=== obstacle_gen ===
Fig. 1: obstacle_gen, clock wires, drivers and flops
Scale: 2 px per um.
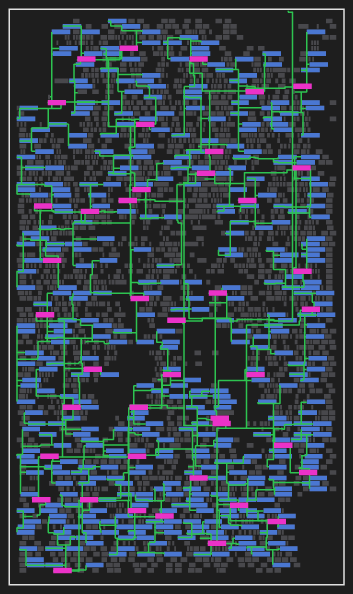
Fig. 2: obstacle_gen, signal metal coverage by tile
Scale: 1.5 px per um. The die is cut into 17 by 29 equal tiles; white is low, dark blue is high, scaled to the fullest tile. Values are wire area over tile area, all layers added.
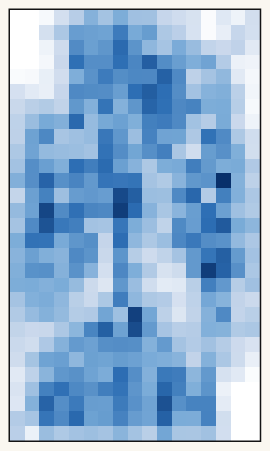
==> config.mk <==
export PLATFORM = sky130hd
export DESIGN_NAME = obstacle_gen
export DESIGN_NICKNAME = d
export VERILOG_FILES = /design/src/rtl/obstacle_pkg.sv /design/src/rtl/obstacle_gen_lfsr16.sv /design/src/rtl/obstacle_gen.sv
export SDC_FILE = /design/constraint.sdc
export NUM_CORES = 1
export LEC_CHECK = 0
export CORE_ASPECT_RATIO = 1.75
export CORE_MARGIN = 3
export CORE_UTILIZATION = 45
export DETAILED_ROUTE_END_ITERATION = 7
export PLACE_DENSITY = 0.74
export SYNTH_ARGS = -nofsm -noshare
export SYNTH_HDL_FRONTEND = slang
export SYNTH_SLANG_ARGS = --single-unit
export TNS_END_PERCENT = 50
==> constraint.sdc <==
create_clock -name clk -period 4.9 [get_ports clk]
set_input_delay 0.98 -clock clk [delete_from_list [all_inputs] [get_ports clk]]
set_output_delay 0.98 -clock clk [all_outputs]
set_load 0.005 [all_outputs]
==> src/rtl/obstacle_pkg.sv <==
// Shared constants for the obstacle generator: bus packing, parked-slot
// encoding and game-mode encodings.
package obstacle_pkg;

    localparam int NUM_OBS  = 10;
    localparam int X_W      = 10;
    localparam int Y_W      = 9;
    localparam int X_STRIDE = 2 * X_W;
    localparam int Y_STRIDE = 2 * Y_W;

    localparam logic [X_W-1:0] PARK_X = 10'h3FF;

    localparam int UPPER_BOUND = 20;
    localparam int LOWER_BOUND = 460;

    typedef enum logic [1:0] {
        GM_INIT  = 2'b00,
        GM_PLAY  = 2'b01,
        GM_PAUSE = 2'b10,
        GM_END   = 2'b11
    } gamemode_e;

endpackage

==> src/rtl/obstacle_gen_lfsr16.sv <==
// Free-running 16-bit Fibonacci LFSR (taps 16,14,13,11) used to pick
// obstacle heights; advances every clock regardless of game mode.
module lfsr16 #(
    parameter logic [15:0] SEED = 16'hACE1
) (
    input  logic        clk,
    input  logic        rst_n,
    output logic [15:0] lfsr
);

    always_ff @(posedge clk or negedge rst_n) begin
        if (!rst_n) begin
            lfsr <= SEED;
        end else begin
            lfsr <= {lfsr[14:0], lfsr[15] ^ lfsr[13] ^ lfsr[12] ^ lfsr[10]};
        end
    end

endmodule

==> src/rtl/obstacle_gen.sv <==
// Ten-slot obstacle generator: spawns at the right edge, scrolls left, retires
// and scores. Optional macro OBSTACLE_SPEEDUP_EN ramps scroll speed with spawns.
module obstacle_gen #(
    parameter int          SCREEN_W       = 640,
    parameter int          OBS_WIDTH      = 40,
    parameter int          OBS_HEIGHT     = 120,
    parameter int          UPPER_BOUND    = 20,
    parameter int          SPEED          = 4,
    parameter int          SPAWN_INTERVAL = 80,
    parameter logic [15:0] LFSR_SEED      = 16'hACE1
) (
    input  logic         clk,
    input  logic         rst_n,
    input  logic [1:0]   gamemode,
    output logic [199:0] obstacle_x,
    output logic [179:0] obstacle_y,
    output logic [9:0]   obstacle_active,
    output logic [15:0]  score
);
    import obstacle_pkg::*;

    localparam int CNT_W = (SPAWN_INTERVAL > 1) ? $clog2(SPAWN_INTERVAL) : 1;
    localparam logic [CNT_W-1:0] CNT_RELOAD = CNT_W'(SPAWN_INTERVAL - 1);
    localparam int IDX_W = $clog2(NUM_OBS);

    logic [X_W-1:0]     left_q  [NUM_OBS];
    logic [X_W-1:0]     right_q [NUM_OBS];
    logic [Y_W-1:0]     top_q   [NUM_OBS];
    logic [Y_W-1:0]     bot_q   [NUM_OBS];
    logic [NUM_OBS-1:0] active_q;
    logic [NUM_OBS-1:0] retire;
    logic [CNT_W-1:0]   spawn_cnt;
    logic [15:0]        score_q;
    logic [15:0]        lfsr;
    logic [IDX_W-1:0]   free_idx;
    logic               free_found;
    logic               spawn_tick;
    logic [X_W-1:0]     step;
    logic [3:0]         retire_cnt;
    logic [16:0]        score_sum;
    logic [Y_W-1:0]     new_top;
    logic               unused_lfsr_hi;

    lfsr16 #(.SEED(LFSR_SEED)) u_lfsr (
        .clk   (clk),
        .rst_n (rst_n),
        .lfsr  (lfsr)
    );

    assign unused_lfsr_hi = ^lfsr[15:8];

`ifdef OBSTACLE_SPEEDUP_EN
    localparam logic [3:0] SPEED_MAX = 4'd12;
    logic [3:0] speed_q;
    logic [2:0] spawn_ok;

    // Speed steps up on every eighth successful spawn, i.e. when spawn_ok wraps.
    always_ff @(posedge clk or negedge rst_n) begin
        if (!rst_n) begin
            speed_q  <= 4'(SPEED);
            spawn_ok <= '0;
        end else if (gamemode == GM_INIT) begin
            speed_q  <= 4'(SPEED);
            spawn_ok <= '0;
        end else if (gamemode == GM_PLAY && spawn_tick && free_found) begin
            spawn_ok <= spawn_ok + 3'd1;
            if (spawn_ok == 3'd7 && speed_q < SPEED_MAX) begin
                speed_q <= speed_q + 4'd1;
            end
        end
    end

    assign step = X_W'(speed_q);
`else
    assign step = X_W'(SPEED);
`endif

    always_comb begin
        free_found = 1'b0;
        free_idx   = '0;
        retire     = '0;
        retire_cnt = '0;
        // Descending scan so the lowest free index wins.
        for (int k = NUM_OBS - 1; k >= 0; k--) begin
            if (!active_q[k]) begin
                free_found = 1'b1;
                free_idx   = IDX_W'(k);
            end
        end
        for (int k = 0; k < NUM_OBS; k++) begin
            retire[k]  = active_q[k] && (left_q[k] < step);
            retire_cnt = retire_cnt + 4'(retire[k]);
        end
        spawn_tick = (spawn_cnt == '0);
        score_sum  = {1'b0, score_q} + 17'(retire_cnt);
        new_top    = Y_W'(UPPER_BOUND) + Y_W'(lfsr[7:0]);
    end

    always_ff @(posedge clk or negedge rst_n) begin
        if (!rst_n) begin
            for (int k = 0; k < NUM_OBS; k++) begin
                left_q[k]  <= PARK_X;
                right_q[k] <= PARK_X;
                top_q[k]   <= '0;
                bot_q[k]   <= '0;
            end
            active_q  <= '0;
            spawn_cnt <= CNT_RELOAD;
            score_q   <= '0;
        end else begin
            case (gamemode_e'(gamemode))
                GM_INIT: begin
                    for (int k = 0; k < NUM_OBS; k++) begin
                        left_q[k]  <= PARK_X;
                        right_q[k] <= PARK_X;
                        top_q[k]   <= '0;
                        bot_q[k]   <= '0;
                    end
                    active_q  <= '0;
                    spawn_cnt <= CNT_RELOAD;
                    score_q   <= '0;
                end
                GM_PLAY: begin
                    for (int k = 0; k < NUM_OBS; k++) begin
                        if (retire[k]) begin
                            active_q[k] <= 1'b0;
                            left_q[k]   <= PARK_X;
                            right_q[k]  <= PARK_X;
                            top_q[k]    <= '0;
                            bot_q[k]    <= '0;
                        end else if (active_q[k]) begin
                            left_q[k]  <= left_q[k] - step;
                            right_q[k] <= right_q[k] - step;
                        end
                    end
                    score_q <= score_sum[16] ? 16'hFFFF : score_sum[15:0];
                    // free_idx comes from the pre-retire mask, so a retiring slot
                    // never collides with the spawn write.
                    if (spawn_tick) begin
                        spawn_cnt <= CNT_RELOAD;
                        if (free_found) begin
                            active_q[free_idx] <= 1'b1;
                            left_q[free_idx]   <= X_W'(SCREEN_W);
                            right_q[free_idx]  <= X_W'(SCREEN_W + OBS_WIDTH);
                            top_q[free_idx]    <= new_top;
                            bot_q[free_idx]    <= new_top + Y_W'(OBS_HEIGHT);
                        end
                    end else begin
                        spawn_cnt <= spawn_cnt - CNT_W'(1);
                    end
                end
                default: ;
            endcase
        end
    end

    for (genvar k = 0; k < NUM_OBS; k++) begin : g_pack
        assign obstacle_x[k*X_STRIDE +: X_W]       = left_q[k];
        assign obstacle_x[k*X_STRIDE + X_W +: X_W] = right_q[k];
        assign obstacle_y[k*Y_STRIDE +: Y_W]       = top_q[k];
        assign obstacle_y[k*Y_STRIDE + Y_W +: Y_W] = bot_q[k];
    end

    assign obstacle_active = active_q;
    assign score           = score_q;

endmodule
==> reports/qor.csv <==
metric,value,unit
place.gp.congestion,0.9053,
wire_length_of_the_first_global_routing_pass,111000,um
yosys.stat.seqShare,0.5418,
worst_hold_startpoint,u_lfsr.lfsr[8],
run_status,finished clean,
syn-instance-count,2060,
openroad_warning_count,30,
yosys_area,20310,um^2
ir_drop,0.0002587,V
floorplanUtilization,0.4572,
tritoncts,yes,
clock-sinks,429,
grtUsageMet1,0.3348,
timing.clock.skew,0.03066,ns
final_critical_path_time_including_i_o_delays_and_setup,4.891,ns
pin_count,410,
post_placement_worst_setup_slack,-0.3009,ns
ff_type,sky130_fd_sc_hd__dfrtp_1,
synth_flops,429,
n_multi_input_combinational_cell,1432,
die_height,287.0,um
rsz_0062_raised_after_global_routing,yes,
worst-slew-pin-transition,1.227,ns
final_critical_path_setup_slack,0.008762,ns
dr.pass1.iters,6,
crit_path_max_fanout,4,
n_sequential_cell,429,
worstPathRequired,5.37,ns
hold_path_class,reg2reg,
worst-r2r-cell-count,18,
## Picture notes: Fig. 1
Key: blue = flip-flops [count 429]; magenta = clock-net drivers [count 42]; green = clock wires [length 5570 um]
Position of the flops: spread over the die. There are 43 routed clock nets.

## Picture notes: Fig. 2
3.2% of the tiles are nearly empty. 42% of the tiles are over half the peak. The fullest tile reaches 0.56. The mean over all tiles is 0.25.
via total after detailed routing: 18450
final wirelength: 72420 um
WL per Instance: 23.54 um

[per-layer routing]
metal	part of all wire	routed length, um	vias to the layer above
met1	0.36	25730	9196
met4	0.070	5073	0
met2	0.51	37240	804
met5	0	0	-
li1	-	-	8238
met3	0.060	4376	211
[report_power, final]
group	internal, mW	switching (mW)
combinational	0.278	0.384
sequential	3.69	0.113
clock	1.87	1.43
total	5.84	1.93
[cells by family after synthesis]
logic type | synth area share
AOI/OAI and AO/OA | 0.2039
xor gates and xnor gates | 0.009057
adders and majority gates | 0.02415
and+or+nand+nor | 0.1762
muxes | 0.005422
buffers and inverters | 0.03943
DFF | 0.5418

=== ar_tx_sched ===
--- config.mk ---
export PLATFORM = sky130hd
export DESIGN_NAME = ar_tx_sched
export DESIGN_NICKNAME = d
export VERILOG_FILES = /design/src/rtl/ar_pkg.sv /design/src/rtl/ar_rr_arb.sv /design/src/rtl/ar_tx_sched.sv
export SDC_FILE = /design/constraint.sdc
export NUM_CORES = 1
export LEC_CHECK = 0
export CAP_MARGIN = 20
export CELL_PAD_IN_SITES_DETAIL_PLACEMENT = 0
export CELL_PAD_IN_SITES_GLOBAL_PLACEMENT = 2
export CORE_UTILIZATION = 21
export DETAILED_ROUTE_END_ITERATION = 16
export PLACE_DENSITY_LB_ADDON = 0.1
export SETUP_SLACK_MARGIN = 0.2
export SLEW_MARGIN = 0
export SYNTH_ARGS = -nofsm -noshare
export SYNTH_HDL_FRONTEND = slang
export SYNTH_SLANG_ARGS = --single-unit
--- constraint.sdc ---
create_clock -name clk -period 1.9 [get_ports clk]
set_clock_uncertainty 0.2 [all_clocks]
set_input_delay 0.38 -clock clk [delete_from_list [all_inputs] [get_ports clk]]
set_output_delay 0.38 -clock clk [all_outputs]
set_load 0.02 [all_outputs]
--- src/rtl/ar_pkg.sv ---
// Shared definitions for the ARINC transmit scheduler.
//   AR_*_W       : word field widths (address, data, speed select, source index)
//   ar_sched_state_t : scheduler FSM states
//   ar_idx_w()   : index width for an N-entry requester set (at least 1 bit)
package ar_pkg;

  localparam int AR_ADR_W  = 8;
  localparam int AR_DAT_W  = 23;
  localparam int AR_NVEL_W = 2;
  localparam int AR_SRC_W  = 3;

  typedef enum logic [2:0] {
    ST_IDLE,
    ST_LOAD,
    ST_START,
    ST_WAIT_EN,
    ST_WAIT_DONE,
    ST_GAP
  } ar_sched_state_t;

  function automatic int ar_idx_w(input int n);
    return (n > 1) ? $clog2(n) : 1;
  endfunction

endpackage

--- src/rtl/ar_rr_arb.sv ---
// Combinational round-robin picker.
//   req  : request vector, one bit per source
//   last : index of the most recently granted source
//   win  : first set request at or after (last+1) mod NREQ
//   vld  : any request set
module ar_rr_arb
  import ar_pkg::*;
#(
  parameter int NREQ = 4,
  parameter int IW   = ar_idx_w(NREQ)
) (
  input  logic [NREQ-1:0] req,
  input  logic [IW-1:0]   last,
  output logic [IW-1:0]   win,
  output logic            vld
);

  // Walk the ring from farthest to nearest so the nearest set bit after
  // 'last' is the one left standing.
  always_comb begin
    win = '0;
    vld = 1'b0;
    for (int k = NREQ; k >= 1; k--) begin
      if (req[IW'((int'(last) + k) % NREQ)]) begin
        win = IW'((int'(last) + k) % NREQ);
        vld = 1'b1;
      end
    end
  end

endmodule

--- src/rtl/ar_tx_sched.sv ---
// Round-robin scheduler sharing one ARINC serial transmitter among NREQ sources.
//   clk, rst_n        : clock, async active-low reset
//   req/adr_in/dat_in : per-source request level and word fields (source i at slice i)
//   nvel_cfg          : speed select, taken only while idle
//   ack               : one-hot pulse when a source's word is captured
//   busy              : high whenever not idle
//   err_tmo           : pulse when the transmitter never raised tx_en
//   cur_src           : index of the source being sent
//   tx_st/tx_adr/tx_dat/tx_nvel : transmitter load interface
//   tx_en, tx_ce      : transmitter word-in-progress flag and bit-time strobe
module ar_tx_sched
  import ar_pkg::*;
#(
  parameter int NREQ      = 4,
  parameter int GAP_TICKS = 4,
  parameter int TMO_CYC   = 64   // must be >= 2
) (
  input  logic                       clk,
  input  logic                       rst_n,
  input  logic [NREQ-1:0]            req,
  input  logic [AR_ADR_W*NREQ-1:0]   adr_in,
  input  logic [AR_DAT_W*NREQ-1:0]   dat_in,
  input  logic [AR_NVEL_W-1:0]       nvel_cfg,
  output logic [NREQ-1:0]            ack,
  output logic                       busy,
  output logic                       err_tmo,
  output logic [AR_SRC_W-1:0]        cur_src,
  output logic                       tx_st,
  output logic [AR_ADR_W-1:0]        tx_adr,
  output logic [AR_DAT_W-1:0]        tx_dat,
  output logic [AR_NVEL_W-1:0]       tx_nvel,
  input  logic                       tx_en,
  input  logic                       tx_ce
);

  localparam int IW = ar_idx_w(NREQ);
  localparam int TW = $clog2(TMO_CYC + 1);
  localparam int GW = $clog2(GAP_TICKS + 1);

  logic [NREQ-1:0][AR_ADR_W-1:0] adr_v;
  logic [NREQ-1:0][AR_DAT_W-1:0] dat_v;
  assign adr_v = adr_in;
  assign dat_v = dat_in;

  ar_sched_state_t state, state_nxt;
  logic [IW-1:0]   last;
  logic [TW-1:0]   tmo_cnt;
  logic [GW-1:0]   gap_cnt;
  logic            en_q;
  logic            en_fall;
  logic            grant;
  logic            tmo_hit;
  logic [IW-1:0]   arb_win;
  logic            arb_vld;

  ar_rr_arb #(.NREQ(NREQ), .IW(IW)) u_arb (
    .req  (req),
    .last (last),
    .win  (arb_win),
    .vld  (arb_vld)
  );

  assign en_fall = en_q & ~tx_en;

  always_ff @(posedge clk or negedge rst_n) begin
    if (!rst_n) state <= ST_IDLE;
    else        state <= state_nxt;
  end

  // tmo_cnt is 0 in the first WAIT_EN cycle (the one after tx_st), so
  // deciding at TMO_CYC-2 puts the registered err_tmo exactly TMO_CYC
  // cycles after tx_st.
  always_comb begin
    state_nxt = state;
    grant     = 1'b0;
    tmo_hit   = 1'b0;
    case (state)
      ST_IDLE: begin
        if (arb_vld) begin
          state_nxt = ST_LOAD;
          grant     = 1'b1;
        end
      end
      ST_LOAD:  state_nxt = ST_START;
      ST_START: state_nxt = ST_WAIT_EN;
      ST_WAIT_EN: begin
        if (tx_en) begin
          state_nxt = ST_WAIT_DONE;
        end else if (tmo_cnt == TW'(TMO_CYC - 2)) begin
          tmo_hit   = 1'b1;
          state_nxt = ST_GAP;
        end
      end
      ST_WAIT_DONE: if (en_fall) state_nxt = ST_GAP;
      ST_GAP: if (tx_ce && gap_cnt == GW'(GAP_TICKS - 1)) state_nxt = ST_IDLE;
      default: state_nxt = ST_IDLE;
    endcase
  end

  // Winner is resolved in IDLE and registered on the IDLE->LOAD edge, so
  // ack and the captured word are both visible during LOAD.
  always_ff @(posedge clk or negedge rst_n) begin
    if (!rst_n) begin
      en_q    <= 1'b0;
      ack     <= '0;
      busy    <= 1'b0;
      err_tmo <= 1'b0;
      cur_src <= '0;
      tx_st   <= 1'b0;
      tx_adr  <= '0;
      tx_dat  <= '0;
      tx_nvel <= '0;
      last    <= IW'(NREQ - 1);
      tmo_cnt <= '0;
      gap_cnt <= '0;
    end else begin
      en_q    <= tx_en;
      ack     <= '0;
      tx_st   <= 1'b0;
      err_tmo <= tmo_hit;
      busy    <= (state_nxt != ST_IDLE);

      if (state == ST_IDLE) tx_nvel <= nvel_cfg;

      if (grant) begin
        ack     <= NREQ'(1) << arb_win;
        cur_src <= AR_SRC_W'(arb_win);
        last    <= arb_win;
        tx_adr  <= adr_v[arb_win];
        tx_dat  <= dat_v[arb_win];
      end

      if (state == ST_LOAD) tx_st <= 1'b1;

      if (state == ST_START)
        tmo_cnt <= '0;
      else if (state == ST_WAIT_EN && !tx_en && !tmo_hit)
        tmo_cnt <= tmo_cnt + 1'b1;

      // Fresh gap count on every entry, whether by word end or timeout.
      if (state_nxt == ST_GAP && state != ST_GAP)
        gap_cnt <= '0;
      else if (state == ST_GAP && tx_ce)
        gap_cnt <= gap_cnt + 1'b1;
    end
  end

endmodule

Fig. 3: ar_tx_sched, clock wires, drivers and flops
Scale: 4 px per um.
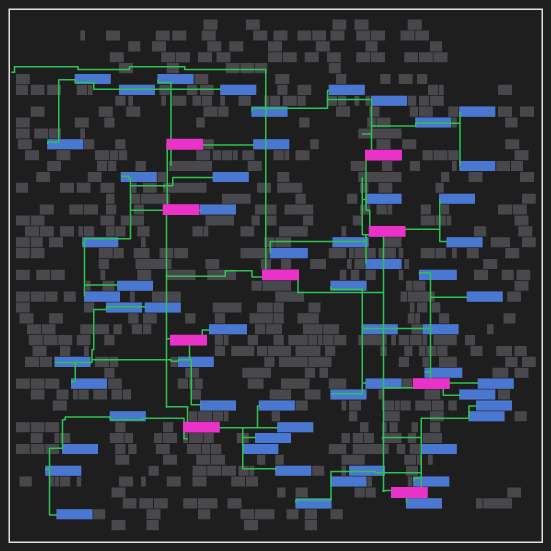
Key: green = clock wires [length 1140 um]; magenta = clock-net drivers [count 9]; blue = flip-flops [count 58]
Position of the flops: spread over the die.
clock network power: 2.05 mW
Clock Latency Late Sink: 0.33 ns
power share of the clock group: 0.220

Fig. 4: ar_tx_sched, gate-type map
Scale: 3 px per um.
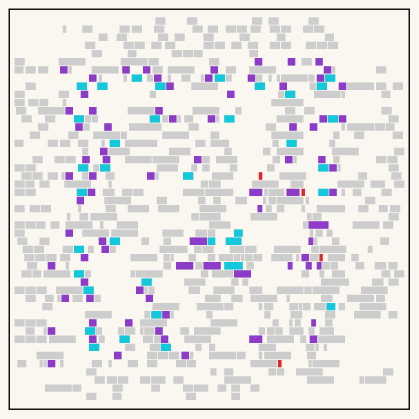
Key: purple = aoi and oai cells [cells 78, where spread over the die]; red = inv cells [cells 4, most used inv_1]; cyan = non-inverting ao/oa cells [cells 36, most used a21bo_2]
Non-Filler Instances: 809
share of cell area taken by multi-input logic gates: 0.3282
most frequently placed logic cell in the final layout: sky130_fd_sc_hd__clkdlybuf4s50_1

Fig. 5: ar_tx_sched, track usage over the die
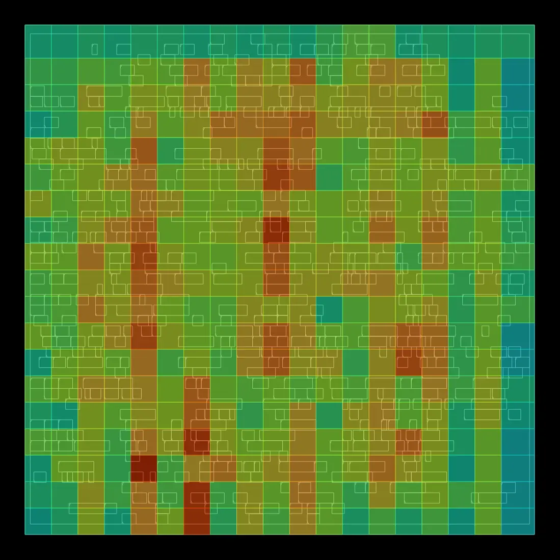
global-route met3 utilization: 0.04061
WL per Instance: 17.80 um
global-route usage over all layers: 0.1650

==> reports/qor.csv <==
metric,value,unit
endpoint_kind_of_the_worst_setup_timing_path,register,
floorplanUtilization,0.2161,
run_status,finished with violations,
comb_power_share,0.559,
netlist.area_leader.share,0.3897,
final_critical_path_setup_slack,-0.09357,ns
n_clock_buffer,11,
syn-instance-count,370,
library_cell_with_the_highest_instance_count_after_synthesis,sky130_fd_sc_hd__dfrtp_1,
ys_sh_adder,0.01392,
yosys.stat.seqShare,0.4043,
setup_viol_count_final,32,
initialDrtViolationCount,157,
violations,negative setup slack,
synth_flops,58,
reg2reg_from,last[0],
-- routing by layer --
layer | track usage | vias up | share of wire
met4 | 0.05747 | 0 | 0.013
met1 | 0.2072 | 1774 | 0.43
li1 | - | 1831 | -
met5 | 0 | - | 0
met3 | 0.04061 | 12 | 0.061
met2 | 0.2740 | 129 | 0.49
-- logic make-up after synthesis --
logic type,after synthesis
and+or+nand+nor,116
AOI/OAI and AO/OA,114
DFF,58
buffers and inverters,37
muxes,35
xor gates and xnor gates,5
adders and majority gates,4
other,1

=== mmio_io_ctrl ===
==> src/rtl/mmio_pkg.sv <==
// Shared constants and helpers for the memory-mapped I/O controller.
package mmio_pkg;

  // Register offsets within the 4 KiB I/O region.
  localparam logic [11:0] OFF_LEDR   = 12'h000;
  localparam logic [11:0] OFF_LEDG   = 12'h010;
  localparam logic [11:0] OFF_HEX0   = 12'h020;
  localparam logic [11:0] OFF_LCD    = 12'h030;
  localparam logic [11:0] OFF_SW     = 12'h800;
  localparam logic [11:0] OFF_BTN    = 12'h810;
  localparam logic [11:0] OFF_BTNCAP = 12'h814;

  // Active-low segments: all ones turns a digit off.
  localparam logic [6:0] HEX_BLANK = 7'h7F;

  // Replace the bytes of old_val selected by mask with those of new_val.
  function automatic logic [31:0] merge_bytes(input logic [31:0] old_val,
                                               input logic [31:0] new_val,
                                               input logic [3:0]  mask);
    logic [31:0] r;
    r = old_val;
    for (int b = 0; b < 4; b++) begin
      if (mask[b]) r[8*b +: 8] = new_val[8*b +: 8];
    end
    return r;
  endfunction

endpackage

==> src/rtl/btn_debounce.sv <==
// One button: 2-flop synchroniser followed by a stability counter.
// The level flips only after the synchronised input has disagreed with it
// on DEB_CYCLES consecutive edges; o_rise marks the edge of a 0->1 flip.
module btn_debounce #(
  parameter int DEB_CYCLES = 16
) (
  input  logic i_clk,
  input  logic i_rst,
  input  logic i_async,
  output logic o_level,
  output logic o_rise
);
  localparam int CNT_W = $clog2(DEB_CYCLES);
  localparam logic [CNT_W-1:0] CNT_MAX = CNT_W'(DEB_CYCLES - 1);

  logic sync1, sync2, level_q, differ, done;
  logic [CNT_W-1:0] cnt_q;

  assign differ  = sync2 ^ level_q;
  assign done    = differ && (cnt_q == CNT_MAX);
  assign o_level = level_q;
  assign o_rise  = done && !level_q;

  // Synchronise, count disagreeing cycles, flip the level when stable long enough.
  always_ff @(posedge i_clk) begin
    if (i_rst) begin
      sync1   <= 1'b0;
      sync2   <= 1'b0;
      level_q <= 1'b0;
      cnt_q   <= '0;
    end else begin
      sync1 <= i_async;
      sync2 <= sync1;
      if (!differ) begin
        cnt_q <= '0;
      end else if (done) begin
        level_q <= ~level_q;
        cnt_q   <= '0;
      end else begin
        cnt_q <= cnt_q + CNT_W'(1);
      end
    end
  end

endmodule

==> src/rtl/mmio_io_ctrl.sv <==
// Memory-mapped I/O controller: output registers, switch/button inputs,
// sticky button capture with interrupt.
// Bus handshake: a store commits at the edge where i_wren=1; a load issued
// at edge N returns o_ld_data qualified by a one-cycle o_ld_valid after N,
// and always sees the register state from before any same-cycle store.
module mmio_io_ctrl
  import mmio_pkg::*;
#(
  parameter logic [31:0] IO_BASE    = 32'h0000_7000,
  parameter int          LEDR_W     = 17,
  parameter int          LEDG_W     = 8,
  parameter int          NUM_HEX    = 8,
  parameter int          SW_W       = 18,
  parameter int          BTN_W      = 4,
  parameter int          DEB_CYCLES = 16
) (
  input  logic                 i_clk,
  input  logic                 i_rst,
  input  logic [31:0]          i_addr,
  input  logic [31:0]          i_st_data,
  input  logic                 i_wren,
  input  logic [3:0]           i_bmask,
  input  logic                 i_rden,
  output logic [31:0]          o_ld_data,
  output logic                 o_ld_valid,
  output logic [LEDR_W-1:0]    o_io_ledr,
  output logic [LEDG_W-1:0]    o_io_ledg,
  output logic [7*NUM_HEX-1:0] o_io_hex,
  output logic [31:0]          o_io_lcd,
  input  logic [SW_W-1:0]      i_io_sw,
  input  logic [BTN_W-1:0]     i_io_btn,
  output logic                 o_btn_irq
);
  localparam int HEX_WORDS = NUM_HEX / 4;

  logic [9:0]        widx;
  logic              hit, wr, unused_addr;
  logic [LEDR_W-1:0] ledr_q;
  logic [LEDG_W-1:0] ledg_q;
  logic [6:0]        hex_q [NUM_HEX];
  logic [31:0]       lcd_q;
  logic [SW_W-1:0]   sw_s1, sw_s2;
  logic [BTN_W-1:0]  btn_level, btn_rise, cap_q, cap_clr, cap_next;
  logic [31:0]       ledr_x, ledg_x, sw_x, lvl_x, cap_x, rd_mux;
  logic [31:0]       hex_w [HEX_WORDS];

  assign widx        = i_addr[11:2];
  assign hit         = (i_addr[31:12] == IO_BASE[31:12]);
  assign wr          = i_wren && hit;
  assign unused_addr = ^i_addr[1:0];

  // Zero-extended 32-bit views of every readable register.
  always_comb begin
    ledr_x = '0;
    ledr_x[LEDR_W-1:0] = ledr_q;
    ledg_x = '0;
    ledg_x[LEDG_W-1:0] = ledg_q;
    sw_x = '0;
    sw_x[SW_W-1:0] = sw_s2;
    lvl_x = '0;
    lvl_x[BTN_W-1:0] = btn_level;
    cap_x = '0;
    cap_x[BTN_W-1:0] = cap_q;
    for (int j = 0; j < HEX_WORDS; j++) begin
      hex_w[j] = '0;
      for (int b = 0; b < 4; b++) hex_w[j][8*b +: 7] = hex_q[4*j+b];
    end
  end

  // Read decode; unmapped offsets fall through to zero.
  always_comb begin
    rd_mux = '0;
    if (widx == OFF_LEDR[11:2])   rd_mux = ledr_x;
    if (widx == OFF_LEDG[11:2])   rd_mux = ledg_x;
    if (widx == OFF_LCD[11:2])    rd_mux = lcd_q;
    if (widx == OFF_SW[11:2])     rd_mux = sw_x;
    if (widx == OFF_BTN[11:2])    rd_mux = lvl_x;
    if (widx == OFF_BTNCAP[11:2]) rd_mux = cap_x;
    for (int j = 0; j < HEX_WORDS; j++) begin
      if (widx == OFF_HEX0[11:2] + 10'(j)) rd_mux = hex_w[j];
    end
  end

  // Byte-masked stores into the output registers; bit 7 of each HEX byte is dropped.
  always_ff @(posedge i_clk) begin
    if (i_rst) begin
      ledr_q <= '0;
      ledg_q <= '0;
      lcd_q  <= '0;
      for (int k = 0; k < NUM_HEX; k++) hex_q[k] <= HEX_BLANK;
    end else if (wr) begin
      if (widx == OFF_LEDR[11:2]) ledr_q <= LEDR_W'(merge_bytes(ledr_x, i_st_data, i_bmask));
      if (widx == OFF_LEDG[11:2]) ledg_q <= LEDG_W'(merge_bytes(ledg_x, i_st_data, i_bmask));
      if (widx == OFF_LCD[11:2])  lcd_q  <= merge_bytes(lcd_q, i_st_data, i_bmask);
      for (int j = 0; j < HEX_WORDS; j++) begin
        for (int b = 0; b < 4; b++) begin
          if (widx == OFF_HEX0[11:2] + 10'(j) && i_bmask[b]) hex_q[4*j+b] <= i_st_data[8*b +: 7];
        end
      end
    end
  end

  // Write-one-to-clear on the capture register; a same-cycle rise wins.
  assign cap_clr  = (wr && widx == OFF_BTNCAP[11:2]) ?
                    BTN_W'(merge_bytes(32'h0, i_st_data, i_bmask)) : '0;
  assign cap_next = (cap_q & ~cap_clr) | btn_rise;

  // Switch synchroniser, capture register and interrupt.
  always_ff @(posedge i_clk) begin
    if (i_rst) begin
      sw_s1     <= '0;
      sw_s2     <= '0;
      cap_q     <= '0;
      o_btn_irq <= 1'b0;
    end else begin
      sw_s1     <= i_io_sw;
      sw_s2     <= sw_s1;
      cap_q     <= cap_next;
      o_btn_irq <= |cap_next;
    end
  end

  // Registered load response; a miss still answers with zero.
  always_ff @(posedge i_clk) begin
    if (i_rst) begin
      o_ld_valid <= 1'b0;
      o_ld_data  <= '0;
    end else begin
      o_ld_valid <= i_rden;
      o_ld_data  <= (i_rden && hit) ? rd_mux : '0;
    end
  end

  for (genvar i = 0; i < BTN_W; i++) begin : g_btn
    btn_debounce #(.DEB_CYCLES(DEB_CYCLES)) u_deb (
      .i_clk   (i_clk),
      .i_rst   (i_rst),
      .i_async (i_io_btn[i]),
      .o_level (btn_level[i]),
      .o_rise  (btn_rise[i])
    );
  end

  // Flatten the digit registers onto the segment bus.
  always_comb begin
    o_io_hex = '0;
    for (int k = 0; k < NUM_HEX; k++) o_io_hex[7*k +: 7] = hex_q[k];
  end

  assign o_io_ledr = ledr_q;
  assign o_io_ledg = ledg_q;
  assign o_io_lcd  = lcd_q;

endmodule

==> config.mk <==
export PLATFORM = sky130hd
export DESIGN_NAME = mmio_io_ctrl
export DESIGN_NICKNAME = d
export VERILOG_FILES = /design/src/rtl/mmio_pkg.sv /design/src/rtl/btn_debounce.sv /design/src/rtl/mmio_io_ctrl.sv
export SDC_FILE = /design/constraint.sdc
export NUM_CORES = 1
export LEC_CHECK = 0
export CAP_MARGIN = 20
export CELL_PAD_IN_SITES_DETAIL_PLACEMENT = 1
export CELL_PAD_IN_SITES_GLOBAL_PLACEMENT = 2
export CORE_ASPECT_RATIO = 0.9
export CORE_MARGIN = 2
export CORE_UTILIZATION = 25
export DETAILED_ROUTE_END_ITERATION = 10
export MAX_ROUTING_LAYER = met4
export PLACE_DENSITY_LB_ADDON = 0.1
export SLEW_MARGIN = 20
export SYNTH_ARGS = -nofsm -noshare
export SYNTH_HDL_FRONTEND = slang
export SYNTH_SLANG_ARGS = --single-unit
==> constraint.sdc <==
create_clock -name i_clk -period 3 [get_ports i_clk]
set_input_delay 0.6 -clock i_clk [delete_from_list [all_inputs] [get_ports i_clk]]
set_output_delay 0.6 -clock i_clk [all_outputs]
set_load 0.02 [all_outputs]
Fig. 6: mmio_io_ctrl, gate-type map
Scale: 2 px per um.
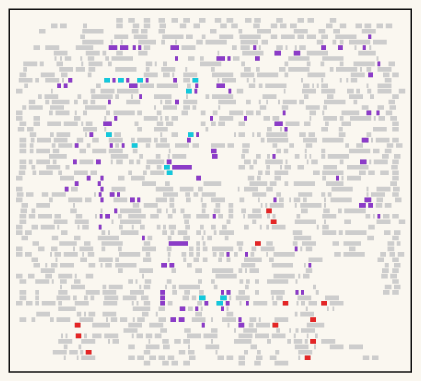
Key: purple = aoi and oai cells [cells 107, most used a21oi_1, where spread over the die]; cyan = non-inverting ao/oa cells [cells 13, most used a211o_1]; red = xor and xnor cells [cells 12, most used xnor2_1]

Fig. 7: mmio_io_ctrl, track usage over the die
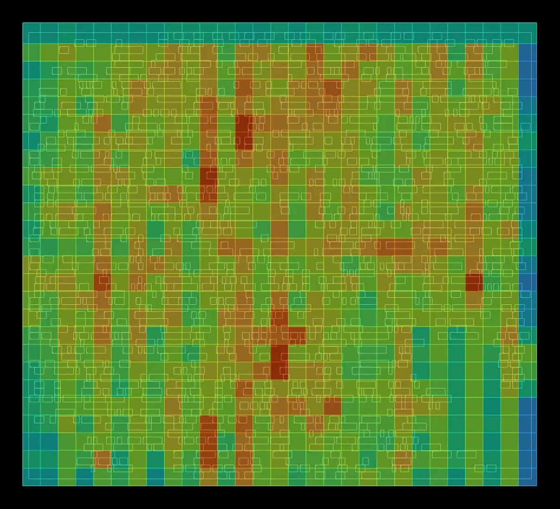
met2 track utilization from global routing: 0.2707
global-route usage over all layers: 0.1810
global routing's busiest layer: met2
met1 global-route usage: 0.2563
global-route met3 utilization: 0.03580

==> reports/qor.csv <==
metric,value,unit
place.gp.congestion,0.8231,
crit-reg2reg-capture,o_btn_irq,
mostFrequentLayoutCells,"sky130_fd_sc_hd__clkdlybuf4s50_1 (237), sky130_fd_sc_hd__dfxtp_1 (159), sky130_fd_sc_hd__buf_4 (80), sky130_fd_sc_hd__nor2_1 (70), sky130_fd_sc_hd__nand2_1 (67)",
synthSimpleGateAreaFrac,0.2138,
final_layout_top_logic_cell,sky130_fd_sc_hd__clkdlybuf4s50_1,
nNetsFinal,1205,
floorplanUtilization,0.2541,
synth-edff-count,56,
synth_top_cell_by_area,sky130_fd_sc_hd__dfxtp_1,
detailroute.wirelength.met2,13880,um
stdcell_area,13060,um^2
cts.htree.levels,1,
seq_cell_area,4865,um^2
library_cell_with_the_highest_instance_count_after_synthesis,sky130_fd_sc_hd__dfxtp_1,
dp_hpwl,23880,um
run_status,finished clean,
clock_net_power,3.22,mW
cellInternalPower,5.308,mW
number_of_antenna_violating_nets_in_the_routed_design,0,
antenna_found_initial,1,
worstSkewPairLatency,0.53,ns
share_of_cells_above_drive_strength_1,0.1599,
rsz_0062_raised_after_global_routing,no,
p_switching,1.515,mW
total_grt_overflow,0,
area_delta_synth_final,50.71,%
min_delay_worst_endpoint,sw_s2[3],
grt_max_degree,49,
dieArea,36180,um^2
post_route_utilization,0.3830,
==> worst max-delay path: cells and delay by family <==
kind	cells	cell delay [ns]
simple gates	5	1.55
buf+inv	2	0.66
==> state kept, by name (all words and copies together), names as in the netlist, 8 cells and up <==
| signal | count |
|---|---|
| g_btn.u_deb.cnt_q | 16 |
| hex_q | 56 |
| o_io_lcd | 32 |
| o_io_ledg | 8 |
| o_io_ledr | 17 |
| o_ld_data | 32 |
| sw_s1 | 18 |
| sw_s2 | 18 |

=== alu_control ===
Fig. 8: alu_control, clock wires, drivers and flops
Scale: 12 px per um.
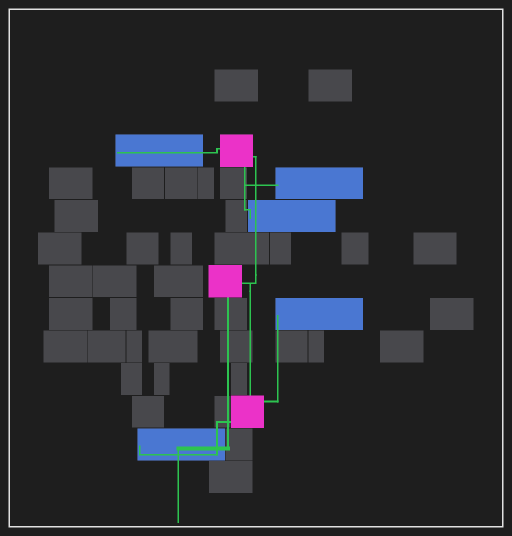
Fig. 9: alu_control, I/O nets highlighted
Scale: 12 px per um.
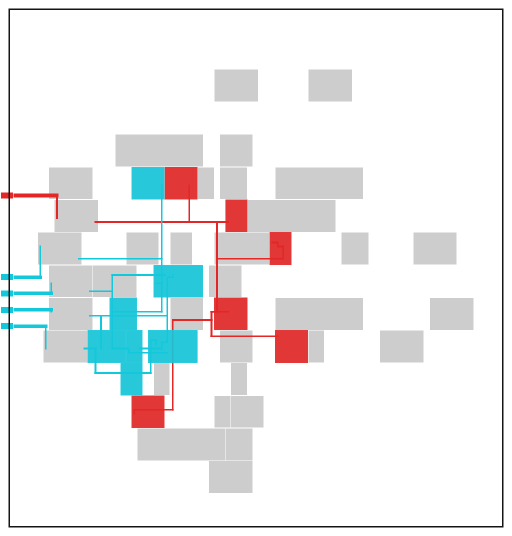
File: src/rtl/alu_control.sv
// alu_control: registered ALU operation decode from ALUOp/funct with stall and sync reset.
// Define ALU_CTRL_EXT_OPS_EN to decode the extended R-type ops (XOR/SLL/SRL/SRA/SLT/SLTU).
module alu_control (
  input  logic       clk,
  input  logic       rst,
  input  logic       en,
  input  logic [1:0] ALUOp,
  input  logic [3:0] funct,
  output logic [3:0] ALUCtrl,
  output logic       illegal
);
  localparam logic [3:0] OP_AND  = 4'b0000;
  localparam logic [3:0] OP_OR   = 4'b0001;
  localparam logic [3:0] OP_ADD  = 4'b0010;
  localparam logic [3:0] OP_SUB  = 4'b0110;
  localparam logic [3:0] OP_INV  = 4'b1111;
`ifdef ALU_CTRL_EXT_OPS_EN
  localparam logic [3:0] OP_XOR  = 4'b0011;
  localparam logic [3:0] OP_SLL  = 4'b0100;
  localparam logic [3:0] OP_SRL  = 4'b0101;
  localparam logic [3:0] OP_SRA  = 4'b0111;
  localparam logic [3:0] OP_SLT  = 4'b1000;
  localparam logic [3:0] OP_SLTU = 4'b1001;
`endif
  logic [3:0] r_type;
  logic [3:0] ctrl_d, ctrl_q;
  logic       illegal_d, illegal_q;
  always_comb begin
    r_type = OP_INV;
    case (funct)
      4'b0000: r_type = OP_ADD;
      4'b1000: r_type = OP_SUB;
      4'b0111: r_type = OP_AND;
      4'b0110: r_type = OP_OR;
`ifdef ALU_CTRL_EXT_OPS_EN
      4'b0100: r_type = OP_XOR;
      4'b0001: r_type = OP_SLL;
      4'b0101: r_type = OP_SRL;
      4'b1101: r_type = OP_SRA;
      4'b0010: r_type = OP_SLT;
      4'b0011: r_type = OP_SLTU;
`endif
      default: r_type = OP_INV;
    endcase
  end
  // The parity selector only misses both items when an input bit is X/Z, forcing INVALID.
  always_comb begin
    ctrl_d = OP_INV;
    case (^{ALUOp, funct})
      1'b0, 1'b1: ctrl_d = (ALUOp == 2'b00) ? OP_ADD :
                           (ALUOp == 2'b01) ? OP_SUB :
                           (ALUOp == 2'b10) ? r_type : OP_INV;
      default:    ctrl_d = OP_INV;
    endcase
    illegal_d = (ctrl_d == OP_INV);
  end
  always_ff @(posedge clk) begin
    if (rst) begin
      ctrl_q    <= OP_ADD;
      illegal_q <= 1'b0;
    end else if (en) begin
      ctrl_q    <= ctrl_d;
      illegal_q <= illegal_d;
    end
  end
  assign ALUCtrl = ctrl_q;
  assign illegal = illegal_q;
endmodule

File: config.mk
export PLATFORM = sky130hd
export DESIGN_NAME = alu_control
export DESIGN_NICKNAME = d
export VERILOG_FILES = /design/src/rtl/alu_control.sv
export SDC_FILE = /design/constraint.sdc
export NUM_CORES = 1
export LEC_CHECK = 0
export CAP_MARGIN = 20
export CORE_AREA = 2 2 39 41
export DETAILED_ROUTE_END_ITERATION = 12
export DIE_AREA = 0 0 41 43
export PLACE_DENSITY = 0.53
export SLEW_MARGIN = 10
export SYNTH_ARGS = -nofsm -noshare
export SYNTH_HDL_FRONTEND = slang
export SYNTH_SLANG_ARGS = --single-unit
File: constraint.sdc
create_clock -name clk -period 1.94 [get_ports clk]
set_clock_uncertainty 0.2 [all_clocks]
set_input_delay 0.388 -clock clk [delete_from_list [all_inputs] [get_ports clk]]
set_output_delay 0.388 -clock clk [all_outputs]
set_load 0.01 [all_outputs]
==> reports/qor.csv <==
metric,value,unit
run_status,finished clean,
crit_path_max_fanout,2,
report.power.total,291.1,uW
leakagePower,0.1625,nW
cts.htree.levels,1,
tapcell.inserted,16,
layout.clock.cell_area_share,0.05915,
yosys.area_share.aoi,0.2049,
cellPowerDensity,655.3,nW/um^2
wire_length_of_the_first_global_routing_pass,1069,um
cts_hold_buffers,0,
openroad_warning_count,26,
cts_repair_resize_count,0,
nNetsFinal,57,
m1WireLength,283,um
cell_count_after_placement,59,
worst-slew-pin-transition,0.3262,ns
whs,0.2778,ns
timing.slew.headroom,0.7819,
seq_cell_area,100.1,um^2
## Picture notes: Fig. 8
Key: blue = flip-flops [count 5]; magenta = clock-net drivers [count 3]; green = clock wires [length 92.7 um]
There are 4 routed clock nets.

## Picture notes: Fig. 9
Key: red = `rst` [bits 1, direction input, edge west, end cells 6, wire 58.4 um]; cyan = `funct` [bits 4, direction input, edge west, end cells 7, wire 84.5 um]
I/O pin total: 14
count of input and output buffers: 13

[flip-flops by register name, summed over array words and instances (netlist names)]
signal   cells
ALUCtrl      4
illegal      1
[path summary, 6_finish.rpt]
path | endpoint | slack, ns | from | cells after the start
worst max-delay path | ALUCtrl[3] | 0.25 | ALUCtrl[3] | 1
worst min-delay path | ALUCtrl[3] | 0.28 | ALUCtrl[3] | 2
worst max register to register | ALUCtrl[2] | 1.05 | ALUCtrl[2] | 3
worst min register to register | ALUCtrl[3] | 0.28 | ALUCtrl[3] | 2

=== uart_hex_streamer ===
Fig. 10: uart_hex_streamer, gate-type map
Scale: 4 px per um.
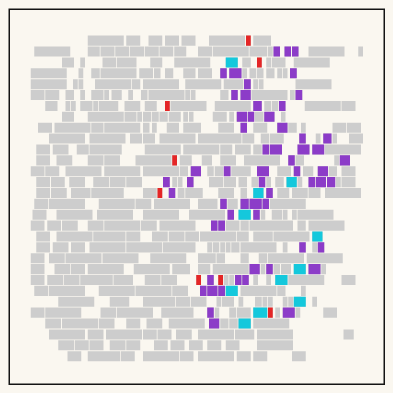
Fig. 11: uart_hex_streamer, signal metal coverage by tile
Scale: 4 px per um. The die is cut into 19 by 19 equal tiles; white is low, dark blue is high, scaled to the fullest tile. Values are wire area over tile area, all layers added.
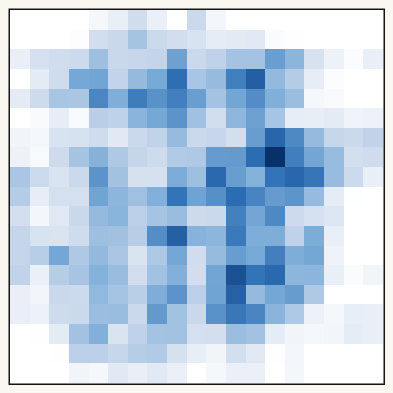
### src/rtl/uart_hex_streamer.sv
// Pops TRNG FIFO words and streams them as ASCII hex lines through a uart_tx byte handshake.
// Build option: define HEX_PREFIX_EN to send "0x" in front of every word.
module uart_hex_streamer #(
    parameter int unsigned WORD_W    = 32,
    parameter int unsigned BURST_LEN = 4,
    parameter logic [7:0]  SEP_CHAR  = 8'h20,
    parameter bit          UPPER_HEX = 1'b1
) (
    input  logic              clk,
    input  logic              rst_n,
    input  logic              trigger,
    input  logic              continuous,
    input  logic              fifo_empty,
    output logic              fifo_rd_en,
    input  logic [WORD_W-1:0] fifo_rd_data,
    output logic              tx_start,
    output logic [7:0]        tx_data,
    input  logic              tx_busy,
    output logic              active,
    output logic              underrun,
    output logic [15:0]       words_sent
);

    localparam int unsigned Nibbles = WORD_W / 4;
    localparam int unsigned NibW    = (Nibbles > 1) ? $clog2(Nibbles) : 1;

    typedef enum logic [3:0] {
        StIdle,
        StPop,
        StCapture,
        StChar,
        StWaitHi,
        StWaitLo,
        StNext,
        StSep,
        StCr,
        StLf
`ifdef HEX_PREFIX_EN
        ,
        StPfx0,
        StPfx1
`endif
    } state_e;

    state_e            state_q;
    state_e            kind_q;  // which byte is in flight, decides where WAIT_LO resumes
    logic [WORD_W-1:0] word_q;
    logic [NibW-1:0]   nib_idx_q;
    logic [7:0]        burst_cnt_q;
    logic [3:0]        cur_nib;

    assign cur_nib = word_q[{nib_idx_q, 2'b00} +: 4];

    function automatic logic [7:0] hex_char(input logic [3:0] n);
        return (n < 4'd10) ? (8'h30 + {4'h0, n})
                           : ((UPPER_HEX ? 8'h41 : 8'h61) + {4'h0, n} - 8'd10);
    endfunction

    always_ff @(posedge clk or negedge rst_n) begin
        if (!rst_n) begin
            state_q     <= StIdle;
            kind_q      <= StIdle;
            word_q      <= '0;
            nib_idx_q   <= '0;
            burst_cnt_q <= '0;
            fifo_rd_en  <= 1'b0;
            tx_start    <= 1'b0;
            tx_data     <= 8'h00;
            active      <= 1'b0;
            underrun    <= 1'b0;
            words_sent  <= '0;
        end else begin
            fifo_rd_en <= 1'b0;
            tx_start   <= 1'b0;
            unique case (state_q)
                StIdle: begin
                    if ((trigger | continuous) && !fifo_empty) begin
                        fifo_rd_en  <= 1'b1;
                        active      <= 1'b1;
                        underrun    <= 1'b0;
                        burst_cnt_q <= '0;
                        state_q     <= StPop;
                    end
                end
                StPop: state_q <= StCapture;
                StCapture: begin
                    word_q    <= fifo_rd_data;
                    nib_idx_q <= NibW'(Nibbles - 1);
`ifdef HEX_PREFIX_EN
                    state_q   <= StPfx0;
`else
                    state_q   <= StChar;
`endif
                end
`ifdef HEX_PREFIX_EN
                StPfx0: begin
                    tx_data  <= 8'h30;
                    tx_start <= 1'b1;
                    kind_q   <= StPfx0;
                    state_q  <= StWaitHi;
                end
                StPfx1: begin
                    tx_data  <= 8'h78;
                    tx_start <= 1'b1;
                    kind_q   <= StPfx1;
                    state_q  <= StWaitHi;
                end
`endif
                StChar: begin
                    tx_data  <= hex_char(cur_nib);
                    tx_start <= 1'b1;
                    kind_q   <= StChar;
                    state_q  <= StWaitHi;
                end
                StWaitHi: if (tx_busy) state_q <= StWaitLo;
                StWaitLo: begin
                    if (!tx_busy) begin
                        case (kind_q)
                            StChar: begin
                                if (nib_idx_q == '0) begin
                                    words_sent  <= words_sent + 16'd1;
                                    burst_cnt_q <= burst_cnt_q + 8'd1;
                                    state_q     <= StNext;
                                end else begin
                                    nib_idx_q <= nib_idx_q - 1'b1;
                                    state_q   <= StChar;
                                end
                            end
                            StSep: begin
                                // Defensive: never pop an empty FIFO
                                if (fifo_empty) begin
                                    underrun <= 1'b1;
                                    state_q  <= StCr;
                                end else begin
                                    fifo_rd_en <= 1'b1;
                                    state_q    <= StPop;
                                end
                            end
                            StCr: state_q <= StLf;
                            StLf: begin
                                if (continuous && !fifo_empty) begin
                                    fifo_rd_en  <= 1'b1;
                                    burst_cnt_q <= '0;
                                    state_q     <= StPop;
                                end else begin
                                    active  <= 1'b0;
                                    state_q <= StIdle;
                                end
                            end
`ifdef HEX_PREFIX_EN
                            StPfx0: state_q <= StPfx1;
                            StPfx1: state_q <= StChar;
`endif
                            default: begin
                                active  <= 1'b0;
                                state_q <= StIdle;
                            end
                        endcase
                    end
                end
                StNext: begin
                    if (burst_cnt_q == 8'(BURST_LEN)) begin
                        state_q <= StCr;
                    end else if (fifo_empty) begin
                        underrun <= 1'b1;
                        state_q  <= StCr;
                    end else begin
                        state_q <= StSep;
                    end
                end
                StSep: begin
                    tx_data  <= SEP_CHAR;
                    tx_start <= 1'b1;
                    kind_q   <= StSep;
                    state_q  <= StWaitHi;
                end
                StCr: begin
                    tx_data  <= 8'h0D;
                    tx_start <= 1'b1;
                    kind_q   <= StCr;
                    state_q  <= StWaitHi;
                end
                StLf: begin
                    tx_data  <= 8'h0A;
                    tx_start <= 1'b1;
                    kind_q   <= StLf;
                    state_q  <= StWaitHi;
                end
                default: begin
                    active  <= 1'b0;
                    state_q <= StIdle;
                end
            endcase
        end
    end

endmodule
### config.mk
export PLATFORM = sky130hd
export DESIGN_NAME = uart_hex_streamer
export DESIGN_NICKNAME = d
export VERILOG_FILES = /design/src/rtl/uart_hex_streamer.sv
export SDC_FILE = /design/constraint.sdc
export NUM_CORES = 1
export LEC_CHECK = 0
export CAP_MARGIN = 10
export CORE_MARGIN = 5
export CORE_UTILIZATION = 58
export DETAILED_ROUTE_END_ITERATION = 7
export GPL_ROUTABILITY_DRIVEN = 0
export PLACE_DENSITY = 0.83
export SLEW_MARGIN = 10
export SYNTH_ARGS = -nofsm -noshare
export SYNTH_HDL_FRONTEND = slang
export SYNTH_SLANG_ARGS = --single-unit
### constraint.sdc
create_clock -name clk -period 5.91 [get_ports clk]
set_input_delay 1.182 -clock clk [delete_from_list [all_inputs] [get_ports clk]]
set_output_delay 1.182 -clock clk [all_outputs]
set_load 0.01 [all_outputs]
==> reports/qor.csv <==
metric,value,unit
timing.final.max_slew_violations,0,
timing.clock.skew,0.007321,ns
floorplanUtilization,0.5930,
via_per_inst,5.896,
endpoint_kind_of_the_worst_setup_timing_path,register,
layout.clock.cell_area_share,0.04691,
largest_reg_flops,32,
pin_count,66,
share_of_cells_above_drive_strength_1,0.1458,
n_sequential_cell,78,
inverters,8,
yosysCellCount,371,
cap_viol_max_count,0,
critical_path.cell_chain,clkdlybuf4s50_1 > or4_4 > or3_4 > nor2_1 > xor2_1,
core_region_area,6794,um^2
comb_area_share,0.3948,
tritoncts,yes,
ys_sh_adder,0.01863,
cp_num_buf_inv,1,
syn-num-nets,415,
clockRootBuffer,sky130_fd_sc_hd__clkbuf_8,
postRouteWirelength,8816,um
run_status,finished clean,
timing.final.hold_violations,0,
worstPathRequired,6.18,ns
rsz_0062_raised_after_global_routing,no,
top_layer_used_by_detailed_routing,met4,
yosys.area_share.aoi,0.1134,
## Picture notes: Fig. 10
Key: red = inv cells [cells 8, most used inv_1]; cyan = non-inverting ao/oa cells [cells 11, most used a22o_1]; purple = aoi and oai cells [cells 60, most used o21ai_0]

## Picture notes: Fig. 11
The fullest tile reaches 0.59. 17% of the tiles are nearly empty. 18% of the tiles are over half the peak. The densest ninth of the die: center. The mean over all tiles is 0.16.
via total after detailed routing: 3113
WL per Instance: 16.70 um

report_power, final:
part           switching [mW]  internal, mW  total, mW
clock network           0.208         0.252      0.460
registers               0.159         0.699      0.858
logic                   0.324         0.408      0.732
total                   0.691          1.36       2.05
path summary, 6_finish.rpt:
check	startpoint	end	slack, ns	cells after the start
max in group asynchronous	rst_n	word_q[19]	4.31	1
min in group asynchronous	rst_n	tx_data[4]	0.98	1
hold / removal	words_sent[13]	words_sent[13]	0.49	1
setup / recovery	tx_busy	words_sent[15]	2.97	5
setup reg to reg	nib_idx_q[0]	words_sent[15]	3.07	7
hold reg to reg	words_sent[13]	words_sent[13]	0.49	1

=== writeback_unit ===
**src/rtl/rv32_pkg.sv**
```systemverilog
// Shared RV32I constants for the writeback path: widths, result-select
// codes, load funct3 codes and writeback FSM state encoding.
package rv32_pkg;

    localparam int XLEN   = 32;
    localparam int REG_AW = 5;

    localparam logic [1:0] RES_ALU  = 2'd0;
    localparam logic [1:0] RES_LOAD = 2'd1;
    localparam logic [1:0] RES_PC4  = 2'd2;

    localparam logic [2:0] F3_LB  = 3'b000;
    localparam logic [2:0] F3_LH  = 3'b001;
    localparam logic [2:0] F3_LW  = 3'b010;
    localparam logic [2:0] F3_LBU = 3'b100;
    localparam logic [2:0] F3_LHU = 3'b101;

    localparam logic [0:0] WB_IDLE      = 1'b0;
    localparam logic [0:0] WB_WAIT_LOAD = 1'b1;

endpackage

```
**src/rtl/load_align.sv**
```systemverilog
// Combinational RV32I load extraction: picks the byte/half addressed by
// addr out of an aligned word, extends it, and flags misaligned accesses.
module load_align
    import rv32_pkg::*;
(
    input  logic [2:0]      funct3,
    input  logic [1:0]      addr,
    input  logic [XLEN-1:0] rdata,
    output logic [XLEN-1:0] data,
    output logic            misaligned
);

    logic [7:0]  byte_v;
    logic [15:0] half_v;

    always_comb begin
        byte_v = rdata[7:0];
        case (addr)
            2'd0:    byte_v = rdata[7:0];
            2'd1:    byte_v = rdata[15:8];
            2'd2:    byte_v = rdata[23:16];
            default: byte_v = rdata[31:24];
        endcase
        half_v = addr[1] ? rdata[31:16] : rdata[15:0];
    end

    // Unknown funct3 values fall through to the word case, both for data and alignment.
    always_comb begin
        data       = rdata;
        misaligned = 1'b0;
        case (funct3)
            F3_LB:  data = {{(XLEN-8){byte_v[7]}}, byte_v};
            F3_LBU: data = {{(XLEN-8){1'b0}}, byte_v};
            F3_LH: begin
                data       = {{(XLEN-16){half_v[15]}}, half_v};
                misaligned = addr[0];
            end
            F3_LHU: begin
                data       = {{(XLEN-16){1'b0}}, half_v};
                misaligned = addr[0];
            end
            default: begin
                data       = rdata;
                misaligned = (addr != 2'd0);
            end
        endcase
    end

endmodule

```
**src/rtl/writeback_unit.sv**
```systemverilog
// Writeback stage: selects the result, waits on variable-latency load data,
// and drives a registered one-cycle register-bank write plus forwarding copy.
module writeback_unit
    import rv32_pkg::*;
(
    input  logic              clk,
    input  logic              rst,
    input  logic              wb_valid,
    input  logic [REG_AW-1:0] wb_rd,
    input  logic              wb_reg_write,
    input  logic [1:0]        wb_res_sel,
    input  logic [XLEN-1:0]   wb_alu_result,
    input  logic [XLEN-1:0]   wb_pc_plus4,
    input  logic [2:0]        wb_funct3,
    input  logic              mem_rvalid,
    input  logic [XLEN-1:0]   mem_rdata,
    output logic [REG_AW-1:0] rd,
    output logic              RegWrite,
    output logic [XLEN-1:0]   C,
    output logic              stall,
    output logic              fwd_valid,
    output logic [REG_AW-1:0] fwd_rd,
    output logic [XLEN-1:0]   fwd_data,
    output logic              load_misalign
);

    // Handshake: wb_valid is sampled only in IDLE (stall low); mem_rvalid is a
    // single-cycle response sampled only in WAIT_LOAD, never in the accept cycle.
    logic [0:0]        state;
    logic [REG_AW-1:0] lat_rd;
    logic              lat_we;
    logic [2:0]        lat_f3;
    logic [1:0]        lat_addr;

    logic [2:0]        la_f3;
    logic [1:0]        la_addr;
    logic [XLEN-1:0]   la_data;
    logic              la_mis;
    logic [XLEN-1:0]   sel_value;

    // In IDLE the aligner only checks the incoming load; in WAIT_LOAD it extracts the latched one.
    always_comb begin
        la_f3     = (state == WB_IDLE) ? wb_funct3 : lat_f3;
        la_addr   = (state == WB_IDLE) ? wb_alu_result[1:0] : lat_addr;
        sel_value = (wb_res_sel == RES_PC4) ? wb_pc_plus4 : wb_alu_result;
    end

    load_align u_align (
        .funct3     (la_f3),
        .addr       (la_addr),
        .rdata      (mem_rdata),
        .data       (la_data),
        .misaligned (la_mis)
    );

    always_ff @(posedge clk) begin
        if (rst) begin
            state         <= WB_IDLE;
            rd            <= '0;
            RegWrite      <= 1'b0;
            C             <= '0;
            load_misalign <= 1'b0;
            lat_rd        <= '0;
            lat_we        <= 1'b0;
            lat_f3        <= '0;
            lat_addr      <= '0;
        end else begin
            RegWrite      <= 1'b0;
            load_misalign <= 1'b0;
            if (state == WB_IDLE) begin
                if (wb_valid) begin
                    if (wb_res_sel == RES_LOAD) begin
                        if (la_mis) begin
                            load_misalign <= 1'b1;
                        end else begin
                            lat_rd   <= wb_rd;
                            lat_we   <= wb_reg_write;
                            lat_f3   <= wb_funct3;
                            lat_addr <= wb_alu_result[1:0];
                            state    <= WB_WAIT_LOAD;
                        end
                    end else begin
                        rd       <= wb_rd;
                        RegWrite <= wb_reg_write && (wb_rd != '0);
                        C        <= sel_value;
                    end
                end
            end else begin
                if (mem_rvalid) begin
                    rd       <= lat_rd;
                    RegWrite <= lat_we && (lat_rd != '0);
                    C        <= la_data;
                    state    <= WB_IDLE;
                end
            end
        end
    end

    assign stall     = (state == WB_WAIT_LOAD);
    assign fwd_valid = RegWrite;
    assign fwd_rd    = rd;
    assign fwd_data  = C;

endmodule

```
**config.mk**
```make
export PLATFORM = sky130hd
export DESIGN_NAME = writeback_unit
export DESIGN_NICKNAME = d
export VERILOG_FILES = /design/src/rtl/rv32_pkg.sv /design/src/rtl/load_align.sv /design/src/rtl/writeback_unit.sv
export SDC_FILE = /design/constraint.sdc
export NUM_CORES = 1
export LEC_CHECK = 0
export ABC_AREA = 1
export CORE_MARGIN = 1.5
export CORE_UTILIZATION = 49
export DETAILED_ROUTE_END_ITERATION = 8
export PLACE_DENSITY = 0.88
export SLEW_MARGIN = 20
export SYNTH_ARGS = -nofsm -noshare
export SYNTH_HDL_FRONTEND = slang
export SYNTH_HIERARCHICAL = 1
export SYNTH_SLANG_ARGS = --single-unit
```
**constraint.sdc**
```tcl
create_clock -name clk -period 3.3 [get_ports clk]
set_input_delay 0.66 -clock clk [delete_from_list [all_inputs] [get_ports clk]]
set_output_delay 0.66 -clock clk [all_outputs]
set_load 0.02 [all_outputs]
```
Fig. 12: writeback_unit, clock wires, drivers and flops
Scale: 4 px per um.
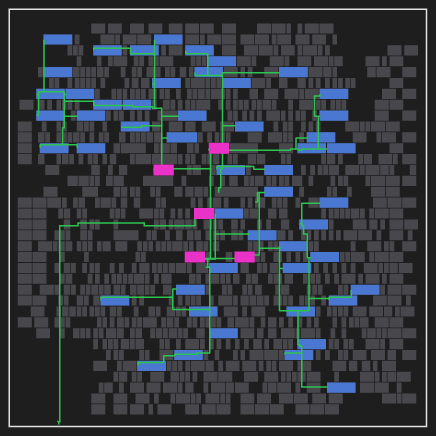
Key: magenta = clock-net drivers [count 5]; green = clock wires [length 655 um]; blue = flip-flops [count 51]
There are 6 routed clock nets.
maximum clock skew at final layout: 0.008721 ns
Clock Latency Late Sink: 0.31 ns
clock network power: 459 uW
power share of the clock group: 0.225

==> reports/qor.csv <==
metric,value,unit
run_status,finished clean,
stdcell_area,6543,um^2
pg_comb,874,uW
p_switching,749.3,uW
synth-async-reset-ratio,0,
cell_count_after_placement,1105,
openroad_warning_count,26,
crit_arrival,2.79,ns
logic_area,2808,um^2
report.power.total,2.042,mW
number_of_antenna_violating_nets_in_the_routed_design,0,
critical_path_depth_in_cells,14,
timing.slew.headroom,0.5130,
timing.final.hold_violations,0,
cellInternalPower,1.293,mW
startpoint_of_the_most_critical_setup_path,wb_alu_result[1],
critPathMaxStageDelay,0.47,ns
min_delay_worst_endpoint,lat_f3[0],
hold_path_class,reg2reg,
total_placed_instance_area,6427,um^2
ir_drop,0.0001886,V
syn_area_per_cell,5.783,um^2
clock-sinks,51,
cell type report:
class                   count  share of cell area
flip-flops and latches     51              0.1562
clock buffers               5             0.01052
multi-input cells         595              0.4291
inverters                 129             0.07439
repair buffers            197              0.2972
well taps                 133             0.02544
clock inverters             3            0.007076
cells by family after synthesis:
| family | count (synthesis) | share of synthesized area |
|---|---|---|
| AND-OR/OR-AND | 31 | 0.03459 |
| buffers and inverters | 217 | 0.2329 |
| flip-flops | 51 | 0.2046 |
| AND/OR/NAND/NOR | 564 | 0.5280 |

=== wavetable_osc_flat ===
Fig. 13: wavetable_osc_flat, clock wires, drivers and flops
Scale: 1.5 px per um.
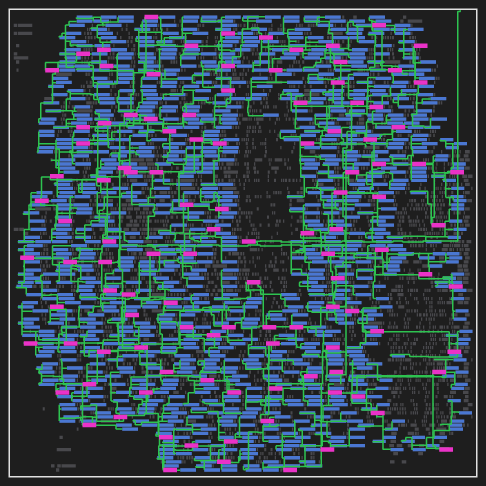
Fig. 14: wavetable_osc_flat, track usage over the die
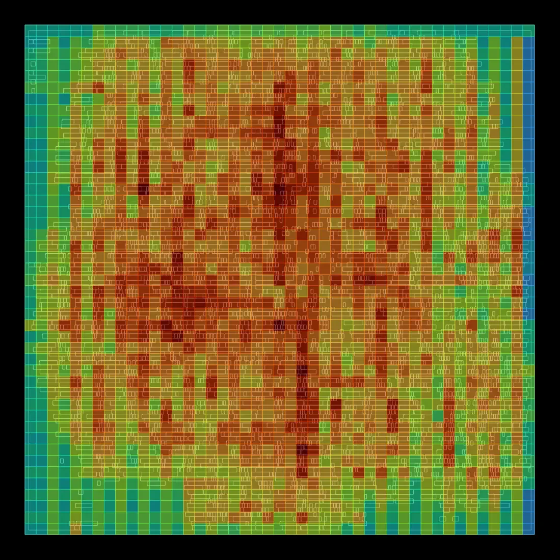
Fig. 15: wavetable_osc_flat, signal metal coverage by tile
Scale: 1 px per um. The die is cut into 31 by 31 equal tiles; white is low, dark blue is high, scaled to the fullest tile. Values are wire area over tile area, all layers added.
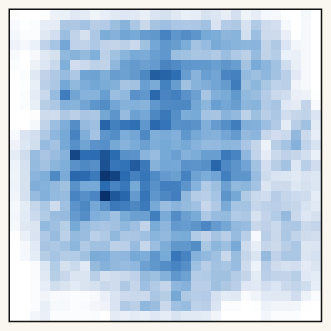
### config.mk
export PLATFORM = sky130hd
export DESIGN_NAME = wavetable_osc_flat
export DESIGN_NICKNAME = d
export VERILOG_FILES = /design/src/rtl/synth_pkg.sv /design/src/rtl/wavetable_osc_if.sv /design/src/rtl/wavetable_ram.sv /design/src/rtl/wavetable_osc.sv /design/src/flat_wrapper.sv
export SDC_FILE = /design/constraint.sdc
export NUM_CORES = 1
export LEC_CHECK = 0
export ABC_AREA = 1
export CAP_MARGIN = 0
export CORE_MARGIN = 2
export CORE_UTILIZATION = 50
export CTS_CLUSTER_SIZE = 28
export DETAILED_ROUTE_END_ITERATION = 7
export GPL_TIMING_DRIVEN = 0
export MAX_ROUTING_LAYER = met4
export PLACE_DENSITY = 0.66
export SYNTH_ARGS = -nofsm -noshare
export SYNTH_HDL_FRONTEND = slang
export SYNTH_SLANG_ARGS = --single-unit
### constraint.sdc
create_clock -name mclk -period 4.3 [get_ports mclk]
set_clock_uncertainty 0.15 [all_clocks]
set_input_delay 1.29 -clock mclk [delete_from_list [all_inputs] [get_ports mclk]]
set_output_delay 1.29 -clock mclk [all_outputs]
set_load 0.01 [all_outputs]
### src/rtl/synth_pkg.sv
// Shared defaults and state encoding for the wavetable oscillator.
// Imported by the interface, RAM and top-level oscillator.
package synth_pkg;

    localparam int SAMPLE_BITS_DEF = 16;
    localparam int CLIP_LEN_DEF    = 64;
    localparam int PHASE_BITS_DEF  = 24;

    typedef enum logic [1:0] {
        ST_IDLE,
        ST_FETCH,
        ST_SCALE,
        ST_PRESENT
    } osc_state_t;

endpackage

### src/rtl/wavetable_osc_if.sv
// Sample stream from the oscillator to the I2S serializer.
// master: drives smp_valid/smp_data, receives smp_ready.
interface wavetable_osc_if
    import synth_pkg::*;
#(
    parameter int SAMPLE_BITS = SAMPLE_BITS_DEF
);
    logic                   smp_valid;
    logic                   smp_ready;
    logic [SAMPLE_BITS-1:0] smp_data;

    modport master (
        output smp_valid,
        output smp_data,
        input  smp_ready
    );

    modport slave (
        input  smp_valid,
        input  smp_data,
        output smp_ready
    );
endinterface

### src/rtl/wavetable_ram.sv
// Single-port-write, sync-read wavetable, read-before-write.
// Ports: clk, we/waddr/wdata write port, re/raddr/rdata read port.
module wavetable_ram
    import synth_pkg::*;
#(
    parameter int SAMPLE_BITS = SAMPLE_BITS_DEF,
    parameter int CLIP_LEN    = CLIP_LEN_DEF
) (
    input  logic                        clk,
    input  logic                        we,
    input  logic [$clog2(CLIP_LEN)-1:0] waddr,
    input  logic [SAMPLE_BITS-1:0]      wdata,
    input  logic                        re,
    input  logic [$clog2(CLIP_LEN)-1:0] raddr,
    output logic [SAMPLE_BITS-1:0]      rdata
);

    logic [SAMPLE_BITS-1:0] mem [CLIP_LEN];

    // Both updates are non-blocking, so a same-address
    // read returns the entry as it was before this edge.
    always_ff @(posedge clk) begin
        if (we) begin
            mem[waddr] <= wdata;
        end
        if (re) begin
            rdata <= mem[raddr];
        end
    end

endmodule

### src/rtl/wavetable_osc.sv
// Phase-accumulator wavetable oscillator with gain and valid/ready output.
// Ports: mclk, rst_n, tbl_* write port, tune_*, gain, enable, phase_wrap, smp stream.
module wavetable_osc
    import synth_pkg::*;
#(
    parameter int SAMPLE_BITS = SAMPLE_BITS_DEF,
    parameter int CLIP_LEN    = CLIP_LEN_DEF,
    parameter int PHASE_BITS  = PHASE_BITS_DEF
) (
    input  logic                        mclk,
    input  logic                        rst_n,
    input  logic                        tbl_we,
    input  logic [$clog2(CLIP_LEN)-1:0] tbl_addr,
    input  logic [SAMPLE_BITS-1:0]      tbl_wdata,
    input  logic [PHASE_BITS-1:0]       tune_word,
    input  logic                        tune_load,
    input  logic [3:0]                  gain,
    input  logic                        enable,
    output logic                        phase_wrap,
    wavetable_osc_if.master             smp
);

    localparam int ADDR_BITS = $clog2(CLIP_LEN);

    osc_state_t state;
    osc_state_t state_nxt;

    logic [PHASE_BITS-1:0]  phase;
    logic [PHASE_BITS-1:0]  incr;
    logic [PHASE_BITS-1:0]  incr_eff;
    logic [PHASE_BITS:0]    phase_sum;
    logic [SAMPLE_BITS-1:0] held;
    logic [SAMPLE_BITS-1:0] scaled;
    logic [SAMPLE_BITS-1:0] data_q;
    logic                   fire;
    logic                   ram_re;

    assign fire = smp.smp_valid && smp.smp_ready;

    // A load landing on the handshake edge is used by that addition.
    assign incr_eff  = tune_load ? tune_word : incr;
    assign phase_sum = {1'b0, phase} + {1'b0, incr_eff};

    assign smp.smp_data = data_q;

    wavetable_ram #(
        .SAMPLE_BITS (SAMPLE_BITS),
        .CLIP_LEN    (CLIP_LEN)
    ) u_ram (
        .clk   (mclk),
        .we    (tbl_we),
        .waddr (tbl_addr),
        .wdata (tbl_wdata),
        .re    (ram_re),
        .raddr (phase[PHASE_BITS-1 -: ADDR_BITS]),
        .rdata (held)
    );

    always_ff @(posedge mclk or negedge rst_n) begin
        if (!rst_n) begin
            state <= ST_IDLE;
        end else begin
            state <= state_nxt;
        end
    end

    always_comb begin
        state_nxt = state;
        unique case (state)
            ST_IDLE: begin
                if (enable) begin
                    state_nxt = ST_FETCH;
                end
            end
            ST_FETCH: state_nxt = ST_SCALE;
            ST_SCALE: state_nxt = ST_PRESENT;
            ST_PRESENT: begin
                // Never drop a presented sample; enable only
                // decides where to go once it is accepted.
                if (fire) begin
                    state_nxt = enable ? ST_FETCH : ST_IDLE;
                end
            end
            default: state_nxt = ST_IDLE;
        endcase
    end

    always_comb begin
        smp.smp_valid = 1'b0;
        ram_re        = 1'b0;
        unique case (1'b1)
            (state == ST_FETCH):   ram_re        = 1'b1;
            (state == ST_PRESENT): smp.smp_valid = 1'b1;
            default: ;
        endcase
    end

    // Large gains saturate to pure sign so any SAMPLE_BITS behaves alike.
    always_comb begin
        scaled = '0;
        if (int'(gain) >= SAMPLE_BITS - 1) begin
            scaled = {SAMPLE_BITS{held[SAMPLE_BITS-1]}};
        end else begin
            scaled = $unsigned($signed(held) >>> gain);
        end
    end

    always_ff @(posedge mclk or negedge rst_n) begin
        if (!rst_n) begin
            phase      <= '0;
            incr       <= '0;
            data_q     <= '0;
            phase_wrap <= 1'b0;
        end else begin
            phase_wrap <= fire && phase_sum[PHASE_BITS];
            if (tune_load) begin
                incr <= tune_word;
            end
            if (fire) begin
                phase <= phase_sum[PHASE_BITS-1:0];
            end
            if (state == ST_SCALE) begin
                data_q <= scaled;
            end
        end
    end

endmodule
### src/flat_wrapper.sv
// flat-port wrapper written by rule: the top's interface ports become plain ports
module wavetable_osc_flat import synth_pkg::*;
#(
    parameter int SAMPLE_BITS = SAMPLE_BITS_DEF,
    parameter int CLIP_LEN    = CLIP_LEN_DEF,
    parameter int PHASE_BITS  = PHASE_BITS_DEF
)
  (mclk, rst_n, tbl_we, tbl_addr, tbl_wdata, tune_word, tune_load, gain, enable, phase_wrap, smp_smp_valid, smp_smp_data, smp_smp_ready);
  wavetable_osc_if #(.SAMPLE_BITS(SAMPLE_BITS)) smp_i ();
  input  logic mclk;
  input  logic rst_n;
  input  logic tbl_we;
  input  logic [$clog2(CLIP_LEN)-1:0] tbl_addr;
  input  logic [SAMPLE_BITS-1:0] tbl_wdata;
  input  logic [PHASE_BITS-1:0] tune_word;
  input  logic tune_load;
  input  logic [3:0] gain;
  input  logic enable;
  output logic phase_wrap;
  output wire logic [$bits(smp_i.smp_valid)-1:0] smp_smp_valid;
  output wire logic [$bits(smp_i.smp_data)-1:0] smp_smp_data;
  input wire logic [$bits(smp_i.smp_ready)-1:0] smp_smp_ready;
  assign smp_smp_valid = smp_i.smp_valid;
  assign smp_smp_data = smp_i.smp_data;
  assign smp_i.smp_ready = smp_smp_ready;
  wavetable_osc #(.SAMPLE_BITS(SAMPLE_BITS), .CLIP_LEN(CLIP_LEN), .PHASE_BITS(PHASE_BITS)) u_core (.mclk(mclk), .rst_n(rst_n), .tbl_we(tbl_we), .tbl_addr(tbl_addr), .tbl_wdata(tbl_wdata), .tune_word(tune_word), .tune_load(tune_load), .gain(gain), .enable(enable), .phase_wrap(phase_wrap), .smp(smp_i));
endmodule
==> reports/qor.csv <==
metric,value,unit
run_status,finished clean,
number_of_antenna_violating_nets_in_the_routed_design,0,
initialDrtViolationCount,5238,
total_grt_overflow,0,
timing.slew.headroom,0.3114,
start_kind,primary input,
instances_no_fill,5846,
die_height,310.7,um
critical_path_depth_in_cells,13,
cp_num_buf_inv,2,
cell_count_after_placement,5630,
holdPathStages,2,
place.gp.congestion,0.9958,
area_delta_synth_final,15.37,%
ys_types,33,
grtUsageMet1,0.4301,
synth_flops,1107,
crit_path_max_fanout,10,
yosysCellCount,4235,
mostFrequentLayoutCells,"sky130_fd_sc_hd__nand2_1 (1586), sky130_fd_sc_hd__edfxtp_1 (1040), sky130_fd_sc_hd__nand3_1 (917), sky130_fd_sc_hd__buf_2 (127), sky130_fd_sc_hd__clkbuf_16 (112)",
## Picture notes: Fig. 13
Key: blue = flip-flops [count 1107]; green = clock wires [length 12700 um]; magenta = clock-net drivers [count 112]
Position of the flops: spread over the die. There are 113 routed clock nets.
clock network power: 9.84 mW
power share of the clock group: 0.276
Clock Latency Late Sink: 0.72 ns

## Picture notes: Fig. 14
met2 track utilization from global routing: 0.4718
WL per Instance: 25.51 um
global-route met3 utilization: 0.06692
global routing's busiest layer: met2
global-route usage over all layers: 0.3153

## Picture notes: Fig. 15
The mean over all tiles is 0.26. The fullest tile reaches 0.77. 24% of the tiles are over half the peak. The densest ninth of the die: center. The emptiest ninth of the die: south-west.
via total after detailed routing: 33700
final wirelength: 149100 um

==> cell type report <==
cell class / count / share of cell area
flip-flops and latches: 1107 / 0.6063
multi-input cells: 2781 / 0.2293
clock buffers: 131 / 0.05295
repair buffers: 141 / 0.03290
well taps: 1254 / 0.02891
plain buffers: 243 / 0.02727
clock inverters: 82 / 0.01496
inverters: 104 / 0.007284
diodes: 3 / 0.0001383
==> report_power, final <==
part	switching, mW	internal [mW]
sequential	0.189	12.2
combinational	9.74	3.71
clock	4.26	5.58


==> layout pictures side by side <==
Signal metal coverage by tile.
shot_01.png
Scale: 2 px per um. The die is cut into 20 by 18 equal tiles; white is low, dark blue is high, scaled to the fullest tile. Values are wire area over tile area, all layers added.
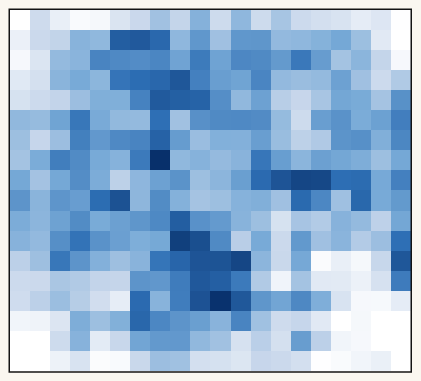
shot_02.png
Scale: 8 px per um. The die is cut into 8 by 9 equal tiles; white is low, dark blue is high, scaled to the fullest tile. Values are wire area over tile area, all layers added.
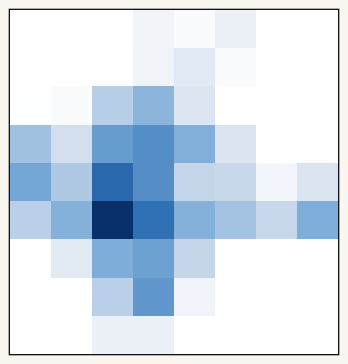
shot_03.png
Scale: 4 px per um. The die is cut into 21 by 21 equal tiles; white is low, dark blue is high, scaled to the fullest tile. Values are wire area over tile area, all layers added.
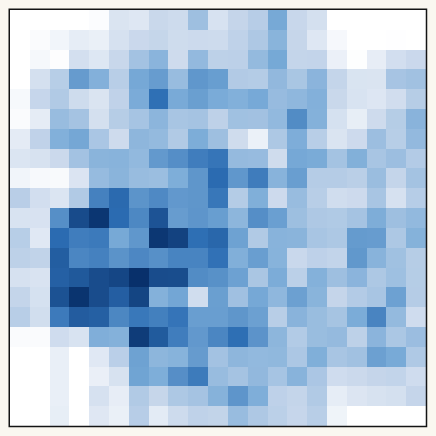
shot_04.png
Scale: 3 px per um. The die is cut into 27 by 27 equal tiles; white is low, dark blue is high, scaled to the fullest tile. Values are wire area over tile area, all layers added.
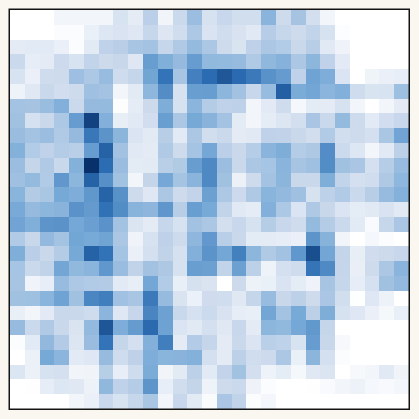
shot_04.png: ar_tx_sched
shot_01.png: mmio_io_ctrl
shot_03.png: writeback_unit
shot_02.png: alu_control
Of these, smallest die: shot_02.png
Of these, largest die: shot_01.png

Key to shot_04.png:
The fullest tile reaches 0.47. The densest ninth of the die: west. The emptiest ninth of the die: south-east. 13% of the tiles are over half the peak.


==> layout pictures side by side <==
Track usage over the die.
(a)
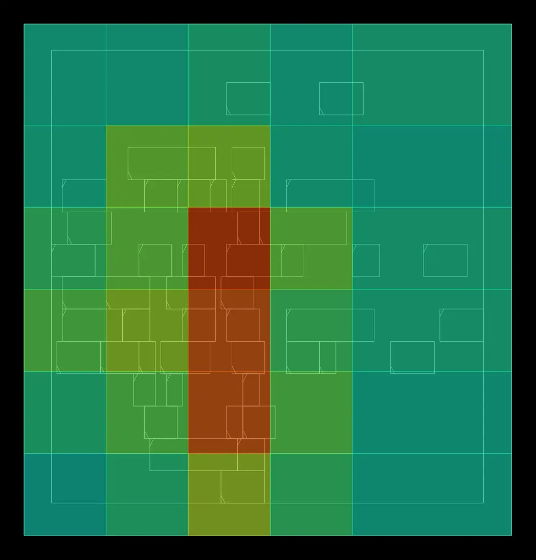
(b)
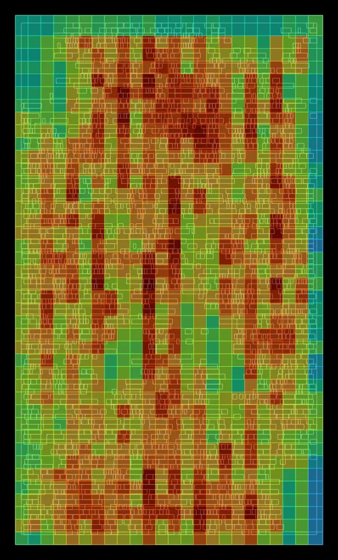
(c)
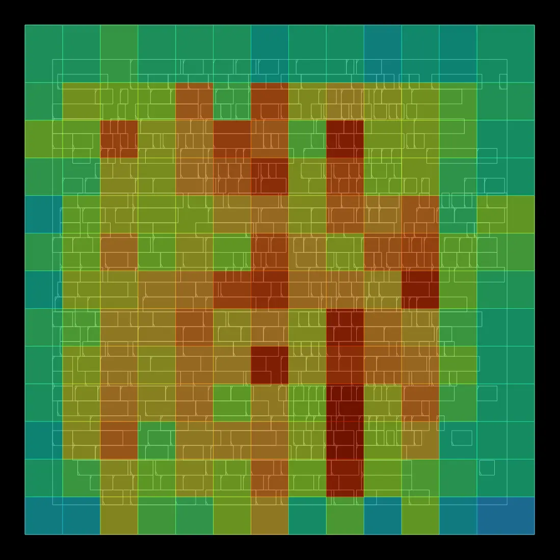
(d)
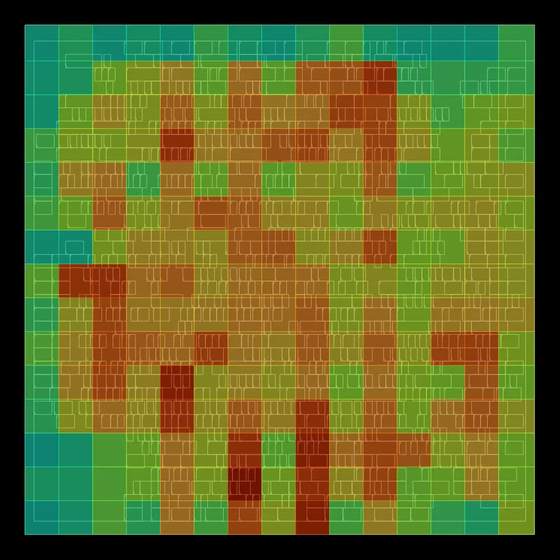
- least wire per cell: (a)
obstacle_gen -> (b)
writeback_unit -> (d)
alu_control -> (a)
uart_hex_streamer -> (c)

No activity file was given, so power comes from the tool's default toggle rates.
